==================== mult_seq_ctrl
`src/rtl/mult_pkg.sv`:
```
// Shared types and sizing helpers for the shift-add multiplier controller.
package mult_pkg;

  typedef enum logic [1:0] {
    IDLE = 2'd0,
    LOAD = 2'd1,
    STEP = 2'd2,
    DONE = 2'd3
  } mult_state_t;

  localparam int MULT_WIDTH = 32;

  // The counter must be able to hold WIDTH itself, not just WIDTH-1.
  function automatic int iter_w(input int width);
    return $clog2(width + 1);
  endfunction

  localparam int ITER_W = iter_w(MULT_WIDTH);

endpackage

```
`src/rtl/mult_iter_counter.sv`:
```
// Iteration counter: synchronous clear, saturating increment, and a flag
// marking the last iteration (count == WIDTH-1).
module mult_iter_counter
  import mult_pkg::*;
#(
  parameter int WIDTH = MULT_WIDTH
) (
  input  logic                      clk,
  input  logic                      reset,
  input  logic                      clr,
  input  logic                      inc,
  output logic [iter_w(WIDTH)-1:0]  count,
  output logic                      last
);

  localparam int IW = iter_w(WIDTH);
  localparam logic [IW-1:0] CNT_MAX  = IW'(WIDTH);
  localparam logic [IW-1:0] CNT_LAST = IW'(WIDTH - 1);

  logic [IW-1:0] count_q;
  logic [IW-1:0] count_d;

  always_comb begin
    count_d = count_q;
    if (clr) begin
      count_d = '0;
    end else if (inc && (count_q != CNT_MAX)) begin
      count_d = count_q + 1'b1;
    end
  end

  always_ff @(posedge clk or negedge reset) begin
    if (!reset) begin
      count_q <= '0;
    end else begin
      count_q <= count_d;
    end
  end

  assign count = count_q;
  assign last  = (count_q == CNT_LAST);

endmodule

```
`src/rtl/mult_seq_ctrl.sv`:
```
// Sequencing FSM for the shift-add multiplier: LOAD, WIDTH add/shift steps
// (or fewer with early exit), then a one-cycle DONE pulse.
module mult_seq_ctrl
  import mult_pkg::*;
#(
  parameter int WIDTH      = MULT_WIDTH,
  parameter bit EARLY_EXIT = 1'b0
) (
  input  logic                      clk,
  input  logic                      reset,
  input  logic                      start,
  input  logic                      mplier_lsb,
  input  logic                      mplier_zero,
  output logic                      busy,
  output logic                      done,
  output logic                      op_load,
  output logic                      prod_clear,
  output logic                      prod_write,
  output logic                      mcand_shift,
  output logic                      mplier_shift,
  output logic [iter_w(WIDTH)-1:0]  iter
);

  mult_state_t state_q, state_d;
  logic        busy_q, busy_d;
  logic        done_q, done_d;

  logic in_load;
  logic in_step;
  logic early_zero;
  logic step_act;
  logic iter_last;

  assign in_load    = (state_q == LOAD);
  assign in_step    = (state_q == STEP);
  assign early_zero = EARLY_EXIT && mplier_zero;
  // A step that finds no remaining multiplier bits does no datapath work.
  assign step_act   = in_step && !early_zero;

  always_comb begin
    state_d = state_q;
    unique case (state_q)
      IDLE: if (start) state_d = LOAD;
      LOAD: state_d = STEP;
      STEP: if (early_zero || iter_last) state_d = DONE;
      DONE: state_d = IDLE;
      default: state_d = IDLE;
    endcase
    busy_d = (state_d != IDLE);
    done_d = (state_d == DONE);
  end

  always_ff @(posedge clk or negedge reset) begin
    if (!reset) begin
      state_q <= IDLE;
      busy_q  <= 1'b0;
      done_q  <= 1'b0;
    end else begin
      state_q <= state_d;
      busy_q  <= busy_d;
      done_q  <= done_d;
    end
  end

  mult_iter_counter #(
    .WIDTH (WIDTH)
  ) u_iter (
    .clk   (clk),
    .reset (reset),
    .clr   (in_load),
    .inc   (step_act),
    .count (iter),
    .last  (iter_last)
  );

  // Multiplicand shift, multiplier shift and product accumulate share one
  // edge, so the accumulate uses the pre-shift multiplicand.
  assign busy         = busy_q;
  assign done         = done_q;
  assign op_load      = in_load;
  assign prod_clear   = in_load;
  assign mcand_shift  = step_act;
  assign mplier_shift = step_act;
  assign prod_write   = step_act && mplier_lsb;

endmodule

```
`config.mk`:
```
export PLATFORM = sky130hd
export DESIGN_NAME = mult_seq_ctrl
export DESIGN_NICKNAME = d
export VERILOG_FILES = /design/src/rtl/mult_pkg.sv /design/src/rtl/mult_iter_counter.sv /design/src/rtl/mult_seq_ctrl.sv
export SDC_FILE = /design/constraint.sdc
export NUM_CORES = 1
export LEC_CHECK = 0
export CAP_MARGIN = 15
export CORE_AREA = 2 2 39 41
export DETAILED_ROUTE_END_ITERATION = 10
export DIE_AREA = 0 0 41 43
export PLACE_DENSITY = 0.77
export SLEW_MARGIN = 25
export SYNTH_ARGS = -nofsm -noshare
export SYNTH_HDL_FRONTEND = slang
export SYNTH_SLANG_ARGS = --single-unit
```
`constraint.sdc`:
```
create_clock -name clk -period 2.37 [get_ports clk]
set_input_delay 0.474 -clock clk [delete_from_list [all_inputs] [get_ports clk]]
set_output_delay 0.474 -clock clk [all_outputs]
set_load 0.05 [all_outputs]
```
==================== conv_mac_accum
--- src/rtl/cnn_pkg.sv ---
// Shared widths, saturation limits and result-tag layout for the CNN conv datapath.
package cnn_pkg;

   localparam int DATA_W = 16;
   localparam int ACC_W  = 36;
   localparam int TAG_W  = 6;
   localparam int PROD_W = 2 * DATA_W;

   localparam logic signed [ACC_W-1:0] SAT_MAX = 36'sd32767;
   localparam logic signed [ACC_W-1:0] SAT_MIN = -36'sd32768;

   typedef struct packed {
      logic [1:0] layer;
      logic [1:0] quad;
      logic [1:0] subblock;
   } conv_tag_t;

endpackage

--- src/rtl/conv_out_fifo.sv ---
// Synchronous FIFO for finished window results; a push into a full queue succeeds
// when a pop happens in the same cycle.
module conv_out_fifo #(
   parameter int WIDTH = 22,
   parameter int DEPTH = 4
) (
   input  logic             clock,
   input  logic             reset,
   input  logic             push,
   input  logic [WIDTH-1:0] push_data,
   input  logic             pop,
   output logic [WIDTH-1:0] pop_data,
   output logic             full,
   output logic             empty
);
   localparam int AW = (DEPTH > 1) ? $clog2(DEPTH) : 1;
   localparam logic [AW:0] FULL_CNT = (AW + 1)'(DEPTH);

   logic [WIDTH-1:0] mem_q [DEPTH];
   logic [WIDTH-1:0] mem_d [DEPTH];
   logic [AW-1:0]    wr_ptr_q, wr_ptr_d, rd_ptr_q, rd_ptr_d;
   logic [AW:0]      count_q, count_d;
   logic             do_push, do_pop;

   always_comb begin
      do_pop   = pop && (count_q != '0);
      do_push  = push && ((count_q != FULL_CNT) || do_pop);
      mem_d    = mem_q;
      wr_ptr_d = wr_ptr_q;
      rd_ptr_d = rd_ptr_q;
      count_d  = count_q;
      if (do_push) begin
         mem_d[wr_ptr_q] = push_data;
         wr_ptr_d        = wr_ptr_q + AW'(1);
      end
      if (do_pop) rd_ptr_d = rd_ptr_q + AW'(1);
      case ({do_push, do_pop})
         2'b10:   count_d = count_q + (AW + 1)'(1);
         2'b01:   count_d = count_q - (AW + 1)'(1);
         default: count_d = count_q;
      endcase
   end

   always_ff @(posedge clock or negedge reset) begin
      if (!reset) begin
         for (int i = 0; i < DEPTH; i++) mem_q[i] <= '0;
         wr_ptr_q <= '0;
         rd_ptr_q <= '0;
         count_q  <= '0;
      end else begin
         mem_q    <= mem_d;
         wr_ptr_q <= wr_ptr_d;
         rd_ptr_q <= rd_ptr_d;
         count_q  <= count_d;
      end
   end

   assign pop_data = mem_q[rd_ptr_q];
   assign full     = (count_q == FULL_CNT);
   assign empty    = (count_q == '0);

endmodule

--- src/rtl/conv_mac_accum.sv ---
// Nine-term 3x3 window MAC: operand, product and accumulate stages, then scale/saturate
// into the output FIFO. Define CONV_RELU_EN to clamp negative results to zero.
module conv_mac_accum
   import cnn_pkg::*;
#(
   parameter int FRAC_BITS  = 8,
   parameter int FIFO_DEPTH = 4
) (
   input  logic                     clock,
   input  logic                     reset,
   input  logic                     in_valid,
   input  logic signed [DATA_W-1:0] in_pixel,
   input  logic signed [DATA_W-1:0] in_weight,
   input  logic                     in_last,
   input  logic [TAG_W-1:0]         in_tag,
   output logic                     out_valid,
   input  logic                     out_ready,
   output logic [DATA_W-1:0]        out_data,
   output logic [TAG_W-1:0]         out_addr,
   output logic                     busy,
   output logic                     err_frame,
   output logic                     err_drop,
   input  logic                     err_clear
);
   localparam int FIFO_W = DATA_W + TAG_W;

   function automatic logic signed [DATA_W-1:0] scale_sat(input logic signed [ACC_W-1:0] acc);
      logic signed [ACC_W-1:0]  shifted;
      logic signed [DATA_W-1:0] res;
      shifted = acc >>> FRAC_BITS;
      if (shifted > SAT_MAX)      res = SAT_MAX[DATA_W-1:0];
      else if (shifted < SAT_MIN) res = SAT_MIN[DATA_W-1:0];
      else                        res = shifted[DATA_W-1:0];
`ifdef CONV_RELU_EN
      if (res[DATA_W-1]) res = '0;
`endif
      return res;
   endfunction

   logic [3:0]               tcnt_q, tcnt_d;
   logic                     tcnt_end, frame_good;
   logic                     vld_p0_q, vld_p0_d, end_p0_q, end_p0_d, first_p0_q, first_p0_d;
   logic signed [DATA_W-1:0] pix_p0_q, pix_p0_d, wgt_p0_q, wgt_p0_d;
   conv_tag_t                tag_p0_q, tag_p0_d;
   logic                     vld_p1_q, vld_p1_d, end_p1_q, end_p1_d, first_p1_q, first_p1_d;
   logic signed [PROD_W-1:0] prod_p1_q, prod_p1_d;
   conv_tag_t                tag_p1_q, tag_p1_d;
   logic                     vld_p2_q, vld_p2_d, done_p2_q, done_p2_d;
   logic signed [ACC_W-1:0]  acc_p2_q, acc_p2_d;
   conv_tag_t                tag_p2_q, tag_p2_d;
   logic                     err_frame_q, err_frame_d, err_drop_q, err_drop_d, busy_q, busy_d;
   logic                     push, pop, fifo_full, fifo_empty;
   logic [FIFO_W-1:0]        push_data, pop_data;

   always_comb begin
      // A beat is well framed when in_last coincides exactly with the ninth term.
      tcnt_end   = (tcnt_q == 4'd8);
      frame_good = (in_last == tcnt_end);
      tcnt_d     = tcnt_q;
      if (in_valid) tcnt_d = (in_last || tcnt_end) ? 4'd0 : tcnt_q + 4'd1;

      // p0: registered operands and framing
      vld_p0_d   = in_valid;
      pix_p0_d   = in_pixel;
      wgt_p0_d   = in_weight;
      end_p0_d   = in_valid && in_last && frame_good;
      first_p0_d = (tcnt_q == 4'd0);
      tag_p0_d   = conv_tag_t'(in_tag);

      // p1: product
      vld_p1_d   = vld_p0_q;
      prod_p1_d  = PROD_W'(pix_p0_q) * PROD_W'(wgt_p0_q);
      end_p1_d   = vld_p0_q && end_p0_q;
      first_p1_d = first_p0_q;
      tag_p1_d   = tag_p0_q;

      // p2: accumulate; a window's first term reloads, which also discards a misframed partial
      vld_p2_d  = vld_p1_q;
      done_p2_d = vld_p1_q && end_p1_q;
      tag_p2_d  = tag_p1_q;
      acc_p2_d  = acc_p2_q;
      if (vld_p1_q) acc_p2_d = first_p1_q ? ACC_W'(prod_p1_q) : acc_p2_q + ACC_W'(prod_p1_q);

      push        = done_p2_q;
      push_data   = {tag_p2_q, scale_sat(acc_p2_q)};
      pop         = out_valid && out_ready;
      err_frame_d = (in_valid && !frame_good) || (err_frame_q && !err_clear);
      err_drop_d  = (push && fifo_full && !pop) || (err_drop_q && !err_clear);
      busy_d      = (tcnt_q != 4'd0) || vld_p0_q || vld_p1_q || vld_p2_q;
   end

   always_ff @(posedge clock or negedge reset) begin
      if (!reset) begin
         tcnt_q      <= '0;
         vld_p0_q    <= 1'b0;
         pix_p0_q    <= '0;
         wgt_p0_q    <= '0;
         end_p0_q    <= 1'b0;
         first_p0_q  <= 1'b0;
         tag_p0_q    <= '0;
         vld_p1_q    <= 1'b0;
         prod_p1_q   <= '0;
         end_p1_q    <= 1'b0;
         first_p1_q  <= 1'b0;
         tag_p1_q    <= '0;
         vld_p2_q    <= 1'b0;
         done_p2_q   <= 1'b0;
         acc_p2_q    <= '0;
         tag_p2_q    <= '0;
         err_frame_q <= 1'b0;
         err_drop_q  <= 1'b0;
         busy_q      <= 1'b0;
      end else begin
         tcnt_q      <= tcnt_d;
         vld_p0_q    <= vld_p0_d;
         pix_p0_q    <= pix_p0_d;
         wgt_p0_q    <= wgt_p0_d;
         end_p0_q    <= end_p0_d;
         first_p0_q  <= first_p0_d;
         tag_p0_q    <= tag_p0_d;
         vld_p1_q    <= vld_p1_d;
         prod_p1_q   <= prod_p1_d;
         end_p1_q    <= end_p1_d;
         first_p1_q  <= first_p1_d;
         tag_p1_q    <= tag_p1_d;
         vld_p2_q    <= vld_p2_d;
         done_p2_q   <= done_p2_d;
         acc_p2_q    <= acc_p2_d;
         tag_p2_q    <= tag_p2_d;
         err_frame_q <= err_frame_d;
         err_drop_q  <= err_drop_d;
         busy_q      <= busy_d;
      end
   end

   conv_out_fifo #(
      .WIDTH (FIFO_W),
      .DEPTH (FIFO_DEPTH)
   ) u_fifo (
      .clock     (clock),
      .reset     (reset),
      .push      (push),
      .push_data (push_data),
      .pop       (pop),
      .pop_data  (pop_data),
      .full      (fifo_full),
      .empty     (fifo_empty)
   );

   assign out_valid = !fifo_empty;
   assign out_data  = pop_data[DATA_W-1:0];
   assign out_addr  = pop_data[DATA_W +: TAG_W];
   assign busy      = busy_q;
   assign err_frame = err_frame_q;
   assign err_drop  = err_drop_q;

endmodule

--- config.mk ---
export PLATFORM = sky130hd
export DESIGN_NAME = conv_mac_accum
export DESIGN_NICKNAME = d
export VERILOG_FILES = /design/src/rtl/cnn_pkg.sv /design/src/rtl/conv_out_fifo.sv /design/src/rtl/conv_mac_accum.sv
export SDC_FILE = /design/constraint.sdc
export NUM_CORES = 1
export LEC_CHECK = 0
export CAP_MARGIN = 15
export CORE_MARGIN = 4
export CORE_UTILIZATION = 50
export CTS_CLUSTER_DIAMETER = 120
export DETAILED_ROUTE_END_ITERATION = 8
export MAX_ROUTING_LAYER = met4
export PLACE_DENSITY_LB_ADDON = 0.1
export SLEW_MARGIN = 20
export SYNTH_ARGS = -nofsm -noshare
export SYNTH_HDL_FRONTEND = slang
export SYNTH_HIERARCHICAL = 1
export SYNTH_SLANG_ARGS = --single-unit
--- constraint.sdc ---
create_clock -name clock -period 19.8 [get_ports clock]
set_clock_uncertainty 0.15 [all_clocks]
set_input_delay 1.98 -clock clock [delete_from_list [all_inputs] [get_ports clock]]
set_output_delay 1.98 -clock clock [all_outputs]
set_load 0.02 [all_outputs]

==> layout pictures side by side <==
Selected gate families.
panel A
(2 px per um)
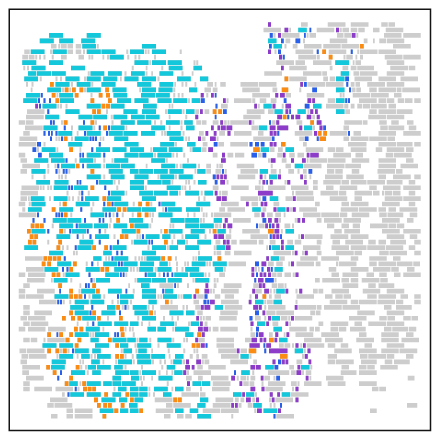
panel B
(8 px per um)
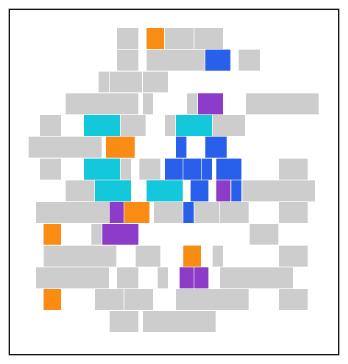
panel A: conv_mac_accum
panel B: mult_seq_ctrl
The one with the largest die is panel A.

Fig. 1: conv_mac_accum, I/O pins on the die edge
(2 px per um) Pins as bars across the die edge, other pins in grey.
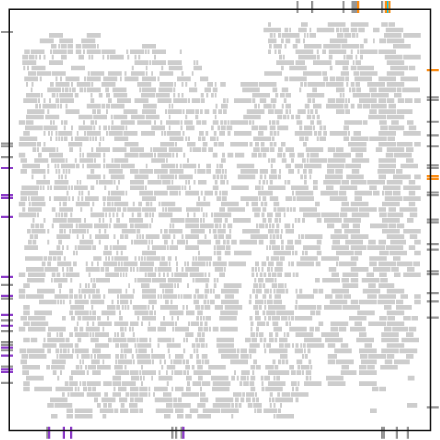
[cyan] out_valid | pins: 1 | direction: output | edge: top
[purple] in_weight | pins: 16 | direction: input | edge: 12 left, 4 bottom
[orange] in_tag | pins: 6 | direction: input | edge: 3 top, 3 right
all pins by edge: 25 left, 22 right, 12 bottom, 11 top

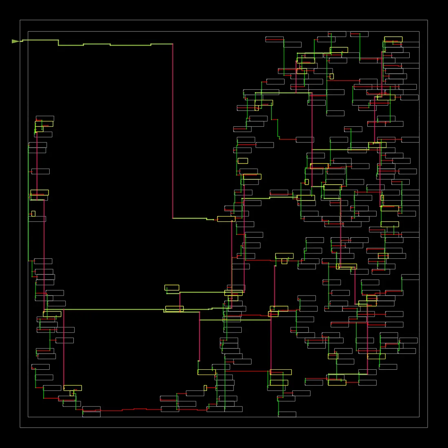
Fig. 2. Clock wiring as the flow saved it (conv_mac_accum).
flip-flops: 228
# clk buffers: 37

==> impl_metrics.json, conv_mac_accum <==
{
  "cts_resized": 0,
  "synthAdderAreaFrac_pct": 33.60,
  "met1_usage_pct": 27.70,
  "layout_top_cell": "inv_1",
  "gr-total-overflow": 0,
  "fin_setup_tns_ns": 0,
  "fillCellCount": 3481,
  "cp-start-kind": "register",
  "critPathTopFamily": "adder cells",
  "worstMarginPinSlew_ns": 0.9752,
  "antenna_found_initial": 0,
  "n_tap_cell": 525,
  "endpoint": "prod_p1_q[31]",
  "topCombFamilyByArea": "adder cells",
  "layout.nonclk_buf_share_pct": 3.463,
  "yosys_warnings": 6,
  "cts_tree": "built",
  "cp_num_buf_inv": 4,
  "first_global_vias": 14200,
  "setup_viol": 0,
  "top_register": "u_fifo/mem_q",
  "via_per_inst": 5.201,
  "diodes": 0,
  "final-clk-cell-share_pct": 3.921,
  "routedWlPerCell_um": 16.50,
  "core_um2": 40010,
  "status": "finished, final reports clean",
  "postCtsSetupBuffers": 0,
  "clockBufferDepth": 3,
  "synthTopCellsByArea": "dfrtp_1 28%, fa_1 26%, ha_1 7.7%",
  "initCoreUtil_pct": 50.95,
  "dieArea_um2": 44060,
  "comb_cells": 1291,
  "clockRootBuffer": "clkbuf_16",
  "die_h_um": 209.9,
  "slew_headroom_pct": 34.59,
  "ys_sh_simple_pct": 11.41,
  "synth_seq_share_pct": 27.99
}
-- conv_mac_accum: synth_stat cells (2+ instances only) --
cell type,instances
a211oi_1,7
a21boi_0,2
a21o_1,26
a21o_2,2
a21oi_1,102
a311oi_1,2
a31oi_1,7
and2_1,130
and3_1,6
buf_1,3
buf_2,3
buf_6,9
clkbuf_1,50
dfrtp_1,228
fa_1,264
ha_1,125
inv_1,360
mux2_2,89
mux2i_1,12
mux4_2,22
nand2_1,151
nand2b_1,9
nand3_1,16
nand3b_1,3
nand4_1,9
nor2_1,88
nor2b_1,9
nor3_1,12
nor3b_1,3
nor4_1,5
o211ai_1,2
o21a_1,21
o21ai_0,38
o21bai_1,16
o22ai_1,2
o31a_1,4
o31ai_1,6
or3_1,5
xnor2_1,49
xor2_1,18
-- conv_mac_accum: per-stage QoR --
step                      instance area [um2]  cells  hold WS, ns  setup slack, ns
final                                   22370   2529       0.1958            12.73
after global routing                    22370   2529       0.2021            12.27
after CTS                               22360   2529       0.1981            12.65
after detailed placement                21480   2483       0.1847            12.68
after global placement                  21480   2483       0.1837            12.85
after floorplan                         20380   1947       0.1812            13.45
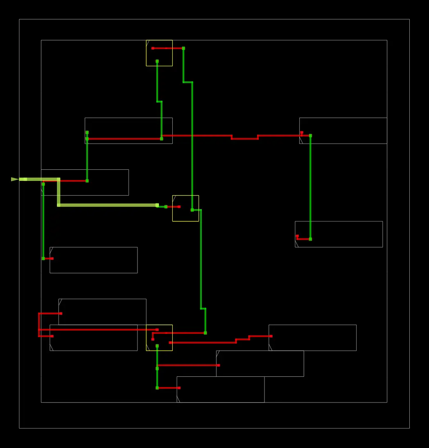
Fig. 3. Clock wiring as the flow saved it (mult_seq_ctrl).
# clk buffers: 3
flip-flops: 10
number of CTS-inserted buffers: 3
clock latency (worst-skew pair): 0.27 ns

==> impl_metrics.json, mult_seq_ctrl <==
{
  "maxCapViolations": 0,
  "firstDrtPassIters": 4,
  "worst_setup_path_end_kind": "output pin",
  "comb_cells": 39,
  "layout_worst_path_cycle_share_pct": 87.10,
  "ys_sh_aoi_pct": 10.59,
  "cts_tree": "built",
  "critPathKind": "reg -> out",
  "fin_crit_ns": 2.064,
  "final_nets": 84,
  "ys_sh_mux_pct": 1.907,
  "flop_cell": "dfrtp_1",
  "dp_hpwl_um": 870.3,
  "hold_class": "in -> async",
  "die_h_um": 43,
  "endpoint": "iter[2]",
  "postRouteAntennaNets": 0,
  "max_stage_delay_ns": 0.85,
  "drtIter0Drc": 4,
  "dieArea_um2": 1763,
  "grt_use_total_pct": 16.41,
  "post-place-ws_ns": 0.6175,
  "n_all_buffers": 16,
  "diodes": 0,
  "fillCellCount": 135,
  "critPathTopFamily": "buffers and inverters",
  "path_clk_slew_ns": 0.07,
  "synth.avg_cell_area_um2": 10.36,
  "synthAdderAreaFrac_pct": 10.59,
  "drive_gt1_share_pct": 15.28,
  "cp_num_buf_inv": 1,
  "syn_nets": 67,
  "hold_buffers": 0,
  "status": "finished, final reports clean",
  "top_area_cell_class": "logic gates",
  "rsz0062_at_grt": "false",
  "xor_area_share_pct": 2.966
}
## mult_seq_ctrl: synth_stat cells, types with 2 or more instances
cell,number,area [um2]
nand4b_1,2,17.52
a21oi_1,3,15.01
nand2_1,4,15.01
dfrtp_1,10,250.2
nor4b_1,2,17.52
nand4_1,3,18.77
inv_1,4,15.01
xor2_1,2,17.52
nor2_1,4,15.01
and2_1,2,12.51
buf_4,3,22.52
ha_1,5,62.56
## mult_seq_ctrl: flip-flops by register name, indices dropped and copies added (netlist names)
signal	flops
busy	1
done	1
state_q	2
u_iter.count	6
## mult_seq_ctrl: layer usage
layer,share of wire [%],vias up
li1,-,235
met4,0,0
met3,4.0,0
met2,51,11
met5,0,-
met1,45,232
## mult_seq_ctrl: per-stage QoR
stage	cell area [um2]	cells
floorplan	590.6	57
global placement	744.5	85
detailed placement	744.5	85
CTS	767.0	88
global route	767.0	88
finish	767.0	88

==================== mac_result_drain
Fig. 4: mac_result_drain, the metal 4 layer
(3 px per um)
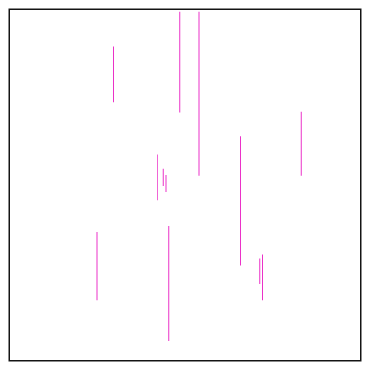

**src/rtl/mac_result_drain.sv**
```systemverilog
// Drain stage for the MAC accumulator: counts terms, rounds and saturates each final
// sum, buffers results in a small FIFO and pulses clear_acc to restart the accumulator.
module mac_result_drain #(
    parameter int unsigned DATA_WIDTH = 16,
    parameter int unsigned ACC_WIDTH  = 40,
    parameter int unsigned FRAC_SHIFT = 15,
    parameter int unsigned LEN_WIDTH  = 8,
    parameter int unsigned FIFO_DEPTH = 4
) (
    input  logic                  clk,
    input  logic                  rst,
    input  logic [ACC_WIDTH-1:0]  acc_in,
    input  logic                  acc_in_valid,
    input  logic [LEN_WIDTH-1:0]  cfg_len,
    output logic                  clear_acc,
    output logic [DATA_WIDTH-1:0] out_data,
    output logic                  out_valid,
    input  logic                  out_ready,
    output logic                  sat_flag,
    output logic [7:0]            drop_cnt
);

    localparam int unsigned PTR_W = $clog2(FIFO_DEPTH);
    localparam int unsigned CNT_W = PTR_W + 1;
    localparam int unsigned RW    = ACC_WIDTH + 1;
    localparam int unsigned HI_W  = RW - DATA_WIDTH + 1;

    logic [LEN_WIDTH-1:0]  cnt_q, cnt_d, len_q, len_d, len_eff;
    logic                  final_c;
    logic signed [RW-1:0]  rnd_sum, rnd_shift;
    logic [HI_W-1:0]       rnd_hi;
    logic                  conv_sat;
    logic [DATA_WIDTH-1:0] conv_data;

    logic [DATA_WIDTH-1:0] mem_q [FIFO_DEPTH];
    logic [PTR_W-1:0]      rd_q, rd_d, wr_q, wr_d, rd_nx;
    logic [CNT_W-1:0]      count_q, count_d;
    logic                  full, push, pop, drop;
    logic [DATA_WIDTH-1:0] head_q, head_d;
    logic                  valid_q;
    logic                  sat_q, sat_d;
    logic [7:0]            drop_q, drop_d;
    logic                  clr_q, rst_dly_q;

    // Term counting; the length is taken from cfg_len only on the first term
    always_comb begin
        len_eff = len_q;
        if (cnt_q == '0) begin
            len_eff = (cfg_len == '0) ? LEN_WIDTH'(1) : cfg_len;
        end
        final_c = acc_in_valid && (cnt_q == len_eff - LEN_WIDTH'(1));
        cnt_d   = cnt_q;
        len_d   = len_q;
        if (acc_in_valid) begin
            len_d = len_eff;
            cnt_d = final_c ? '0 : cnt_q + LEN_WIDTH'(1);
        end
    end

    // Round half toward +inf, shift, then clip when the upper bits are not a sign extension
    always_comb begin
        rnd_sum   = $signed({acc_in[ACC_WIDTH-1], acc_in}) + $signed(RW'(1) << (FRAC_SHIFT - 1));
        rnd_shift = rnd_sum >>> FRAC_SHIFT;
        rnd_hi    = rnd_shift[RW-1:DATA_WIDTH-1];
        conv_sat  = !((&rnd_hi) || !(|rnd_hi));
        conv_data = rnd_shift[DATA_WIDTH-1:0];
        if (conv_sat) begin
            conv_data = rnd_shift[RW-1] ? {1'b1, {(DATA_WIDTH-1){1'b0}}}
                                        : {1'b0, {(DATA_WIDTH-1){1'b1}}};
        end
    end

    // FIFO control; the head is kept in its own register so out_data is registered
    always_comb begin
        full    = (count_q == CNT_W'(FIFO_DEPTH));
        pop     = valid_q && out_ready;
        push    = final_c && (!full || pop);
        drop    = final_c && full && !pop;
        rd_nx   = rd_q + PTR_W'(1);
        rd_d    = pop  ? rd_nx : rd_q;
        wr_d    = push ? wr_q + PTR_W'(1) : wr_q;
        count_d = count_q;
        if (push && !pop) begin
            count_d = count_q + CNT_W'(1);
        end else if (pop && !push) begin
            count_d = count_q - CNT_W'(1);
        end
        head_d = head_q;
        if (pop && (count_q > CNT_W'(1))) begin
            head_d = mem_q[rd_nx];
        end else if (push && ((count_q == '0) || (pop && (count_q == CNT_W'(1))))) begin
            head_d = conv_data;
        end
        sat_d  = sat_q || (final_c && conv_sat);
        drop_d = (drop && (drop_q != 8'hFF)) ? drop_q + 8'd1 : drop_q;
    end

    always_ff @(posedge clk) begin
        if (rst) begin
            cnt_q     <= '0;
            len_q     <= LEN_WIDTH'(1);
            rd_q      <= '0;
            wr_q      <= '0;
            count_q   <= '0;
            head_q    <= '0;
            valid_q   <= 1'b0;
            sat_q     <= 1'b0;
            drop_q    <= '0;
            clr_q     <= 1'b1;
            rst_dly_q <= 1'b1;
        end else begin
            cnt_q     <= cnt_d;
            len_q     <= len_d;
            rd_q      <= rd_d;
            wr_q      <= wr_d;
            count_q   <= count_d;
            head_q    <= head_d;
            valid_q   <= (count_d != '0);
            sat_q     <= sat_d;
            drop_q    <= drop_d;
            clr_q     <= rst_dly_q || final_c;
            rst_dly_q <= 1'b0;
        end
    end

    // Storage needs no reset; occupancy is tracked by count_q
    always_ff @(posedge clk) begin
        if (push) begin
            mem_q[wr_q] <= conv_data;
        end
    end

    assign clear_acc = clr_q;
    assign out_data  = head_q;
    assign out_valid = valid_q;
    assign sat_flag  = sat_q;
    assign drop_cnt  = drop_q;

endmodule

```
**config.mk**
```make
export PLATFORM = sky130hd
export DESIGN_NAME = mac_result_drain
export DESIGN_NICKNAME = d
export VERILOG_FILES = /design/src/rtl/mac_result_drain.sv
export SDC_FILE = /design/constraint.sdc
export NUM_CORES = 1
export LEC_CHECK = 0
export CAP_MARGIN = 5
export CORE_MARGIN = 4
export CORE_UTILIZATION = 50
export DETAILED_ROUTE_END_ITERATION = 8
export PLACE_DENSITY = 0.73
export SYNTH_ARGS = -nofsm -noshare
export SYNTH_HDL_FRONTEND = slang
export SYNTH_SLANG_ARGS = --single-unit
```
**constraint.sdc**
```tcl
create_clock -name clk -period 7.8 [get_ports clk]
set_clock_uncertainty 0.05 [all_clocks]
set_input_delay 1.56 -clock clk [delete_from_list [all_inputs] [get_ports clk]]
set_output_delay 1.56 -clock clk [all_outputs]
set_load 0.01 [all_outputs]
```
==================== adc_buffer_streamer_flat
**config.mk**
```make
export PLATFORM = sky130hd
export DESIGN_NAME = adc_buffer_streamer_flat
export DESIGN_NICKNAME = d
export VERILOG_FILES = /design/src/rtl/adc_buffer_streamer_if.sv /design/src/rtl/adc_buffer_streamer.sv /design/src/flat_wrapper.sv
export SDC_FILE = /design/constraint.sdc
export NUM_CORES = 1
export LEC_CHECK = 0
export CORE_MARGIN = 5
export CORE_UTILIZATION = 30
export CTS_BUF_LIST = sky130_fd_sc_hd__clkbuf_16
export CTS_CLUSTER_SIZE = 28
export DETAILED_ROUTE_END_ITERATION = 12
export HOLD_SLACK_MARGIN = 0.05
export PLACE_DENSITY_LB_ADDON = 0.2
export SLEW_MARGIN = 5
export SYNTH_ARGS = -nofsm -noshare
export SYNTH_HDL_FRONTEND = slang
export SYNTH_SLANG_ARGS = --single-unit
export TNS_END_PERCENT = 5
```
**constraint.sdc**
```tcl
create_clock -name adc_clock -period 3.8 [get_ports adc_clock]
set_input_delay 0.38 -clock adc_clock [delete_from_list [all_inputs] [get_ports adc_clock]]
set_output_delay 0.38 -clock adc_clock [all_outputs]
set_load 0.02 [all_outputs]
```
**src/rtl/adc_buffer_streamer_if.sv**
```systemverilog
// Sample stream between adc_buffer_streamer and its consumer (DMA, UART or processing block).
// A transfer happens on a clock edge where m_valid && m_ready. Once m_valid is high, m_data/m_first/m_last hold until that transfer.
interface adc_buffer_streamer_if #(
  parameter int DATA_WIDTH = 12
);
  logic [DATA_WIDTH-1:0] m_data;
  logic                  m_valid;
  logic                  m_ready;
  logic                  m_first;
  logic                  m_last;

  modport master (output m_data, output m_valid, output m_first, output m_last, input m_ready);
  modport slave  (input m_data, input m_valid, input m_first, input m_last, output m_ready);
endinterface

```
**src/rtl/adc_buffer_streamer.sv**
```systemverilog
// Streams a captured frame out of the sample buffer, addresses 0..2^ADDR_WIDTH-1, as a valid/ready stream.
// A 2-entry FIFO absorbs the buffer's 1-cycle read latency and downstream backpressure.
module adc_buffer_streamer #(
  parameter int DATA_WIDTH = 12,
  parameter int ADDR_WIDTH = 12
) (
  input  logic                  adc_clock,
  input  logic                  reset,
  input  logic                  capture_done,
  input  logic                  start_readout,
  input  logic                  abort,
  output logic [ADDR_WIDTH-1:0] read_addr,
  input  logic [DATA_WIDTH-1:0] read_data,
  adc_buffer_streamer_if.master m,
  output logic                  busy,
  output logic                  readout_done,
  output logic [15:0]           frame_count,
  output logic [1:0]            state_dbg
);

  typedef enum logic [1:0] {
    ST_IDLE   = 2'd0,
    ST_STREAM = 2'd1,
    ST_DRAIN  = 2'd2
  } state_t;

  localparam logic [ADDR_WIDTH-1:0] LAST_ADDR = '1;

  state_t                state_q, state_d;
  logic [ADDR_WIDTH-1:0] read_addr_q, read_addr_d;
  logic                  inflight_q, inflight_d;
  logic                  tag_first_q, tag_first_d;
  logic                  tag_last_q, tag_last_d;
  logic [DATA_WIDTH-1:0] fifo_data_q [2];
  logic [DATA_WIDTH-1:0] fifo_data_d [2];
  logic                  fifo_first_q [2];
  logic                  fifo_first_d [2];
  logic                  fifo_last_q [2];
  logic                  fifo_last_d [2];
  logic                  wr_ptr_q, wr_ptr_d;
  logic                  rd_ptr_q, rd_ptr_d;
  logic [1:0]            count_q, count_d;
  logic                  readout_done_q, readout_done_d;
  logic [15:0]           frame_count_q, frame_count_d;

  logic       push, pop, flush, issue;
  logic [2:0] level;

  always_comb begin
    push  = inflight_q;
    pop   = (count_q != 2'd0) && m.m_ready;
    flush = abort && (state_q != ST_IDLE);
    // Occupancy the FIFO will have once the in-flight read lands and this cycle's pop is taken.
    level = 3'(count_q) + 3'(inflight_q) - 3'(pop);
    issue = (state_q == ST_STREAM) && !abort && (level < 3'd2);

    state_d        = state_q;
    read_addr_d    = read_addr_q;
    inflight_d     = issue;
    tag_first_d    = tag_first_q;
    tag_last_d     = tag_last_q;
    fifo_data_d    = fifo_data_q;
    fifo_first_d   = fifo_first_q;
    fifo_last_d    = fifo_last_q;
    wr_ptr_d       = wr_ptr_q;
    rd_ptr_d       = rd_ptr_q;
    count_d        = count_q + {1'b0, push} - {1'b0, pop};
    readout_done_d = 1'b0;
    frame_count_d  = frame_count_q;

    if (push) begin
      fifo_data_d[wr_ptr_q]  = read_data;
      fifo_first_d[wr_ptr_q] = tag_first_q;
      fifo_last_d[wr_ptr_q]  = tag_last_q;
      wr_ptr_d               = ~wr_ptr_q;
    end
    if (pop) begin
      rd_ptr_d = ~rd_ptr_q;
    end

    // Markers travel with the read as an address tag, so they survive any backpressure.
    if (issue) begin
      tag_first_d = (read_addr_q == '0);
      tag_last_d  = (read_addr_q == LAST_ADDR);
    end

    case (state_q)
      ST_IDLE: begin
        if (start_readout && capture_done) begin
          state_d = ST_STREAM;
        end
      end
      ST_STREAM: begin
        if (issue) begin
          if (read_addr_q == LAST_ADDR) begin
            state_d = ST_DRAIN;
          end else begin
            read_addr_d = read_addr_q + ADDR_WIDTH'(1);
          end
        end
      end
      ST_DRAIN: begin
        if (!abort && (count_q == 2'd0) && !inflight_q) begin
          state_d        = ST_IDLE;
          read_addr_d    = '0;
          readout_done_d = 1'b1;
          frame_count_d  = frame_count_q + 16'd1;
        end
      end
      default: state_d = ST_IDLE;
    endcase

    if (flush) begin
      state_d     = ST_IDLE;
      read_addr_d = '0;
      inflight_d  = 1'b0;
      count_d     = 2'd0;
      wr_ptr_d    = 1'b0;
      rd_ptr_d    = 1'b0;
    end
  end

  always_ff @(posedge adc_clock or posedge reset) begin
    if (reset) begin
      state_q        <= ST_IDLE;
      read_addr_q    <= '0;
      inflight_q     <= 1'b0;
      tag_first_q    <= 1'b0;
      tag_last_q     <= 1'b0;
      for (int i = 0; i < 2; i++) begin
        fifo_data_q[i]  <= '0;
        fifo_first_q[i] <= 1'b0;
        fifo_last_q[i]  <= 1'b0;
      end
      wr_ptr_q       <= 1'b0;
      rd_ptr_q       <= 1'b0;
      count_q        <= 2'd0;
      readout_done_q <= 1'b0;
      frame_count_q  <= 16'd0;
    end else begin
      state_q        <= state_d;
      read_addr_q    <= read_addr_d;
      inflight_q     <= inflight_d;
      tag_first_q    <= tag_first_d;
      tag_last_q     <= tag_last_d;
      fifo_data_q    <= fifo_data_d;
      fifo_first_q   <= fifo_first_d;
      fifo_last_q    <= fifo_last_d;
      wr_ptr_q       <= wr_ptr_d;
      rd_ptr_q       <= rd_ptr_d;
      count_q        <= count_d;
      readout_done_q <= readout_done_d;
      frame_count_q  <= frame_count_d;
    end
  end

  assign read_addr    = read_addr_q;
  assign m.m_valid    = (count_q != 2'd0);
  assign m.m_data     = fifo_data_q[rd_ptr_q];
  assign m.m_first    = fifo_first_q[rd_ptr_q];
  assign m.m_last     = fifo_last_q[rd_ptr_q];
  assign busy         = (state_q == ST_STREAM) || (state_q == ST_DRAIN);
  assign readout_done = readout_done_q;
  assign frame_count  = frame_count_q;
  assign state_dbg    = state_q;

  fifo_no_overflow: assert property (@(posedge adc_clock) disable iff (reset)
    !(push && !pop && !flush && (count_q == 2'd2)));

endmodule

```
**src/flat_wrapper.sv**
```systemverilog
// flat-port wrapper written by rule: the top's interface ports become plain ports
module adc_buffer_streamer_flat 
#(
  parameter int DATA_WIDTH = 12,
  parameter int ADDR_WIDTH = 12
)
  (adc_clock, reset, capture_done, start_readout, abort, read_addr, read_data, busy, readout_done, frame_count, state_dbg, m_m_data, m_m_valid, m_m_first, m_m_last, m_m_ready);
  adc_buffer_streamer_if #(.DATA_WIDTH(DATA_WIDTH)) m_i ();
  input  logic adc_clock;
  input  logic reset;
  input  logic capture_done;
  input  logic start_readout;
  input  logic abort;
  output logic [ADDR_WIDTH-1:0] read_addr;
  input  logic [DATA_WIDTH-1:0] read_data;
  output logic busy;
  output logic readout_done;
  output logic [15:0] frame_count;
  output logic [1:0] state_dbg;
  output wire logic [$bits(m_i.m_data)-1:0] m_m_data;
  output wire logic [$bits(m_i.m_valid)-1:0] m_m_valid;
  output wire logic [$bits(m_i.m_first)-1:0] m_m_first;
  output wire logic [$bits(m_i.m_last)-1:0] m_m_last;
  input wire logic [$bits(m_i.m_ready)-1:0] m_m_ready;
  assign m_m_data = m_i.m_data;
  assign m_m_valid = m_i.m_valid;
  assign m_m_first = m_i.m_first;
  assign m_m_last = m_i.m_last;
  assign m_i.m_ready = m_m_ready;
  adc_buffer_streamer #(.DATA_WIDTH(DATA_WIDTH), .ADDR_WIDTH(ADDR_WIDTH)) u_core (.adc_clock(adc_clock), .reset(reset), .capture_done(capture_done), .start_readout(start_readout), .abort(abort), .read_addr(read_addr), .read_data(read_data), .m(m_i), .busy(busy), .readout_done(readout_done), .frame_count(frame_count), .state_dbg(state_dbg));
endmodule
```
==================== alu_sequencer
<file path="src/rtl/alu_sequencer.sv">
// Two-state command sequencer feeding a combinational 64-bit ALU from a register bank.
// Define ALU_SEQUENCER_OVF_EN to compile signed-overflow reporting on add/sub.
module alu_sequencer #(
  parameter int WORDSIZE = 64,
  parameter int NREGS    = 8,
  parameter int RAW      = 3
) (
  input  logic                clock,
  input  logic                reset,
  input  logic                cmd_valid,
  output logic                cmd_ready,
  input  logic [4:0]          cmd_op,
  input  logic [RAW-1:0]      cmd_dst,
  input  logic [RAW-1:0]      cmd_src_a,
  input  logic [RAW-1:0]      cmd_src_b,
  input  logic                cmd_imm_en,
  input  logic [WORDSIZE-1:0] cmd_imm,
  output logic [WORDSIZE-1:0] alu_a,
  output logic [WORDSIZE-1:0] alu_b,
  output logic [4:0]          alu_op,
  input  logic [WORDSIZE-1:0] alu_result,
  output logic                done,
  output logic [RAW-1:0]      done_dst,
  output logic [WORDSIZE-1:0] done_data,
  output logic                ovf,
  input  logic [RAW-1:0]      rd_addr,
  output logic [WORDSIZE-1:0] rd_data
);

  typedef enum logic {IDLE, ISSUE} state_t;

  state_t              state;
  logic [WORDSIZE-1:0] bank [NREGS];
  logic [RAW-1:0]      dst_q;
  logic [WORDSIZE-1:0] opnd_a;
  logic [WORDSIZE-1:0] opnd_b;
  logic                ovf_next;

  // r0 is forced to zero on every read path
  assign opnd_a  = (cmd_src_a == '0) ? '0 : bank[cmd_src_a];
  assign opnd_b  = cmd_imm_en ? cmd_imm :
                   (cmd_src_b == '0) ? '0 : bank[cmd_src_b];
  assign rd_data = (rd_addr == '0) ? '0 : bank[rd_addr];

`ifdef ALU_SEQUENCER_OVF_EN
  logic sa, sb, sr;
  assign sa = alu_a[WORDSIZE-1];
  assign sb = alu_b[WORDSIZE-1];
  assign sr = alu_result[WORDSIZE-1];

  always_comb begin
    ovf_next = 1'b0;
    unique case (alu_op)
      5'd2:    ovf_next = (sa == sb) && (sr != sa);
      5'd3:    ovf_next = (sa != sb) && (sr != sa);
      default: ovf_next = 1'b0;
    endcase
  end
`else
  assign ovf_next = 1'b0;
`endif

  always_ff @(posedge clock or posedge reset) begin
    if (reset) begin
      state     <= IDLE;
      cmd_ready <= 1'b1;
      for (int i = 0; i < NREGS; i++) bank[i] <= '0;
      alu_a     <= '0;
      alu_b     <= '0;
      alu_op    <= '0;
      dst_q     <= '0;
      done      <= 1'b0;
      done_dst  <= '0;
      done_data <= '0;
      ovf       <= 1'b0;
    end else begin
      done <= 1'b0;
      unique case (state)
        IDLE: begin
          if (cmd_valid && cmd_ready) begin
            alu_a     <= opnd_a;
            alu_b     <= opnd_b;
            alu_op    <= cmd_op;
            dst_q     <= cmd_dst;
            cmd_ready <= 1'b0;
            state     <= ISSUE;
          end
        end
        ISSUE: begin
          if (dst_q != '0) bank[dst_q] <= alu_result;
          done      <= 1'b1;
          done_dst  <= dst_q;
          done_data <= alu_result;
          ovf       <= ovf_next;
          cmd_ready <= 1'b1;
          state     <= IDLE;
        end
        default: state <= IDLE;
      endcase
    end
  end

endmodule

</file>
<file path="config.mk">
export PLATFORM = sky130hd
export DESIGN_NAME = alu_sequencer
export DESIGN_NICKNAME = d
export VERILOG_FILES = /design/src/rtl/alu_sequencer.sv
export SDC_FILE = /design/constraint.sdc
export NUM_CORES = 2
export LEC_CHECK = 0
export CORE_MARGIN = 8
export CORE_UTILIZATION = 37
export DETAILED_ROUTE_END_ITERATION = 10
export GPL_ROUTABILITY_DRIVEN = 0
export PLACE_DENSITY = 0.68
export SLEW_MARGIN = 20
export SYNTH_ARGS = -nofsm -noshare
export SYNTH_HDL_FRONTEND = slang
export SYNTH_SLANG_ARGS = --single-unit
</file>
<file path="constraint.sdc">
create_clock -name clock -period 21.6 [get_ports clock]
set_input_delay 2.16 -clock clock [delete_from_list [all_inputs] [get_ports clock]]
set_output_delay 2.16 -clock clock [all_outputs]
set_load 0.02 [all_outputs]
</file>
==================== muldiv_unit_flat
### config.mk
export PLATFORM = sky130hd
export DESIGN_NAME = muldiv_unit_flat
export DESIGN_NICKNAME = d
export VERILOG_FILES = /design/src/rtl/muldiv_if.sv /design/src/rtl/muldiv_unit.sv /design/src/flat_wrapper.sv
export SDC_FILE = /design/constraint.sdc
export NUM_CORES = 1
export LEC_CHECK = 0
export CAP_MARGIN = 20
export CORE_ASPECT_RATIO = 0.9
export CORE_UTILIZATION = 60
export CTS_CLUSTER_DIAMETER = 40
export CTS_CLUSTER_SIZE = 14
export DETAILED_ROUTE_END_ITERATION = 8
export PLACE_DENSITY = 0.82
export REMOVE_ABC_BUFFERS = 1
export SETUP_SLACK_MARGIN = 0.3
export SYNTH_ARGS = -nofsm -noshare
export SYNTH_HDL_FRONTEND = slang
export SYNTH_SLANG_ARGS = --single-unit
export TNS_END_PERCENT = 20
### constraint.sdc
create_clock -name clk -period 4.5 [get_ports clk]
set_input_delay 0.9 -clock clk [delete_from_list [all_inputs] [get_ports clk]]
set_output_delay 0.9 -clock clk [all_outputs]
set_load 0.005 [all_outputs]
### src/rtl/muldiv_if.sv
// Request/response bundle between the issuing stage and the iterative multiply/divide unit.
// The issuing stage drives the request side; the unit drives the handshake replies.
interface muldiv_if #(
   parameter int XLEN = 32
);
   logic            flush;
   logic            in_valid;
   logic            in_ready;
   logic [1:0]      op;
   logic [XLEN-1:0] operand_A;
   logic [XLEN-1:0] operand_B;
   logic            out_valid;
   logic            out_ready;
   logic [XLEN-1:0] result;
   logic            busy;

   modport master (
      output flush, in_valid, op, operand_A, operand_B, out_ready,
      input  in_ready, out_valid, result, busy
   );

   modport slave (
      input  flush, in_valid, op, operand_A, operand_B, out_ready,
      output in_ready, out_valid, result, busy
   );
endinterface

### src/rtl/muldiv_unit.sv
// Iterative unsigned multiply/divide unit: shift-add MUL/MULHU and restoring DIVU/REMU.
// Each operation takes 32 iterations; the result is registered in the first DONE cycle.
module muldiv_unit #(
   parameter int XLEN = 32
) (
   input  logic     clk,
   input  logic     rst_n,
   muldiv_if.slave  bus
);
   typedef enum logic [1:0] {
      IDLE = 2'd0,
      CALC = 2'd1,
      DONE = 2'd2
   } state_t;

   state_t            state_r;
   logic [1:0]        op_r;
   logic [XLEN-1:0]   a_r;
   logic [XLEN-1:0]   b_r;
   logic [2*XLEN-1:0] acc_r;
   logic [XLEN-1:0]   rem_r;
   logic [4:0]        cnt_r;
   logic              out_valid_r;
   logic [XLEN-1:0]   result_r;

   logic [XLEN:0]     mul_sum_s;
   logic [XLEN:0]     div_shift_s;
   logic [XLEN-1:0]   div_diff_s;
   logic              div_ge_s;
   logic [XLEN-1:0]   done_res_s;

   // One datapath step for each algorithm, plus the result selection for DONE.
   always_comb begin
      mul_sum_s   = {1'b0, acc_r[2*XLEN-1:XLEN]} + (acc_r[0] ? {1'b0, a_r} : 33'd0);
      div_shift_s = {rem_r, acc_r[XLEN-1]};
      div_ge_s    = (div_shift_s >= {1'b0, b_r});
      // The difference is smaller than the divisor whenever it is kept, so 32 bits suffice.
      div_diff_s  = div_shift_s[XLEN-1:0] - b_r;
      case (op_r)
         2'b00:   done_res_s = acc_r[XLEN-1:0];
         2'b01:   done_res_s = acc_r[2*XLEN-1:XLEN];
         2'b10:   done_res_s = acc_r[XLEN-1:0];
         2'b11:   done_res_s = rem_r;
         default: done_res_s = 32'd0;
      endcase
   end

   // Control FSM with operand latches, iteration state and registered outputs.
   always_ff @(posedge clk or negedge rst_n) begin
      if (!rst_n) begin
         state_r     <= IDLE;
         op_r        <= 2'b00;
         a_r         <= 32'd0;
         b_r         <= 32'd0;
         acc_r       <= 64'd0;
         rem_r       <= 32'd0;
         cnt_r       <= 5'd0;
         out_valid_r <= 1'b0;
         result_r    <= 32'd0;
      end else if (bus.flush) begin
         state_r     <= IDLE;
         out_valid_r <= 1'b0;
      end else begin
         case (state_r)
            IDLE: begin
               if (bus.in_valid) begin
                  op_r  <= bus.op;
                  a_r   <= bus.operand_A;
                  b_r   <= bus.operand_B;
                  cnt_r <= 5'd0;
                  if (bus.op[1] && (bus.operand_B == 32'd0)) begin
                     // Divide by zero: preload the architected answers and go straight to DONE.
                     acc_r   <= {32'd0, 32'hFFFF_FFFF};
                     rem_r   <= bus.operand_A;
                     state_r <= DONE;
                  end else begin
                     acc_r   <= bus.op[1] ? {32'd0, bus.operand_A} : {32'd0, bus.operand_B};
                     rem_r   <= 32'd0;
                     state_r <= CALC;
                  end
               end else begin
                  state_r <= IDLE;
               end
            end
            CALC: begin
               if (op_r[1]) begin
                  acc_r[XLEN-1:0] <= {acc_r[XLEN-2:0], div_ge_s};
                  rem_r           <= div_ge_s ? div_diff_s : div_shift_s[XLEN-1:0];
               end else begin
                  acc_r <= {mul_sum_s, acc_r[XLEN-1:1]};
               end
               if (cnt_r == 5'd31) begin
                  state_r <= DONE;
               end else begin
                  cnt_r <= cnt_r + 5'd1;
               end
            end
            DONE: begin
               if (!out_valid_r) begin
                  result_r    <= done_res_s;
                  out_valid_r <= 1'b1;
               end else if (bus.out_ready) begin
                  out_valid_r <= 1'b0;
                  state_r     <= IDLE;
               end else begin
                  out_valid_r <= 1'b1;
               end
            end
            default: begin
               state_r     <= IDLE;
               out_valid_r <= 1'b0;
            end
         endcase
      end
   end

   assign bus.in_ready  = (state_r == IDLE) && !bus.flush;
   assign bus.busy      = (state_r != IDLE);
   assign bus.out_valid = out_valid_r;
   assign bus.result    = result_r;
endmodule

### src/flat_wrapper.sv
// flat-port wrapper written by rule: the top's interface ports become plain ports
module muldiv_unit_flat 
#(
   parameter int XLEN = 32
)
  (clk, rst_n, bus_flush, bus_in_valid, bus_op, bus_operand_A, bus_operand_B, bus_out_ready, bus_in_ready, bus_out_valid, bus_result, bus_busy);
  muldiv_if #(.XLEN(XLEN)) bus_i ();
  input  logic clk;
  input  logic rst_n;
  input wire logic [$bits(bus_i.flush)-1:0] bus_flush;
  input wire logic [$bits(bus_i.in_valid)-1:0] bus_in_valid;
  input wire logic [$bits(bus_i.op)-1:0] bus_op;
  input wire logic [$bits(bus_i.operand_A)-1:0] bus_operand_A;
  input wire logic [$bits(bus_i.operand_B)-1:0] bus_operand_B;
  input wire logic [$bits(bus_i.out_ready)-1:0] bus_out_ready;
  output wire logic [$bits(bus_i.in_ready)-1:0] bus_in_ready;
  output wire logic [$bits(bus_i.out_valid)-1:0] bus_out_valid;
  output wire logic [$bits(bus_i.result)-1:0] bus_result;
  output wire logic [$bits(bus_i.busy)-1:0] bus_busy;
  assign bus_i.flush = bus_flush;
  assign bus_i.in_valid = bus_in_valid;
  assign bus_i.op = bus_op;
  assign bus_i.operand_A = bus_operand_A;
  assign bus_i.operand_B = bus_operand_B;
  assign bus_i.out_ready = bus_out_ready;
  assign bus_in_ready = bus_i.in_ready;
  assign bus_out_valid = bus_i.out_valid;
  assign bus_result = bus_i.result;
  assign bus_busy = bus_i.busy;
  muldiv_unit #(.XLEN(XLEN)) u_core (.clk(clk), .rst_n(rst_n), .bus(bus_i));
endmodule
Fig. 5: muldiv_unit_flat, signal wires by layer
(1.5 px per um) Only two layers are drawn.
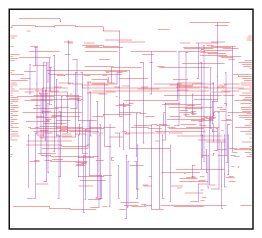
[purple] metal 4 | wire length: 2930 um
[red] metal 3 | wire length: 3920 um
vias post-DR: 13370
gr usage total: 37.41%
final wirelength: 44170 um
wire length per cell: 21.67 um

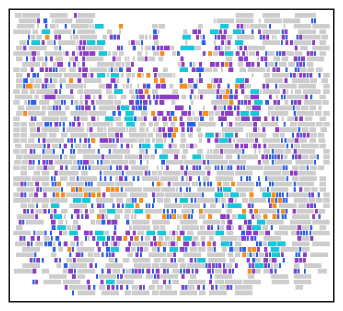
Fig. 6. Selected gate families (muldiv_unit_flat).
(2 px per um)
[cyan] fa/ha/maj cells | cells: 68 | most used: ha_1
[orange] and/or cells | cells: 68 | most used: and2_1
[blue] nand cells | cells: 398 | most used: nand2_1 | where: all over the die
[purple] aoi and oai cells | cells: 421 | most used: o21ai_0 | where: all over the die

==> impl_metrics.json, muldiv_unit_flat <==
{
  "combGateArea_um2": 8120,
  "ys_sh_aoi_pct": 23.29,
  "cts.sinks": 202,
  "postRouteAntennaNets": 0,
  "max_stage_delay_ns": 0.73,
  "dieArea_um2": 23490,
  "whs_ns": 0.4730,
  "gr-total-overflow": 0,
  "fillCellCount": 1723,
  "cp-start-kind": "register",
  "fin_setup_tns_ns": 0,
  "worstRegToRegCells": 9,
  "holdPathStages": 2,
  "grt_pass1_wl_um": 69190,
  "rrSetupSlack_ns": 0.79,
  "p_sw_share_pct": 44.94,
  "rows": 52,
  "cts_resized": 0,
  "flop_cell": "dfrtp_1",
  "top_power_group": "combinational cells",
  "antenna_found_initial": 0,
  "n_all_buffers": 134,
  "layout_worst_path_cycle_share_pct": 82.36,
  "fin_ws_ns": 0.7937,
  "ys_sh_mux_pct": 7.738,
  "fmax_mhz": 269.8,
  "sh_seq_area_pct": 31.53,
  "met2_length_um": 19820,
  "m1WireLength_um": 17500,
  "finClkSkew_ns": 0.01711,
  "fin_util_pct": 71.49,
  "slew_headroom_pct": 28.51,
  "via_per_inst": 6.561,
  "hold_end": "u_core.a_r[12]",
  "synth.avg_cell_area_um2": 8.280,
  "n_all_inverters": 46,
  "leakage_nw": 7.414,
  "core_um2": 22450,
  "n_clock_buffer": 34,
  "numSynthFlops": 202,
  "status": "finished, final reports clean",
  "firstDrtPassIters": 8,
  "xor_area_share_pct": 2.361,
  "finalMaxSlewViolations": 0,
  "p_clk_mw": 2.31
}
-- muldiv_unit_flat: state kept, by name, summed over array words and instances (netlist names) --
name and flops:
u_core.acc_r 64, u_core.a_r 32, u_core.b_r 32, u_core.bus.result 32, u_core.rem_r 32, u_core.cnt_r 5
u_core.op_r 2, u_core.state_r 2, u_core.bus.out_valid 1
-- muldiv_unit_flat: per-layer routing --
layer	global-route usage (%)	vias to the layer above
li1	-	6059
met1	48.87	6376
met2	58.23	764
met3	6.327	173
met4	22.88	0
met5	0	-
-- muldiv_unit_flat: synthesized netlist by cell type, drive strengths merged (34+ instances only) --
cell | instances | area share (%)
nand2 | 350 | 9.6
inv | 46 | 1.3
a21oi | 112 | 4.1
mux2i | 69 | 5.0
nor2 | 72 | 2.0
dfrtp | 202 | 37
and2 | 37 | 1.7
ha | 66 | 6.0
o21ai | 178 | 6.5
o22ai | 34 | 1.5
a21o | 43 | 2.4
clkbuf | 84 | 2.3
-- muldiv_unit_flat: layout by cell type, fill, tap and decap left out, drive strengths merged, types with 43 or more instances in the layout --
cell type,instances
a21oi,112
mux2i,69
nand2,350
dfrtp,202
inv,50
o21ai,178
nor2,72
ha,66
a21o,43
clkdlybuf4s50,103
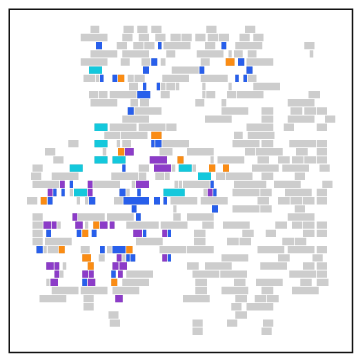
Fig. 7. Selected gate families (adc_buffer_streamer_flat).
(3 px per um)
[blue] nand cells | cells: 47 | most used: nand2_1
[cyan] fa/ha/maj cells | cells: 10 | most used: ha_1
[purple] aoi and oai cells | cells: 30
[orange] and/or cells | cells: 15 | most used: and3_1
final std cells w/o fill: 491
most numerous logic cell after layout: dfrtp_1

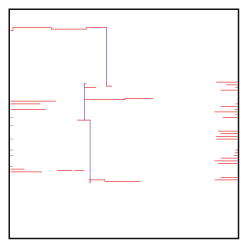
Fig. 8. Signal wires by layer (adc_buffer_streamer_flat).
(2 px per um) Only two layers are drawn.
[red] metal 3 | wire length: 363 um
[purple] metal 4 | wire length: 77.5 um
vias post-DR: 2350
wire length per cell: 14.87 um

==> impl_metrics.json, adc_buffer_streamer_flat <==
{
  "status": "finished, final reports clean",
  "postCtsSetupBuffers": 0,
  "path_clk_slew_ns": 0.06,
  "ys_sh_mux_pct": 15.42,
  "cp_cell_sequence": "or2_2 > and2_1 > ha_1 > inv_1 > ha_1 > inv_1 > fa_1 > inv_1 > o311ai_2 > o211ai_2 > o21ai_0 > o31ai_1",
  "cp_num_buf_inv": 3,
  "antenna_found_initial": 0,
  "finalMaxSlewViolations": 0,
  "fmax_mhz": 315.6,
  "final_cell_mix": "66 x dfrtp_1, 64 x clkdlybuf4s50_1, 43 x mux2_2",
  "crit_start": "u_core.count_q[1]",
  "worstRegToRegCells": 12,
  "die_h_um": 113.9,
  "top_usage_layer": "met2",
  "cts_resized": 0,
  "grt_max_degree": 28,
  "cts-buffers-inserted": 9,
  "synth.avg_cell_area_um2": 11.73,
  "ys_cells": 276
}
adc_buffer_streamer_flat: state kept, by name, summed over array words and instances (netlist names):
| name | cells |
|---|---|
| u_core.fifo_data_q | 24 |
| u_core.frame_count | 16 |
| u_core.read_addr | 12 |
| u_core.count_q | 2 |
| u_core.fifo_first_q | 2 |
| u_core.fifo_last_q | 2 |
| u_core.state_dbg | 2 |
| u_core.inflight_q | 1 |
| u_core.rd_ptr_q | 1 |
| u_core.readout_done | 1 |
| u_core.tag_first_q | 1 |
| u_core.tag_last_q | 1 |
| u_core.wr_ptr_q | 1 |
adc_buffer_streamer_flat: power breakdown:
| part | switching (mW) | internal (mW) | total, mW |
|---|---|---|---|
| Combinational | 0.665 | 0.687 | 1.35 |
| Clock | 0.317 | 0.580 | 0.897 |
| Sequential | 0.170 | 0.908 | 1.08 |
adc_buffer_streamer_flat: cell families after synthesis:
family | after synthesis
adders and majority gates | 10
buffers and inverters | 20
muxes | 44
DFF | 66
xor gates and xnor gates | 17
AOI/OAI and AO/OA | 33
and+or+nand+nor | 86
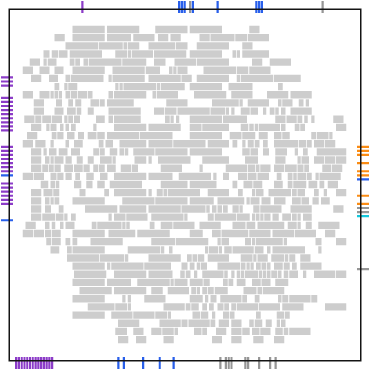
Fig. 9. I/O pins on the die edge (mac_result_drain).
(3 px per um) Pins as bars across the die edge, other pins in grey.
[purple] acc_in | pins: 40 | direction: input | edge: 25 left, 14 bottom, 1 top
[blue] out_data | pins: 16 | direction: output | edge: 8 top, 5 bottom, 2 left, 1 right
[orange] cfg_len | pins: 8 | direction: input | edge: right
[cyan] out_valid | pins: 1 | direction: output | edge: right
Die H: 116.7 um
Buffers on Ports: 64
width of the die: 116.7 um

Notes on Fig. 4 above:
wire length on this layer: 280 um
nets with wire on the layer: 11
share of all routed wire: 2.1%
final wirelength: 13570 um
vias post-DR: 4601

==> impl_metrics.json, mac_result_drain <==
{
  "grt_use_total_pct": 21.09,
  "clockRootBuffer": "clkbuf_16",
  "synth_chip_area_um2": 5903,
  "path_common_cell": "or4_4",
  "dpl_cell_area_um2": 6650,
  "route.detailed.drc": 0,
  "status": "finished, final reports clean",
  "grt_pass1_wl_um": 22410,
  "synth.distinct_cells": 63,
  "p_int_mw": 1.341,
  "final_cell_mix": "64 x clkdlybuf4s50_1, 64 x edfxtp_1, 61 x nor2_1",
  "sh_seq_area_pct": 40.53,
  "comb_cells": 388,
  "dp_cells": 726,
  "synthAdderAreaFrac_pct": 2.755
}
==> mac_result_drain: synthesized netlist by cell type (2+ instances only) <==
cell,number,area share [%]
and3_1,12,1.3
nand2b_1,6,0.64
nand4_1,10,1.1
a21o_1,2,0.25
or3_1,4,0.42
mux4_2,16,6.1
or4_1,10,1.3
o221a_2,16,3.1
nor2b_1,4,0.42
nor3_1,8,0.68
and2_1,4,0.42
o31a_1,2,0.30
or2_2,3,0.32
mux2_2,3,0.57
nand2_1,33,2.1
o21ai_0,20,1.7
a21oi_1,35,3.0
mux2i_1,9,1.5
inv_1,12,0.76
a41oi_1,2,0.30
nand3_1,28,2.4
xor2_1,15,2.2
ha_1,13,2.8
clkbuf_1,18,1.1
and4_1,2,0.30
edfxtp_1,64,33
dfxtp_1,51,17
a31oi_1,5,0.53
or4_4,4,0.76
xnor2_1,15,2.2
a211oi_1,5,0.64
o31ai_1,4,0.51
o311ai_0,2,0.30
nor4_1,8,0.85
nor2_1,61,3.9
buf_6,2,0.38
buf_1,3,0.19
a311oi_1,3,0.45
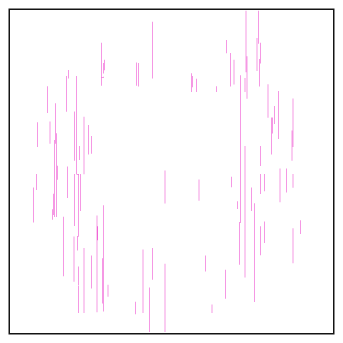
Fig. 10. The metal 4 layer (alu_sequencer).
(1 px per um)
nets with wire on the layer: 47
main direction: vertical
share of all routed wire: 2.7%
longest straight run: 147 um
wire length on this layer: 3150 um
vias post-DR: 25900
final wirelength: 118600 um

==> impl_metrics.json, alu_sequencer <==
{
  "post-place-ws_ns": 13.78,
  "cts-buffers-inserted": 78,
  "path_common_cell": "buf_4",
  "worstMarginPinSlew_ns": 1.196,
  "cpMaxStageDelayCell": "buf_4",
  "postSynthCellCount": 2761,
  "worst_setup_path_end_kind": "output pin",
  "rows": 112,
  "initCoreUtil_pct": 37.34,
  "top_cell": "mux2_2",
  "drive_gt1_share_pct": 31.57,
  "warning_count": 30,
  "fin_ws_ns": 13.87,
  "fin_crit_ns": 7.726,
  "numSynthFlops": 654,
  "grt_pass1_wl_um": 177400,
  "ys_sh_simple_pct": 2.510,
  "diodes": 0,
  "clock_power_share_pct": 45.3,
  "max_stage_delay_ns": 0.78,
  "power_density_nw_per_um2": 69.23,
  "p_int_mw": 2.169,
  "rsz0062_at_grt": "false",
  "p_total_mw": 2.938,
  "status": "finished, final reports clean",
  "cp-start-kind": "primary input",
  "dieArea_um2": 104300,
  "grt_use_total_pct": 22.17,
  "synthTopCellsByArea": "dfrtp_1 47%, mux2_2 23%, mux2i_1 6.4%",
  "fin_util_pct": 45.47,
  "slew_headroom_pct": 20.24,
  "p_switching_mw": 0.7688,
  "core_um2": 93330,
  "design_area_um2": 42430,
  "path_clk_slew_ns": 0.06,
  "yosys_warnings": 0,
  "layout_top_cell": "mux2_2",
  "die_x_um": 322.9,
  "dp_cells": 4221
}
alu_sequencer: layer usage:
metal  wire length (um)  GRT usage [%]  up-vias
met5                  0              0        -
met4               3151          7.010        0
met3               8977          4.549      216
met2              56260          36.17     1078
met1              50240          29.57    13450
li1                   -              -    11160
alu_sequencer: worst max-delay path, delay by kind of cell:
kind	cells	cell delay, ns
mux	1	0.41
buf+inv	4	2.52
compound gates	2	0.41
alu_sequencer: cell type report:
cell class / count / area share, %
clock inverters: 36 / 0.7578
clock buffers: 108 / 5.346
repair buffers: 463 / 10.67
multi-input cells: 1783 / 40.33
flip-flops and latches: 654 / 38.58
well taps: 1254 / 3.697
inverters: 67 / 0.6162
alu_sequencer: worst paths after layout:
| path | start | to | slack (ns) | cells past startpoint |
|---|---|---|---|---|
| min in group asynchronous | reset | done_data[56] | 2.04 | 2 |
| setup reg to reg | state | bank[427] | 17.97 | 6 |
| hold / removal | alu_op[1] | alu_op[1] | 0.48 | 2 |
| max in group asynchronous | reset | bank[221] | 16.51 | 5 |
| hold reg to reg | alu_op[1] | alu_op[1] | 0.48 | 2 |
| setup / recovery | rd_addr[0] | rd_data[57] | 13.87 | 7 |

==> layout pictures side by side <==
Clock wiring as the flow saved it.
shot_01.png
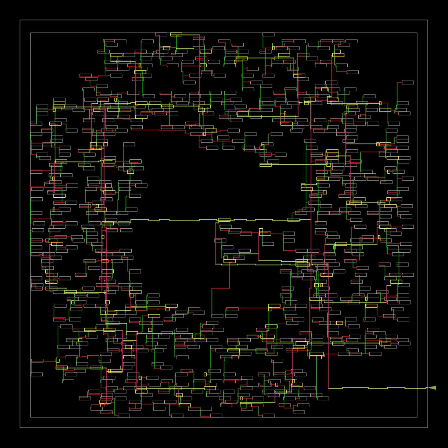
shot_02.png
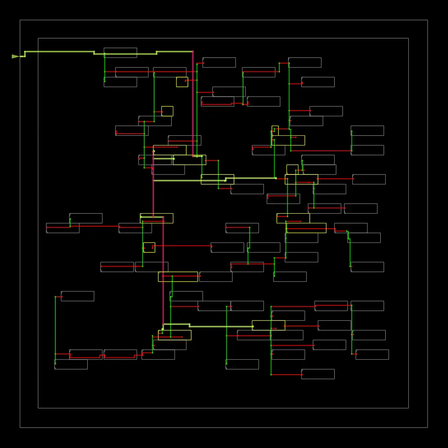
shot_03.png
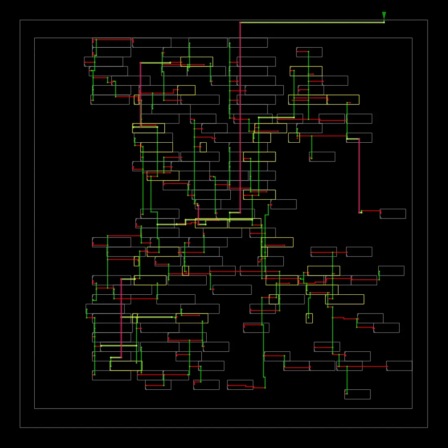
shot_04.png
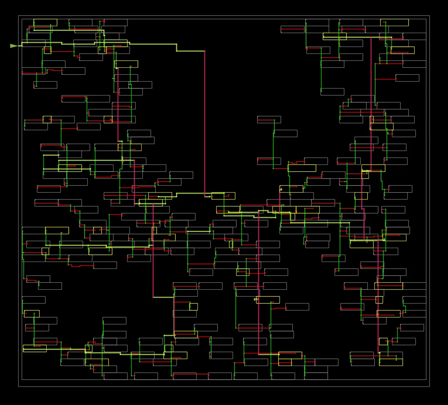
- most clock buffers: shot_01.png
- fewest sequential cells: shot_02.png
shot_01.png -> alu_sequencer
shot_03.png -> mac_result_drain
shot_04.png -> muldiv_unit_flat
shot_02.png -> adc_buffer_streamer_flat


==================== fetch_unit_flat
Fig. 11: fetch_unit_flat, signal wires by layer
(2 px per um) Only two layers are drawn.
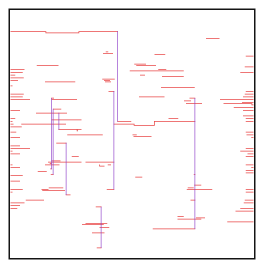

--- src/rtl/wisc_pkg.sv ---
// Shared WISC-S15 definitions: opcodes, branch conditions,
// fetch FSM states and default datapath widths.
package wisc_pkg;

  localparam int ADDR_W  = 16;
  localparam int INSTR_W = 16;

  localparam logic [3:0] ADD    = 4'h0;
  localparam logic [3:0] PADDSB = 4'h1;
  localparam logic [3:0] SUB    = 4'h2;
  localparam logic [3:0] AND    = 4'h3;
  localparam logic [3:0] NOR    = 4'h4;
  localparam logic [3:0] SLL    = 4'h5;
  localparam logic [3:0] SRL    = 4'h6;
  localparam logic [3:0] SRA    = 4'h7;
  localparam logic [3:0] LW     = 4'h8;
  localparam logic [3:0] SW     = 4'h9;
  localparam logic [3:0] LHB    = 4'hA;
  localparam logic [3:0] LLB    = 4'hB;
  localparam logic [3:0] BR     = 4'hC;
  localparam logic [3:0] CALL   = 4'hD;
  localparam logic [3:0] RET    = 4'hE;
  localparam logic [3:0] ERR    = 4'hF;

  localparam logic [2:0] EQ = 3'b000;
  localparam logic [2:0] NE = 3'b001;
  localparam logic [2:0] GT = 3'b010;
  localparam logic [2:0] LT = 3'b011;
  localparam logic [2:0] GE = 3'b100;
  localparam logic [2:0] LE = 3'b101;
  localparam logic [2:0] OV = 3'b110;
  localparam logic [2:0] TR = 3'b111;

  typedef enum logic [1:0] {
    IDLE,
    FETCH,
    WAIT,
    HALT
  } fetch_state_t;

  function automatic logic is_err(
    input logic [3:0] op
  );
    return op == ERR;
  endfunction

endpackage

--- src/rtl/fetch_unit_if.sv ---
// Instruction-memory read bus: one request outstanding,
// data returned on rvalid some cycles after acceptance.
interface fetch_unit_if #(
  parameter int ADDR_W  = 16,
  parameter int INSTR_W = 16
) ();

  logic               imem_req;
  logic [ADDR_W-1:0]  imem_addr;
  logic               imem_rdy;
  logic               imem_rvalid;
  logic [INSTR_W-1:0] imem_rdata;

  modport master (
    output imem_req,
    output imem_addr,
    input  imem_rdy,
    input  imem_rvalid,
    input  imem_rdata
  );

  modport slave (
    input  imem_req,
    input  imem_addr,
    output imem_rdy,
    output imem_rvalid,
    output imem_rdata
  );

endinterface

--- src/rtl/fetch_skid_buf.sv ---
// One-entry {instr, pc} holding buffer used when decode
// stalls while a fetch response is landing.
module fetch_skid_buf #(
  parameter int ADDR_W  = 16,
  parameter int INSTR_W = 16
) (
  input  logic               clk,
  input  logic               rst_n,
  input  logic               clr_i,
  input  logic               load_i,
  input  logic               unload_i,
  input  logic [INSTR_W-1:0] instr_i,
  input  logic [ADDR_W-1:0]  pc_i,
  output logic               valid_o,
  output logic [INSTR_W-1:0] instr_o,
  output logic [ADDR_W-1:0]  pc_o
);

  logic               valid_q, valid_d;
  logic [INSTR_W-1:0] instr_q, instr_d;
  logic [ADDR_W-1:0]  pc_q, pc_d;

  always_comb begin
    valid_d = valid_q;
    instr_d = instr_q;
    pc_d    = pc_q;
    if (clr_i) begin
      valid_d = 1'b0;
    end else if (load_i) begin
      valid_d = 1'b1;
      instr_d = instr_i;
      pc_d    = pc_i;
    end else if (unload_i) begin
      valid_d = 1'b0;
    end
  end

  always_ff @(posedge clk) begin
    if (!rst_n) begin
      valid_q <= 1'b0;
      instr_q <= '0;
      pc_q    <= '0;
    end else begin
      valid_q <= valid_d;
      instr_q <= instr_d;
      pc_q    <= pc_d;
    end
  end

  assign valid_o = valid_q;
  assign instr_o = instr_q;
  assign pc_o    = pc_q;

endmodule

--- src/rtl/fetch_unit.sv ---
// WISC-S15 fetch stage: owns the PC, issues one imem read at a
// time, buffers up to two instructions, handles redirect/halt.
module fetch_unit
  import wisc_pkg::*;
#(
  parameter int               ADDR_W   = 16,
  parameter int               INSTR_W  = 16,
  parameter logic [ADDR_W-1:0] RESET_PC = '0
) (
  input  logic               clk,
  input  logic               rst_n,
  input  logic               stall,
  input  logic               redirect_valid,
  input  logic [ADDR_W-1:0]  redirect_pc,
  fetch_unit_if.master       imem,
  output logic               instr_valid,
  output logic [INSTR_W-1:0] instr,
  output logic [ADDR_W-1:0]  instr_pc,
  output logic [ADDR_W-1:0]  pc_plus1,
  output logic               halted
);

  localparam logic [ADDR_W-1:0] ONE =
    {{(ADDR_W-1){1'b0}}, 1'b1};

  fetch_state_t state_q, state_d;

  logic [ADDR_W-1:0]  pc_q, pc_d;
  logic [ADDR_W-1:0]  req_pc_q, req_pc_d;
  logic               kill_q, kill_d;
  logic               hpend_q, hpend_d;
  logic               ov_q, ov_d;
  logic [INSTR_W-1:0] oi_q, oi_d;
  logic [ADDR_W-1:0]  op_q, op_d;
  logic [ADDR_W-1:0]  op1_q, op1_d;

  logic               redir;
  logic               req;
  logic               accept;
  logic               consume;
  logic               deliver;
  logic               halt_take;
  logic               take_new;
  logic               sk_v;
  logic               sk_load;
  logic               sk_unload;
  logic [INSTR_W-1:0] sk_instr;
  logic [ADDR_W-1:0]  sk_pc;

  always_comb begin
    redir   = redirect_valid && (state_q != HALT);
    req     = (state_q == FETCH) && !sk_v && !hpend_q;
    accept  = req && imem.imem_rdy;
    consume = ov_q && !stall;
    deliver = (state_q == WAIT) && imem.imem_rvalid
              && !kill_q && !redir;
    halt_take = hpend_q && consume
                && is_err(oi_q[INSTR_W-1 -: 4]);
    sk_unload = consume && sk_v;
    take_new  = deliver && !sk_v && (!ov_q || consume);
    sk_load   = deliver && !take_new;
  end

  assign imem.imem_req  = req;
  assign imem.imem_addr = (state_q == FETCH) ? pc_q : '0;

  always_comb begin
    state_d  = state_q;
    pc_d     = pc_q;
    req_pc_d = req_pc_q;
    kill_d   = kill_q;
    unique case (state_q)
      IDLE: begin
        state_d = FETCH;
        if (redir) pc_d = redirect_pc;
      end
      FETCH: begin
        if (redir) begin
          pc_d = redirect_pc;
          if (accept) begin
            kill_d  = 1'b1;
            state_d = WAIT;
          end
        end else if (halt_take) begin
          state_d = HALT;
        end else if (accept) begin
          req_pc_d = pc_q;
          pc_d     = pc_q + ONE;
          state_d  = WAIT;
        end
      end
      WAIT: begin
        // a response arriving with the redirect retires the
        // outstanding read, so no kill is needed for it
        if (redir) begin
          pc_d = redirect_pc;
          if (imem.imem_rvalid) begin
            kill_d  = 1'b0;
            state_d = FETCH;
          end else begin
            kill_d = 1'b1;
          end
        end else if (imem.imem_rvalid) begin
          kill_d  = 1'b0;
          state_d = FETCH;
        end
      end
      HALT: begin
        state_d = HALT;
      end
      default: begin
        state_d = IDLE;
      end
    endcase
  end

  always_comb begin
    ov_d    = ov_q;
    oi_d    = oi_q;
    op_d    = op_q;
    op1_d   = op1_q;
    hpend_d = hpend_q;
    if (redir) begin
      ov_d    = 1'b0;
      hpend_d = 1'b0;
    end else begin
      if (sk_unload) begin
        ov_d  = 1'b1;
        oi_d  = sk_instr;
        op_d  = sk_pc;
        op1_d = sk_pc + ONE;
      end else if (take_new) begin
        ov_d  = 1'b1;
        oi_d  = imem.imem_rdata;
        op_d  = req_pc_q;
        op1_d = req_pc_q + ONE;
      end else if (consume) begin
        ov_d = 1'b0;
      end
      if (deliver
          && is_err(imem.imem_rdata[INSTR_W-1 -: 4]))
        hpend_d = 1'b1;
    end
  end

  always_ff @(posedge clk) begin
    if (!rst_n) begin
      state_q  <= IDLE;
      pc_q     <= RESET_PC;
      req_pc_q <= '0;
      kill_q   <= 1'b0;
      hpend_q  <= 1'b0;
      ov_q     <= 1'b0;
      oi_q     <= '0;
      op_q     <= '0;
      op1_q    <= '0;
    end else begin
      state_q  <= state_d;
      pc_q     <= pc_d;
      req_pc_q <= req_pc_d;
      kill_q   <= kill_d;
      hpend_q  <= hpend_d;
      ov_q     <= ov_d;
      oi_q     <= oi_d;
      op_q     <= op_d;
      op1_q    <= op1_d;
    end
  end

  fetch_skid_buf #(
    .ADDR_W  (ADDR_W),
    .INSTR_W (INSTR_W)
  ) u_skid (
    .clk      (clk),
    .rst_n    (rst_n),
    .clr_i    (redir),
    .load_i   (sk_load),
    .unload_i (sk_unload),
    .instr_i  (imem.imem_rdata),
    .pc_i     (req_pc_q),
    .valid_o  (sk_v),
    .instr_o  (sk_instr),
    .pc_o     (sk_pc)
  );

  assign instr_valid = ov_q;
  assign instr       = oi_q;
  assign instr_pc    = op_q;
  assign pc_plus1    = op1_q;
  assign halted      = (state_q == HALT);

endmodule

--- src/flat_wrapper.sv ---
// flat-port wrapper written by rule: the top's interface ports become plain ports
module fetch_unit_flat import wisc_pkg::*;
#(
  parameter int               ADDR_W   = 16,
  parameter int               INSTR_W  = 16,
  parameter logic [ADDR_W-1:0] RESET_PC = '0
)
  (clk, rst_n, stall, redirect_valid, redirect_pc, instr_valid, instr, instr_pc, pc_plus1, halted, imem_imem_req, imem_imem_addr, imem_imem_rdy, imem_imem_rvalid, imem_imem_rdata);
  fetch_unit_if #(.ADDR_W(ADDR_W), .INSTR_W(INSTR_W)) imem_i ();
  input  logic clk;
  input  logic rst_n;
  input  logic stall;
  input  logic redirect_valid;
  input  logic [ADDR_W-1:0] redirect_pc;
  output logic instr_valid;
  output logic [INSTR_W-1:0] instr;
  output logic [ADDR_W-1:0] instr_pc;
  output logic [ADDR_W-1:0] pc_plus1;
  output logic halted;
  output wire logic [$bits(imem_i.imem_req)-1:0] imem_imem_req;
  output wire logic [$bits(imem_i.imem_addr)-1:0] imem_imem_addr;
  input wire logic [$bits(imem_i.imem_rdy)-1:0] imem_imem_rdy;
  input wire logic [$bits(imem_i.imem_rvalid)-1:0] imem_imem_rvalid;
  input wire logic [$bits(imem_i.imem_rdata)-1:0] imem_imem_rdata;
  assign imem_imem_req = imem_i.imem_req;
  assign imem_imem_addr = imem_i.imem_addr;
  assign imem_i.imem_rdy = imem_imem_rdy;
  assign imem_i.imem_rvalid = imem_imem_rvalid;
  assign imem_i.imem_rdata = imem_imem_rdata;
  fetch_unit #(.ADDR_W(ADDR_W), .INSTR_W(INSTR_W), .RESET_PC(RESET_PC)) u_core (.clk(clk), .rst_n(rst_n), .stall(stall), .redirect_valid(redirect_valid), .redirect_pc(redirect_pc), .imem(imem_i), .instr_valid(instr_valid), .instr(instr), .instr_pc(instr_pc), .pc_plus1(pc_plus1), .halted(halted));
endmodule
--- config.mk ---
export PLATFORM = sky130hd
export DESIGN_NAME = fetch_unit_flat
export DESIGN_NICKNAME = d
export VERILOG_FILES = /design/src/rtl/wisc_pkg.sv /design/src/rtl/fetch_unit_if.sv /design/src/rtl/fetch_skid_buf.sv /design/src/rtl/fetch_unit.sv /design/src/flat_wrapper.sv
export SDC_FILE = /design/constraint.sdc
export NUM_CORES = 1
export LEC_CHECK = 0
export ABC_AREA = 1
export CAP_MARGIN = 5
export CORE_AREA = 2 2 120 122
export CTS_BUF_LIST = sky130_fd_sc_hd__clkbuf_4 sky130_fd_sc_hd__clkbuf_8 sky130_fd_sc_hd__clkbuf_16
export DETAILED_ROUTE_END_ITERATION = 8
export DIE_AREA = 0 0 122 124
export HOLD_SLACK_MARGIN = 0.05
export PLACE_DENSITY_LB_ADDON = 0.15
export SLEW_MARGIN = 20
export SYNTH_ARGS = -nofsm -noshare
export SYNTH_HDL_FRONTEND = slang
export SYNTH_SLANG_ARGS = --single-unit
--- constraint.sdc ---
create_clock -name clk -period 1.8 [get_ports clk]
set_input_delay 0.27 -clock clk [delete_from_list [all_inputs] [get_ports clk]]
set_output_delay 0.27 -clock clk [all_outputs]
set_load 0.05 [all_outputs]
==================== ahb_s2m_mux
[src/rtl/ahb_pkg.sv]
// Shared AHB encodings for the slave-to-master response path:
// transfer types, responses, data-phase select codes and watchdog FSM states.
package ahb_pkg;

  localparam logic [1:0] HTRANS_IDLE   = 2'b00;
  localparam logic [1:0] HTRANS_BUSY   = 2'b01;
  localparam logic [1:0] HTRANS_NONSEQ = 2'b10;
  localparam logic [1:0] HTRANS_SEQ    = 2'b11;

  localparam logic [1:0] HRESP_OKAY  = 2'b00;
  localparam logic [1:0] HRESP_ERROR = 2'b01;
  localparam logic [1:0] HRESP_RETRY = 2'b10;
  localparam logic [1:0] HRESP_SPLIT = 2'b11;

  typedef logic [2:0] dsel_t;

  localparam dsel_t DSEL_NONE  = 3'd0;
  localparam dsel_t DSEL_APB   = 3'd1;
  localparam dsel_t DSEL_SSRAM = 3'd2;
  localparam dsel_t DSEL_MYIP  = 3'd3;
  localparam dsel_t DSEL_DEF   = 3'd4;

  localparam logic [1:0] ST_NORM = 2'd0;
  localparam logic [1:0] ST_ERR1 = 2'd1;
  localparam logic [1:0] ST_ERR2 = 2'd2;

  // MYIP must beat Default: the decoder raises both for the MYIP window.
  function automatic dsel_t dsel_encode(input logic myip, input logic ssram,
                                        input logic apb, input logic def);
    dsel_t enc;
    if (myip)       enc = DSEL_MYIP;
    else if (ssram) enc = DSEL_SSRAM;
    else if (apb)   enc = DSEL_APB;
    else if (def)   enc = DSEL_DEF;
    else            enc = DSEL_NONE;
    return enc;
  endfunction

  function automatic logic htrans_active(input logic [1:0] htrans);
    return (htrans == HTRANS_NONSEQ) || (htrans == HTRANS_SEQ);
  endfunction

endpackage

[src/rtl/ahb_watchdog.sv]
// Bus-hang watchdog: counts consecutive wait states of a valid data phase and
// forces a two-cycle ERROR once the stall exceeds TIMEOUT_CYCLES.
module ahb_watchdog
  import ahb_pkg::*;
#(
  parameter int TIMEOUT_CYCLES = 256,
  parameter int CNT_W          = 9
) (
  input  logic       HCLK,
  input  logic       HRESETn,
  input  logic       dvalid,
  input  logic       slave_ready,
  input  logic       TIMEOUTCLR,
  output logic [1:0] state,
  output logic       TIMEOUTIRQ
);

  localparam logic [CNT_W-1:0] LIMIT  = CNT_W'(TIMEOUT_CYCLES);
  localparam bit               ENABLE = (TIMEOUT_CYCLES > 0);

  logic [CNT_W-1:0] count;
  logic             stall;
  logic             expire;

  always_comb begin
    stall  = ENABLE && (state == ST_NORM) && dvalid && !slave_ready;
    expire = stall && (count == LIMIT);
  end

  always_ff @(posedge HCLK) begin
    if (!HRESETn) begin
      state <= ST_NORM;
      count <= '0;
    end else begin
      case (state)
        ST_NORM: begin
          if (expire) state <= ST_ERR1;
          if (!stall)               count <= '0;
          else if (count != LIMIT)  count <= count + 1'b1;
        end
        ST_ERR1: begin
          state <= ST_ERR2;
          count <= '0;
        end
        ST_ERR2: begin
          state <= ST_NORM;
          count <= '0;
        end
        default: begin
          state <= ST_NORM;
          count <= '0;
        end
      endcase
    end
  end

  // A timeout being raised beats a simultaneous clear request.
  always_ff @(posedge HCLK) begin
    if (!HRESETn)              TIMEOUTIRQ <= 1'b0;
    else if (state == ST_ERR1) TIMEOUTIRQ <= 1'b1;
    else if (TIMEOUTCLR)       TIMEOUTIRQ <= 1'b0;
  end

endmodule

[src/rtl/ahb_s2m_mux.sv]
// Slave-to-master response multiplexer: registers the decoder selects into a
// data-phase select, steers the chosen slave's response and drives system HREADY.
module ahb_s2m_mux
  import ahb_pkg::*;
#(
  parameter int DATA_W         = 32,
  parameter int TIMEOUT_CYCLES = 256,
  parameter int CNT_W          = 9
) (
  input  logic              HCLK,
  input  logic              HRESETn,
  input  logic [1:0]        HTRANS,
  input  logic              HSELAHBAPB,
  input  logic              HSELSSRAM,
  input  logic              HSELMYIP,
  input  logic              HSELDefault,
  input  logic [DATA_W-1:0] HRDATAAPB,
  input  logic [DATA_W-1:0] HRDATASSRAM,
  input  logic [DATA_W-1:0] HRDATAMYIP,
  input  logic              HREADYAPB,
  input  logic              HREADYSSRAM,
  input  logic              HREADYMYIP,
  input  logic              HREADYDefault,
  input  logic [1:0]        HRESPAPB,
  input  logic [1:0]        HRESPSSRAM,
  input  logic [1:0]        HRESPMYIP,
  input  logic [1:0]        HRESPDefault,
  output logic [DATA_W-1:0] HRDATA,
  output logic              HREADY,
  output logic [1:0]        HRESP,
  output logic              TIMEOUTIRQ,
  input  logic              TIMEOUTCLR
);

  dsel_t             enc;
  dsel_t             dsel;
  logic              dvalid;
  logic [1:0]        wd_state;
  logic              sel_ready;
  logic [1:0]        sel_resp;
  logic [DATA_W-1:0] sel_data;

  always_comb enc = dsel_encode(HSELMYIP, HSELSSRAM, HSELAHBAPB, HSELDefault);

  // HREADY is the system ready, so ERR2 (HREADY=1) loads the next address phase.
  always_ff @(posedge HCLK) begin
    if (!HRESETn) begin
      dsel   <= DSEL_NONE;
      dvalid <= 1'b0;
    end else if (HREADY) begin
      dsel   <= enc;
      dvalid <= (enc != DSEL_NONE) && htrans_active(HTRANS);
    end
  end

  always_comb begin
    sel_ready = 1'b1;
    sel_resp  = HRESP_OKAY;
    sel_data  = '0;
    case (dsel)
      DSEL_APB: begin
        sel_ready = HREADYAPB;
        sel_resp  = HRESPAPB;
        sel_data  = HRDATAAPB;
      end
      DSEL_SSRAM: begin
        sel_ready = HREADYSSRAM;
        sel_resp  = HRESPSSRAM;
        sel_data  = HRDATASSRAM;
      end
      DSEL_MYIP: begin
        sel_ready = HREADYMYIP;
        sel_resp  = HRESPMYIP;
        sel_data  = HRDATAMYIP;
      end
      DSEL_DEF: begin
        sel_ready = HREADYDefault;
        sel_resp  = HRESPDefault;
      end
      default: ;
    endcase
  end

  always_comb begin
    HREADY = sel_ready;
    HRESP  = sel_resp;
    HRDATA = sel_data;
    case (wd_state)
      ST_ERR1: begin
        HREADY = 1'b0;
        HRESP  = HRESP_ERROR;
        HRDATA = '0;
      end
      ST_ERR2: begin
        HREADY = 1'b1;
        HRESP  = HRESP_ERROR;
        HRDATA = '0;
      end
      default: ;
    endcase
  end

  ahb_watchdog #(
    .TIMEOUT_CYCLES (TIMEOUT_CYCLES),
    .CNT_W          (CNT_W)
  ) u_watchdog (
    .HCLK        (HCLK),
    .HRESETn     (HRESETn),
    .dvalid      (dvalid),
    .slave_ready (sel_ready),
    .TIMEOUTCLR  (TIMEOUTCLR),
    .state       (wd_state),
    .TIMEOUTIRQ  (TIMEOUTIRQ)
  );

endmodule
[config.mk]
export PLATFORM = sky130hd
export DESIGN_NAME = ahb_s2m_mux
export DESIGN_NICKNAME = d
export VERILOG_FILES = /design/src/rtl/ahb_pkg.sv /design/src/rtl/ahb_watchdog.sv /design/src/rtl/ahb_s2m_mux.sv
export SDC_FILE = /design/constraint.sdc
export NUM_CORES = 1
export LEC_CHECK = 0
export CAP_MARGIN = 20
export CORE_ASPECT_RATIO = 0.75
export CORE_MARGIN = 1.5
export CORE_UTILIZATION = 31
export DETAILED_ROUTE_END_ITERATION = 10
export PLACE_DENSITY_LB_ADDON = 0.1
export SLEW_MARGIN = 20
export SYNTH_ARGS = -nofsm -noshare
export SYNTH_HDL_FRONTEND = slang
export SYNTH_HIERARCHICAL = 1
export SYNTH_SLANG_ARGS = --single-unit
[constraint.sdc]
create_clock -name HCLK -period 2.3 [get_ports HCLK]
set_clock_uncertainty 0.05 [all_clocks]
set_input_delay 0.575 -clock HCLK [delete_from_list [all_inputs] [get_ports HCLK]]
set_output_delay 0.575 -clock HCLK [all_outputs]
set_load 0.02 [all_outputs]

==> layout pictures side by side <==
Clock wiring as the flow saved it.
image #1
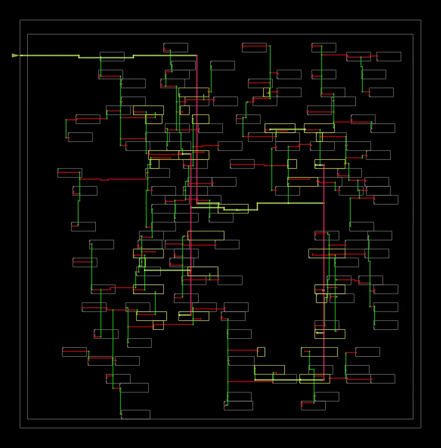
image #2
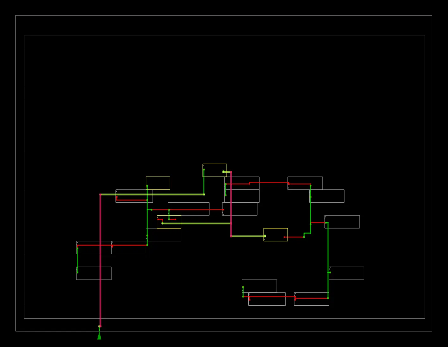
For ahb_s2m_mux, see image #2.
For fetch_unit_flat, see image #1.
- most clock buffers: image #1
- most sequential cells: image #1

Fig. 12: ahb_s2m_mux, signal wires by layer
(3 px per um) Only two layers are drawn.
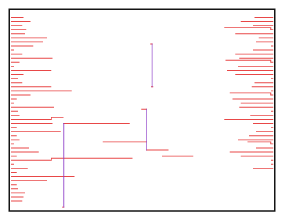
[purple] metal 4 | wire length: 55.8 um
[red] metal 3 | wire length: 691 um

==> impl_metrics.json, ahb_s2m_mux <==
{
  "use_met3_pct": 7.311,
  "worstRegToRegCells": 7,
  "dieArea_um2": 5871,
  "routed_wirelength_um": 6189,
  "rrSetupSlack_ns": 0.72,
  "synthTopCellsByArea": "mux2_2 21%, dfxtp_1 19%, a22oi_1 15%",
  "dp_cells": 433,
  "path_clk_slew_ns": 0.06,
  "crit_path_max_fanout": 1,
  "whs_ns": 0.4223,
  "regArea_um2": 326.6,
  "dr_wl_met3_um": 691,
  "combGateArea_um2": 1310,
  "drtIter0Drc": 88,
  "n_clock_buffer": 4,
  "grt_use_total_pct": 20.08,
  "synthArstFlopShare_pct": 0,
  "clock_latency_ns": 0.25,
  "slew_headroom_pct": 74.85,
  "layout_worst_path_cycle_share_pct": 97.46,
  "m1WireLength_um": 2424,
  "postRouteAntennaNets": 0,
  "peakVddDrop_mv": 0.2355,
  "clockBufferDepth": 2,
  "status": "finished, final reports clean",
  "syn_nets": 332,
  "worstMarginPinSlew_ns": 0.3737,
  "power_density_nw_per_um2": 408.2,
  "fillCellCount": 450,
  "edf_count": 0,
  "highest_layer": "met4",
  "topCombFamilyByArea": "multiplexers",
  "cp-start-kind": "primary input",
  "place_congestion": 0.7409,
  "xor_area_share_pct": 1.043
}
-- ahb_s2m_mux: power by group --
group          switching (mW)  internal, mW  total [mW]
sequential             0.0152         0.286       0.301
combinational           0.364         0.443       0.807
clock                  0.0957         0.152       0.247
total                   0.474         0.881        1.36
-- ahb_s2m_mux: timing repair --
item	CTS	global route
hold buffers	0	0
gates cloned	0	0
buffers inserted	0	0
endpoints found under the hold margin	0	0
pin swaps	1	2
setup endpoints to repair	35	34
gates resized	105	62
-- ahb_s2m_mux: sequential cells by signal (all words and copies together), names as in the netlist --
name / count
u_watchdog/TIMEOUTIRQ: 1
u_watchdog/count: 9
dsel: 3
dvalid: 1
u_watchdog/state: 2
-- ahb_s2m_mux: cell usage in the layout (no fill, tap or decap), drive strengths merged --
cell type and instances:
a21oi 7, nor4b 2, o21ai 8, ha 3, o22ai 1, nor4bb 1
nand2 7, dlygate4sd2 2, nor2b 6, mux2i 8, a31o 1, and2 2
nor2 35, or3 4, nand2b 2, o221ai 1, buf 43, mux2 32
nand4 1, dlymetal6s2s 2, clkdlybuf4s50 112, or4 1, a22oi 34, nand3 8
or4bb 1, clkbuf 10, inv 6, nor3 4, o211ai 1, nor4 1
a211oi 1, dfxtp 16, xor2 2
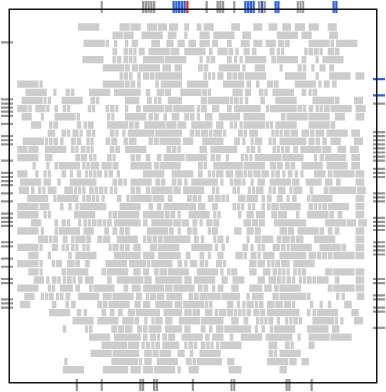
Fig. 13. I/O pins on the die edge (fetch_unit_flat).
(3 px per um) Pins as bars across the die edge, other pins in grey.
[blue] instr | pins: 16 | direction: output | edge: 14 top, 2 right
[red] rst_n | pins: 1 | direction: input | edge: top
all pins by edge: 32 right, 31 top, 30 left, 12 bottom
Die H: 124 um
width of the die: 122 um

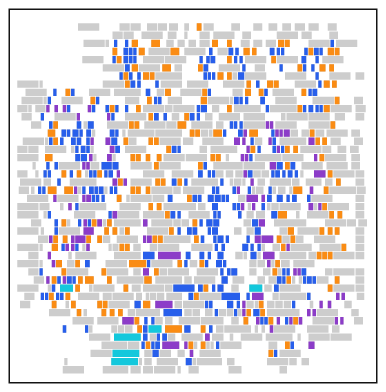
Fig. 14. Selected gate families (fetch_unit_flat).
(3 px per um)
[blue] nand cells | cells: 281 | most used: nand2_1
[purple] nor cells | cells: 98 | most used: nor2_1
[orange] aoi and oai cells | cells: 186 | most used: a21oi_1 | where: all over the die
[cyan] fa/ha/maj cells | cells: 6
final std cells w/o fill: 1196
Comb/total area: 34.32%
most numerous logic cell after layout: nand2_1

Notes on Fig. 11 above:
[red] metal 3 | wire length: 863 um
[purple] metal 4 | wire length: 282 um
vias post-DR: 6053
wire length per cell: 14.07 um

==> impl_metrics.json, fetch_unit_flat <==
{
  "rsz0062_at_grt": "true",
  "final_nets": 1047,
  "top_usage_layer": "met2",
  "path_clk_slew_ns": 0.06,
  "warning_count": 31,
  "clockRootBuffer": "clkbuf_16",
  "edf_count": 0,
  "setup_viol": 3,
  "finClkSkew_ns": 0.006813,
  "hold_buffers": 0,
  "synth.distinct_cells": 36,
  "cts.sinks": 118,
  "hold_viol": 0,
  "worst_setup_path_end_kind": "register",
  "status": "complete, but fails checks",
  "clockBufferDepth": 2,
  "synthTopCellsByArea": "dfxtp_1 42%, nand2_1 13%, a21oi_1 7.5%",
  "via_per_inst": 5.061,
  "fin_ws_ns": -0.03230,
  "worstMarginPinSlew_ns": 0.5060,
  "ys_cells": 826,
  "synth_chip_area_um2": 5678,
  "leakage_nw": 3.814,
  "topCombFamilyByArea": "simple AND/OR/NAND/NOR gates",
  "crit_path_max_fanout": 10,
  "fin_util_pct": 64.07,
  "use_met3_pct": 4.350,
  "grt_use_total_pct": 21.95,
  "cpMaxStageDelayCell": "dfxtp_4",
  "ys_sh_mux_pct": 0.5289,
  "xor_area_share_pct": 0.4628,
  "violations": "setup timing"
}
==> fetch_unit_flat: report_power, final <==
group	total [mW]	switching (mW)	leakage, nW	internal (mW)
registers	2.80	0.0980	0.959	2.70
clock network	3.57	1.22	0.308	2.35
logic	1.17	0.639	2.55	0.530
total	7.53	1.96	3.81	5.58
==> fetch_unit_flat: metal layers <==
layer | vias up | share of wire, % | routed length [um]
met3 | 22 | 5.1 | 862
met1 | 2751 | 46 | 7663
met2 | 195 | 48 | 8016
met5 | - | 0 | 0
li1 | 3085 | - | -
met4 | 0 | 1.7 | 281
==> fetch_unit_flat: final timing paths <==
| path | start | cells after the start | to |
|---|---|---|---|
| min reg2reg | u_core.u_skid.pc_o[13] | 2 | u_core.u_skid.pc_o[13] |
| min | rst_n | 3 | u_core.u_skid.instr_o[7] |
| max | u_core.state_q[0] | 11 | u_core.pc_q[9] |
| max reg2reg | u_core.state_q[0] | 11 | u_core.pc_q[9] |
==> fetch_unit_flat: layout make-up <==
class,count,area [um2]
Clock buffer,21,485.5
Multi-Input combinational cell,582,3017
Clock inverter,11,143.9
Inverter,77,310.3
Sequential cell,118,2375
Timing Repair Buffer,207,2233
Fill cell,1233,4930
Tap cell,180,225.2

==================== div
Fig. 15: div, signal wires by layer
(2 px per um) Only two layers are drawn.
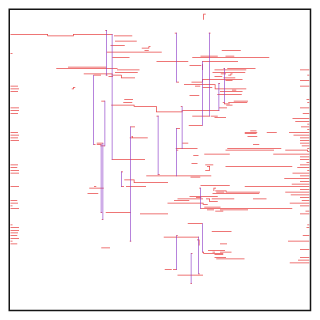

[config.mk]
export PLATFORM = sky130hd
export DESIGN_NAME = div
export DESIGN_NICKNAME = d
export VERILOG_FILES = /design/src/rtl/div_pkg.sv /design/src/rtl/div_step.sv /design/src/rtl/div.sv
export SDC_FILE = /design/constraint.sdc
export NUM_CORES = 1
export LEC_CHECK = 0
export CORE_MARGIN = 3
export CORE_UTILIZATION = 55
export CTS_CLUSTER_SIZE = 12
export DETAILED_ROUTE_END_ITERATION = 12
export PLACE_DENSITY = 0.79
export SLEW_MARGIN = 20
export SYNTH_ARGS = -nofsm -noshare
export SYNTH_HDL_FRONTEND = slang
export SYNTH_SLANG_ARGS = --single-unit
[constraint.sdc]
create_clock -name clock -period 15.94 [get_ports clock]
set_clock_uncertainty 0.15 [all_clocks]
set_input_delay 2.391 -clock clock [delete_from_list [all_inputs] [get_ports clock]]
set_output_delay 2.391 -clock clock [all_outputs]
set_load 0.05 [all_outputs]
[src/rtl/div_pkg.sv]
// Shared types and constants for the sequential restoring divider.
package div_pkg;

    localparam int DIV_BITS = 32;

    // Quotient reported when the divisor is zero.
    localparam logic [DIV_BITS-1:0] DZ_QUOT = {DIV_BITS{1'b1}};

    typedef enum logic [1:0] {
        IDLE = 2'd0,
        RUN  = 2'd1,
        SIGN = 2'd2,
        DONE = 2'd3
    } state_e;

endpackage

[src/rtl/div_step.sv]
// One radix-2 restoring iteration: shift {rem, quot} left, trial-subtract, restore on borrow.
module div_step
    import div_pkg::*;
#(
    parameter int BITS = DIV_BITS
) (
    input  logic [BITS-1:0] rem_i,
    input  logic [BITS-1:0] quot_i,
    input  logic [BITS-1:0] divisor_i,
    output logic [BITS-1:0] rem_o,
    output logic [BITS-1:0] quot_o
);

    logic [BITS:0]   shifted;
    logic [BITS+1:0] trial;
    logic            borrow;

    assign shifted = {rem_i, quot_i[BITS-1]};
    assign trial   = {1'b0, shifted} - {2'b00, divisor_i};
    assign borrow  = trial[BITS+1];

    // Either result is below the divisor, so the low BITS bits hold it exactly.
    assign rem_o  = borrow ? shifted[BITS-1:0] : trial[BITS-1:0];
    assign quot_o = {quot_i[BITS-2:0], ~borrow};

endmodule

[src/rtl/div.sv]
// Sequential signed/unsigned 32-bit divider feeding HI (remainder) and LO (quotient).
module div
    import div_pkg::*;
#(
    parameter int BITS  = DIV_BITS,
    parameter int CNT_W = 6
) (
    input  logic            clock,
    input  logic            reset,
    input  logic            start,
    input  logic            signed_op,
    input  logic [BITS-1:0] a,
    input  logic [BITS-1:0] b,
    output logic [BITS-1:0] hi,
    output logic [BITS-1:0] lo,
    output logic            busy,
    output logic            done,
    output logic            div_zero
);

    state_e           state_q, state_d;
    logic [CNT_W-1:0] cnt_q, cnt_d;
    logic [BITS-1:0]  rem_q, rem_d;
    logic [BITS-1:0]  quot_q, quot_d;
    logic [BITS-1:0]  dvsr_q, dvsr_d;
    logic             quot_neg_q, quot_neg_d;
    logic             rem_neg_q, rem_neg_d;
    logic             dz_q, dz_d;
    logic [BITS-1:0]  hi_q, hi_d;
    logic [BITS-1:0]  lo_q, lo_d;
    logic             div_zero_q, div_zero_d;

    logic [BITS-1:0]  a_mag, b_mag;
    logic [BITS-1:0]  step_rem, step_quot;

    assign a_mag = (signed_op && a[BITS-1]) ? (-a) : a;
    assign b_mag = (signed_op && b[BITS-1]) ? (-b) : b;

    div_step #(.BITS(BITS)) u_step (
        .rem_i     (rem_q),
        .quot_i    (quot_q),
        .divisor_i (dvsr_q),
        .rem_o     (step_rem),
        .quot_o    (step_quot)
    );

    always_comb begin
        state_d    = state_q;
        cnt_d      = cnt_q;
        rem_d      = rem_q;
        quot_d     = quot_q;
        dvsr_d     = dvsr_q;
        quot_neg_d = quot_neg_q;
        rem_neg_d  = rem_neg_q;
        dz_d       = dz_q;
        hi_d       = hi_q;
        lo_d       = lo_q;
        div_zero_d = div_zero_q;
        unique case (state_q)
            IDLE: begin
                if (start) begin
                    div_zero_d = 1'b0;
                    if (b == '0) begin
                        // Result is known now; one SIGN cycle keeps busy up until done.
                        lo_d       = DZ_QUOT;
                        hi_d       = a;
                        div_zero_d = 1'b1;
                        dz_d       = 1'b1;
                        state_d    = SIGN;
                    end else begin
                        dz_d       = 1'b0;
                        quot_neg_d = signed_op & (a[BITS-1] ^ b[BITS-1]);
                        rem_neg_d  = signed_op & a[BITS-1];
                        rem_d      = '0;
                        quot_d     = a_mag;
                        dvsr_d     = b_mag;
                        cnt_d      = CNT_W'(BITS);
                        state_d    = RUN;
                    end
                end
            end
            RUN: begin
                rem_d  = step_rem;
                quot_d = step_quot;
                cnt_d  = cnt_q - CNT_W'(1);
                if (cnt_q == CNT_W'(1)) begin
                    state_d = SIGN;
                end
            end
            SIGN: begin
                if (!dz_q) begin
                    lo_d = quot_neg_q ? (-quot_q) : quot_q;
                    hi_d = rem_neg_q ? (-rem_q) : rem_q;
                end
                state_d = DONE;
            end
            DONE: begin
                state_d = IDLE;
            end
            default: begin
                state_d = IDLE;
            end
        endcase
    end

    always_ff @(posedge clock or posedge reset) begin
        if (reset) begin
            state_q    <= IDLE;
            cnt_q      <= '0;
            rem_q      <= '0;
            quot_q     <= '0;
            dvsr_q     <= '0;
            quot_neg_q <= 1'b0;
            rem_neg_q  <= 1'b0;
            dz_q       <= 1'b0;
            hi_q       <= '0;
            lo_q       <= '0;
            div_zero_q <= 1'b0;
        end else begin
            state_q    <= state_d;
            cnt_q      <= cnt_d;
            rem_q      <= rem_d;
            quot_q     <= quot_d;
            dvsr_q     <= dvsr_d;
            quot_neg_q <= quot_neg_d;
            rem_neg_q  <= rem_neg_d;
            dz_q       <= dz_d;
            hi_q       <= hi_d;
            lo_q       <= lo_d;
            div_zero_q <= div_zero_d;
        end
    end

    assign hi       = hi_q;
    assign lo       = lo_q;
    assign div_zero = div_zero_q;
    assign busy     = (state_q == RUN) || (state_q == SIGN);
    assign done     = (state_q == DONE);

endmodule

==================== lsu_mem_ctrl
## src/rtl/lsu_mem_ctrl.sv

```systemverilog
// RV32I load/store controller: alignment/legality checks, byte-lane formatting, req/gnt/rvalid sequencing.
// Build option LSU_TIMEOUT_EN adds a bus-timeout abort that raises fault_bus.
module lsu_mem_ctrl #(
    parameter int TIMEOUT_CYCLES = 255
) (
    input  logic        clk,
    input  logic        rst_n,
    input  logic        start,
    input  logic [6:0]  opcode,
    input  logic [2:0]  func3,
    input  logic [31:0] addr,
    input  logic [31:0] store_data,
    input  logic [4:0]  rd_idx,
    output logic        busy,
    output logic        done,
    output logic [31:0] load_data,
    output logic [4:0]  rd_out,
    output logic        rd_we,
    output logic        fault_misalign,
    output logic        fault_illegal,
    output logic        fault_bus,
    output logic        mem_req,
    output logic        mem_we,
    output logic [31:0] mem_addr,
    output logic [3:0]  mem_wstrb,
    output logic [31:0] mem_wdata,
    input  logic        mem_gnt,
    input  logic        mem_rvalid,
    input  logic [31:0] mem_rdata,
    output logic [1:0]  state_dbg
);

    // Handshake: mem_req acts as valid and mem_gnt as ready; the request (addr/we/wstrb/wdata)
    // stays stable while mem_req is high and transfers on the edge where both are high.
    typedef enum logic [1:0] {
        IDLE   = 2'd0,
        REQ    = 2'd1,
        WAIT_R = 2'd2,
        DONE   = 2'd3
    } state_t;

    localparam logic [6:0] OP_L = 7'b0000011;
    localparam logic [6:0] OP_S = 7'b0100011;

    state_t      state, state_nxt;
    logic        load_q;
    logic [2:0]  func3_q;
    logic [1:0]  off_q;
    logic [4:0]  rd_q;
    logic        in_load, in_store, in_illegal, in_misalign;
    logic [3:0]  st_strb;
    logic [31:0] st_wdata;
    logic [7:0]  ld_b;
    logic [15:0] ld_h;
    logic [31:0] ld_fmt;
    logic        fin;
    logic        timeout;

    always_comb begin
        in_load     = (opcode == OP_L);
        in_store    = (opcode == OP_S);
        in_illegal  = 1'b1;
        if (in_load)
            in_illegal = !(func3 inside {3'b000, 3'b001, 3'b010, 3'b100, 3'b101});
        else if (in_store)
            in_illegal = !(func3 inside {3'b000, 3'b001, 3'b010});
        in_misalign = ((func3[1:0] == 2'b01) && addr[0]) ||
                      ((func3[1:0] == 2'b10) && (addr[1:0] != 2'b00));
        case (func3[1:0])
            2'b00: begin
                st_wdata = {4{store_data[7:0]}};
                st_strb  = 4'b0001 << addr[1:0];
            end
            2'b01: begin
                st_wdata = {2{store_data[15:0]}};
                st_strb  = 4'b0011 << addr[1:0];
            end
            default: begin
                st_wdata = store_data;
                st_strb  = 4'b1111;
            end
        endcase
    end

    // Halfwords are always aligned by the time data returns, so off_q[1] picks the half.
    always_comb begin
        case (off_q)
            2'd0:    ld_b = mem_rdata[7:0];
            2'd1:    ld_b = mem_rdata[15:8];
            2'd2:    ld_b = mem_rdata[23:16];
            default: ld_b = mem_rdata[31:24];
        endcase
        ld_h = off_q[1] ? mem_rdata[31:16] : mem_rdata[15:0];
        case (func3_q)
            3'b000:  ld_fmt = {{24{ld_b[7]}}, ld_b};
            3'b001:  ld_fmt = {{16{ld_h[15]}}, ld_h};
            3'b100:  ld_fmt = {24'd0, ld_b};
            3'b101:  ld_fmt = {16'd0, ld_h};
            default: ld_fmt = mem_rdata;
        endcase
    end

    always_comb begin
        state_nxt = state;
        case (state)
            IDLE: begin
                if (start) begin
                    if (in_illegal || in_misalign) state_nxt = DONE;
                    else                           state_nxt = REQ;
                end
            end
            REQ: begin
                if (mem_gnt) begin
                    if (load_q) state_nxt = WAIT_R;
                    else        state_nxt = DONE;
                end else if (timeout) begin
                    state_nxt = DONE;
                end
            end
            WAIT_R: begin
                if (mem_rvalid || timeout) state_nxt = DONE;
            end
            DONE:    state_nxt = IDLE;
            default: state_nxt = IDLE;
        endcase
    end

    always_ff @(posedge clk) begin
        if (!rst_n) state <= IDLE;
        else        state <= state_nxt;
    end

    assign fin       = (state != DONE) && (state_nxt == DONE);
    assign busy      = (state != IDLE);
    assign done      = (state == DONE);
    assign mem_req   = (state == REQ);
    assign rd_we     = done && load_q && !fault_misalign && !fault_illegal && !fault_bus;
    assign state_dbg = state;

    always_ff @(posedge clk) begin
        if (!rst_n) begin
            load_q         <= 1'b0;
            func3_q        <= 3'd0;
            off_q          <= 2'd0;
            rd_q           <= 5'd0;
            mem_addr       <= 32'd0;
            mem_we         <= 1'b0;
            mem_wstrb      <= 4'd0;
            mem_wdata      <= 32'd0;
            load_data      <= 32'd0;
            rd_out         <= 5'd0;
            fault_illegal  <= 1'b0;
            fault_misalign <= 1'b0;
        end else begin
            if (state == IDLE && start) begin
                load_q    <= in_load;
                func3_q   <= func3;
                off_q     <= addr[1:0];
                rd_q      <= rd_idx;
                mem_addr  <= {addr[31:2], 2'b00};
                mem_we    <= in_store;
                mem_wstrb <= in_store ? st_strb : 4'd0;
                mem_wdata <= in_store ? st_wdata : 32'd0;
            end
            // Completion results change only on the edge into DONE and then hold.
            if (fin) begin
                fault_illegal  <= (state == IDLE) && in_illegal;
                fault_misalign <= (state == IDLE) && !in_illegal;
                rd_out         <= (state == IDLE) ? rd_idx : rd_q;
                load_data      <= (state == WAIT_R && mem_rvalid) ? ld_fmt : 32'd0;
            end
        end
    end

`ifdef LSU_TIMEOUT_EN
    localparam int CW = ($clog2(TIMEOUT_CYCLES + 1) > 8) ? $clog2(TIMEOUT_CYCLES + 1) : 8;
    logic [CW-1:0] wait_cnt;

    always_ff @(posedge clk) begin
        if (!rst_n)                               wait_cnt <= '0;
        else if (state_nxt != state)              wait_cnt <= '0;
        else if (state == REQ || state == WAIT_R) wait_cnt <= wait_cnt + 1'b1;
    end

    assign timeout = (state == REQ || state == WAIT_R) && (wait_cnt == CW'(TIMEOUT_CYCLES - 1));

    // A grant or response arriving on the final cycle still wins over the abort.
    always_ff @(posedge clk) begin
        if (!rst_n)
            fault_bus <= 1'b0;
        else if (fin)
            fault_bus <= timeout && !((state == REQ && mem_gnt) || (state == WAIT_R && mem_rvalid));
    end
`else
    logic unused_timeout_cfg;
    assign timeout            = 1'b0;
    assign fault_bus          = 1'b0;
    assign unused_timeout_cfg = (TIMEOUT_CYCLES != 0);
`endif

endmodule
```

## config.mk

```make
export PLATFORM = sky130hd
export DESIGN_NAME = lsu_mem_ctrl
export DESIGN_NICKNAME = d
export VERILOG_FILES = /design/src/rtl/lsu_mem_ctrl.sv
export SDC_FILE = /design/constraint.sdc
export NUM_CORES = 1
export LEC_CHECK = 0
export CAP_MARGIN = 20
export CORE_MARGIN = 4
export CORE_UTILIZATION = 38
export CTS_CLUSTER_DIAMETER = 100
export DETAILED_ROUTE_END_ITERATION = 10
export PLACE_DENSITY = 0.76
export SETUP_SLACK_MARGIN = 0.2
export SYNTH_ARGS = -nofsm -noshare
export SYNTH_HDL_FRONTEND = slang
export SYNTH_SLANG_ARGS = --single-unit
```

## constraint.sdc

```tcl
create_clock -name clk -period 1.7 [get_ports clk]
set_clock_uncertainty 0.2 [all_clocks]
set_input_delay 0.34 -clock clk [delete_from_list [all_inputs] [get_ports clk]]
set_output_delay 0.34 -clock clk [all_outputs]
set_load 0.01 [all_outputs]
```

Fig. 16: div, I/O pins on the die edge
(2 px per um) Pins as bars across the die edge, other pins in grey.
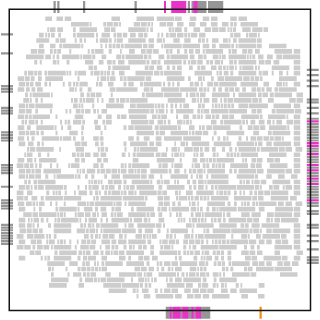
[magenta] hi | pins: 32 | direction: output | edge: 12 bottom, 11 top, 9 right
[orange] reset | pins: 1 | direction: input | edge: bottom
all pins by edge: 51 right, 30 top, 29 left, 25 bottom
width of the die: 149.9 um
Die H: 149.9 um

Notes on Fig. 15 above:
[red] metal 3 | wire length: 1620 um
[purple] metal 4 | wire length: 556 um
wire length per cell: 17.17 um
vias post-DR: 10300
final wirelength: 29870 um
gr usage total: 26.62%

==> impl_metrics.json, div <==
{
  "route.detailed.drc": 0,
  "fin_crit_ns": 6.758,
  "hold_viol": 0,
  "cp-start-kind": "primary input",
  "power_density_nw_per_um2": 209.3,
  "holdPathStages": 2,
  "n_all_buffers": 145,
  "r2r-start": "quot_q[31]",
  "post-place-ws_ns": 8.851,
  "area_growth_syn_to_layout_pct": 19.18,
  "status": "finished, final reports clean",
  "slew_headroom_pct": 26.16,
  "synth_area_um2": 11390,
  "cts.sinks": 171,
  "ys_sh_simple_pct": 16.31,
  "regArea_um2": 4279
}
[div: registers in the layout (all words and copies together) (netlist names)]
signal / cells
quot_q: 32
quot_neg_q: 1
div_zero: 1
cnt_q: 6
rem_neg_q: 1
lo: 32
dvsr_q: 32
rem_q: 32
state_q: 2
hi: 32
[div: routing by layer]
| metal | up-vias | GRT usage, % | share of wire (%) | wire length [um] |
|---|---|---|---|---|
| met2 | 343 | 44.65 | 48 | 14340 |
| met5 | - | 0 | 0 | 0 |
| met1 | 4835 | 35.68 | 45 | 13350 |
| met4 | 0 | 7.731 | 1.9 | 556 |
| met3 | 45 | 4.331 | 5.4 | 1623 |
| li1 | 5080 | - | - | - |
[div: worst reg2reg max path: cells and delay by family, from the launching register on]
family,cells,cell delay (ns)
xor gates and xnor gates,1,0.19
AOI/OAI and AO/OA,7,2.14
buffers and inverters,2,0.30
DFF,1,0.45
adders and majority gates,2,0.63
[div: report_power, final]
group          switching, mW  internal (mW)  leakage, nW
clock network          0.172          0.299        0.318
logic                   1.00          0.582         3.20
registers              0.180          0.607         2.07
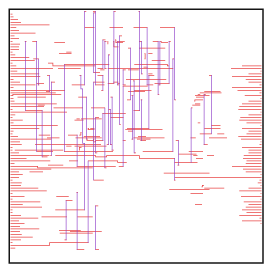
Fig. 17. Signal wires by layer (lsu_mem_ctrl).
(2 px per um) Only two layers are drawn.
[red] metal 3 | wire length: 2210 um
[purple] metal 4 | wire length: 1400 um
wire length per cell: 22.95 um
gr usage total: 26.58%
final wirelength: 24830 um
vias post-DR: 6306

==> impl_metrics.json, lsu_mem_ctrl <==
{
  "rows": 42,
  "fin_ws_ns": -0.3360,
  "sh_seq_area_pct": 24.75,
  "comb_cells": 414,
  "dp_hpwl_um": 13590,
  "synth_seq_share_pct": 44.91,
  "status": "complete, but fails checks",
  "crit_path_max_fanout": 7,
  "m1WireLength_um": 8763,
  "clock_latency_ns": 0.42,
  "ys_sh_mux_pct": 10.12,
  "cts-buffers-inserted": 17,
  "postSynthCellCount": 600,
  "setup_viol": 123,
  "reg_top3": "load_data: 32 flops, mem_wdata: 32 flops, mem_addr: 30 flops",
  "violations": "setup timing",
  "cp.arrival_ns": 2.17,
  "synth_area_um2": 5305,
  "critPathKind": "reg -> reg",
  "n_clock_buffer": 18,
  "synthArstFlopShare_pct": 0,
  "warning_count": 29
}
[lsu_mem_ctrl: logic make-up after synthesis]
group	Yosys count
mux	50
xor+xnor	1
simple gates	199
other cells	1
flops	119
compound gates	161
buf+inv	69
[lsu_mem_ctrl: placed cells by master, fill, tap and decap left out, types with 8 or more instances in the layout]
cell	count
a22o_1	9
mux2_2	19
dfxtp_2	24
buf_16	13
clkdlybuf4s50_1	110
a22oi_2	32
buf_6	28
a221oi_1	10
nand2_1	72
buf_2	101
a21oi_2	42
a221o_1	23
mux2i_1	29
dfxtp_1	92
clkbuf_16	19
nand2_4	36
buf_12	17
inv_1	10
nor2_1	41
o21ai_0	8
buf_4	51
[lsu_mem_ctrl: power by group]
| part | leakage, nW | internal (mW) | switching [mW] |
|---|---|---|---|
| Combinational | 3.00 | 1.07 | 1.00 |
| Sequential | 0.980 | 2.92 | 0.0936 |
| Clock | 0.303 | 2.50 | 1.39 |
| Total | 4.28 | 6.48 | 2.49 |
[lsu_mem_ctrl: worst register-to-register path: cells and delay by family, from the launching register on]
family,cells,cell delay [ns]
buffers and inverters,5,0.65
AND/OR/NAND/NOR,3,0.65
flip-flops,1,0.38
AND-OR/OR-AND,1,0.06


==> gallery <==
The metal 4 layer.
picture 1
(2 px per um)
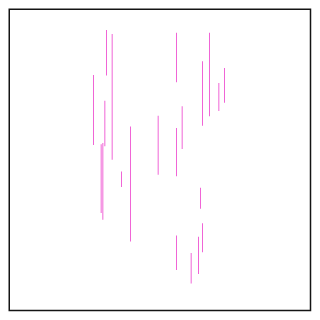
picture 2
(3 px per um)
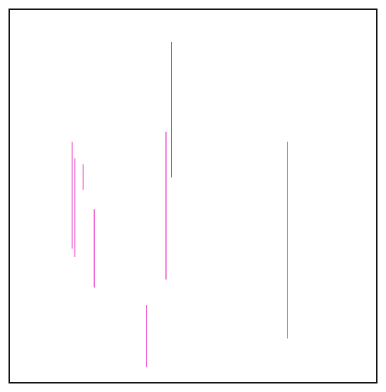
picture 3
(2 px per um)
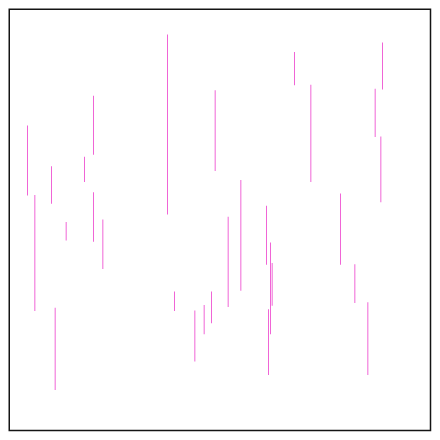
picture 4
(3 px per um)
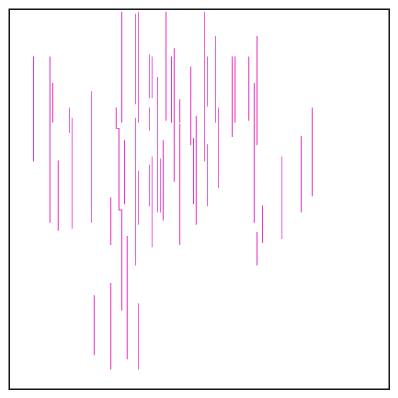
picture 5
(2 px per um)
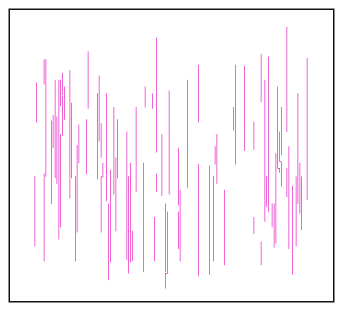
For muldiv_unit_flat, see picture 5.
For conv_mac_accum, see picture 3.
For fetch_unit_flat, see picture 2.
For div, see picture 1.
For lsu_mem_ctrl, see picture 4.
Of these, largest die: picture 3


==> layout pictures side by side <==
I/O pins on the die edge.
Plate I
(1 px per um) Pins as bars across the die edge, other pins in grey.
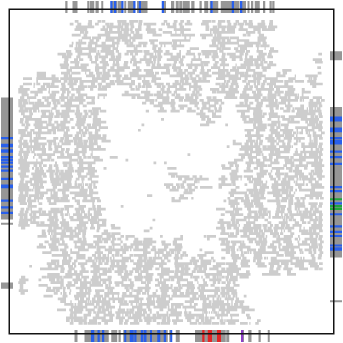
Plate II
(3 px per um) Pins as bars across the die edge, other pins in grey.
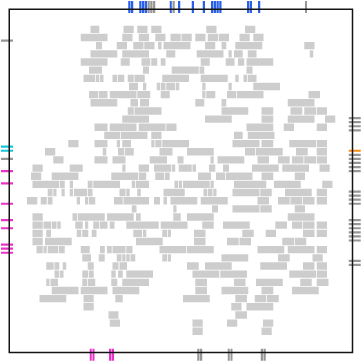
Plate III
(4 px per um) Pins as bars across the die edge, other pins in grey.
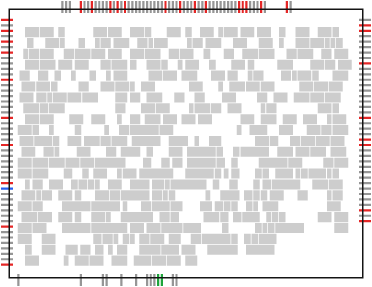
Plate IV
(8 px per um) Pins as bars across the die edge, other pins in grey.
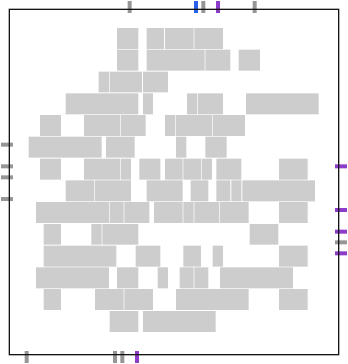
Plate V
(2 px per um) Pins as bars across the die edge, other pins in grey.
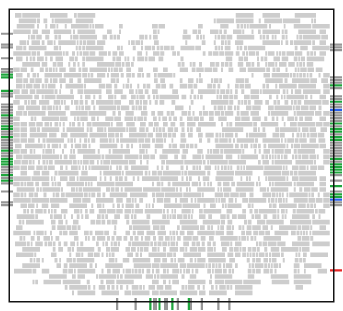
Plate VI
(3 px per um) Pins as bars across the die edge, other pins in grey.
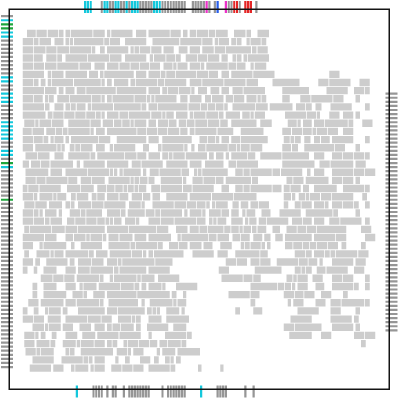
Of these, smallest die: Plate IV
Of these, largest die: Plate I
- muldiv_unit_flat = Plate V
- adc_buffer_streamer_flat = Plate II
- lsu_mem_ctrl = Plate VI
- ahb_s2m_mux = Plate III
- mult_seq_ctrl = Plate IV
- alu_sequencer = Plate I

No activity file was given, so power comes from the tool's default toggle rates.
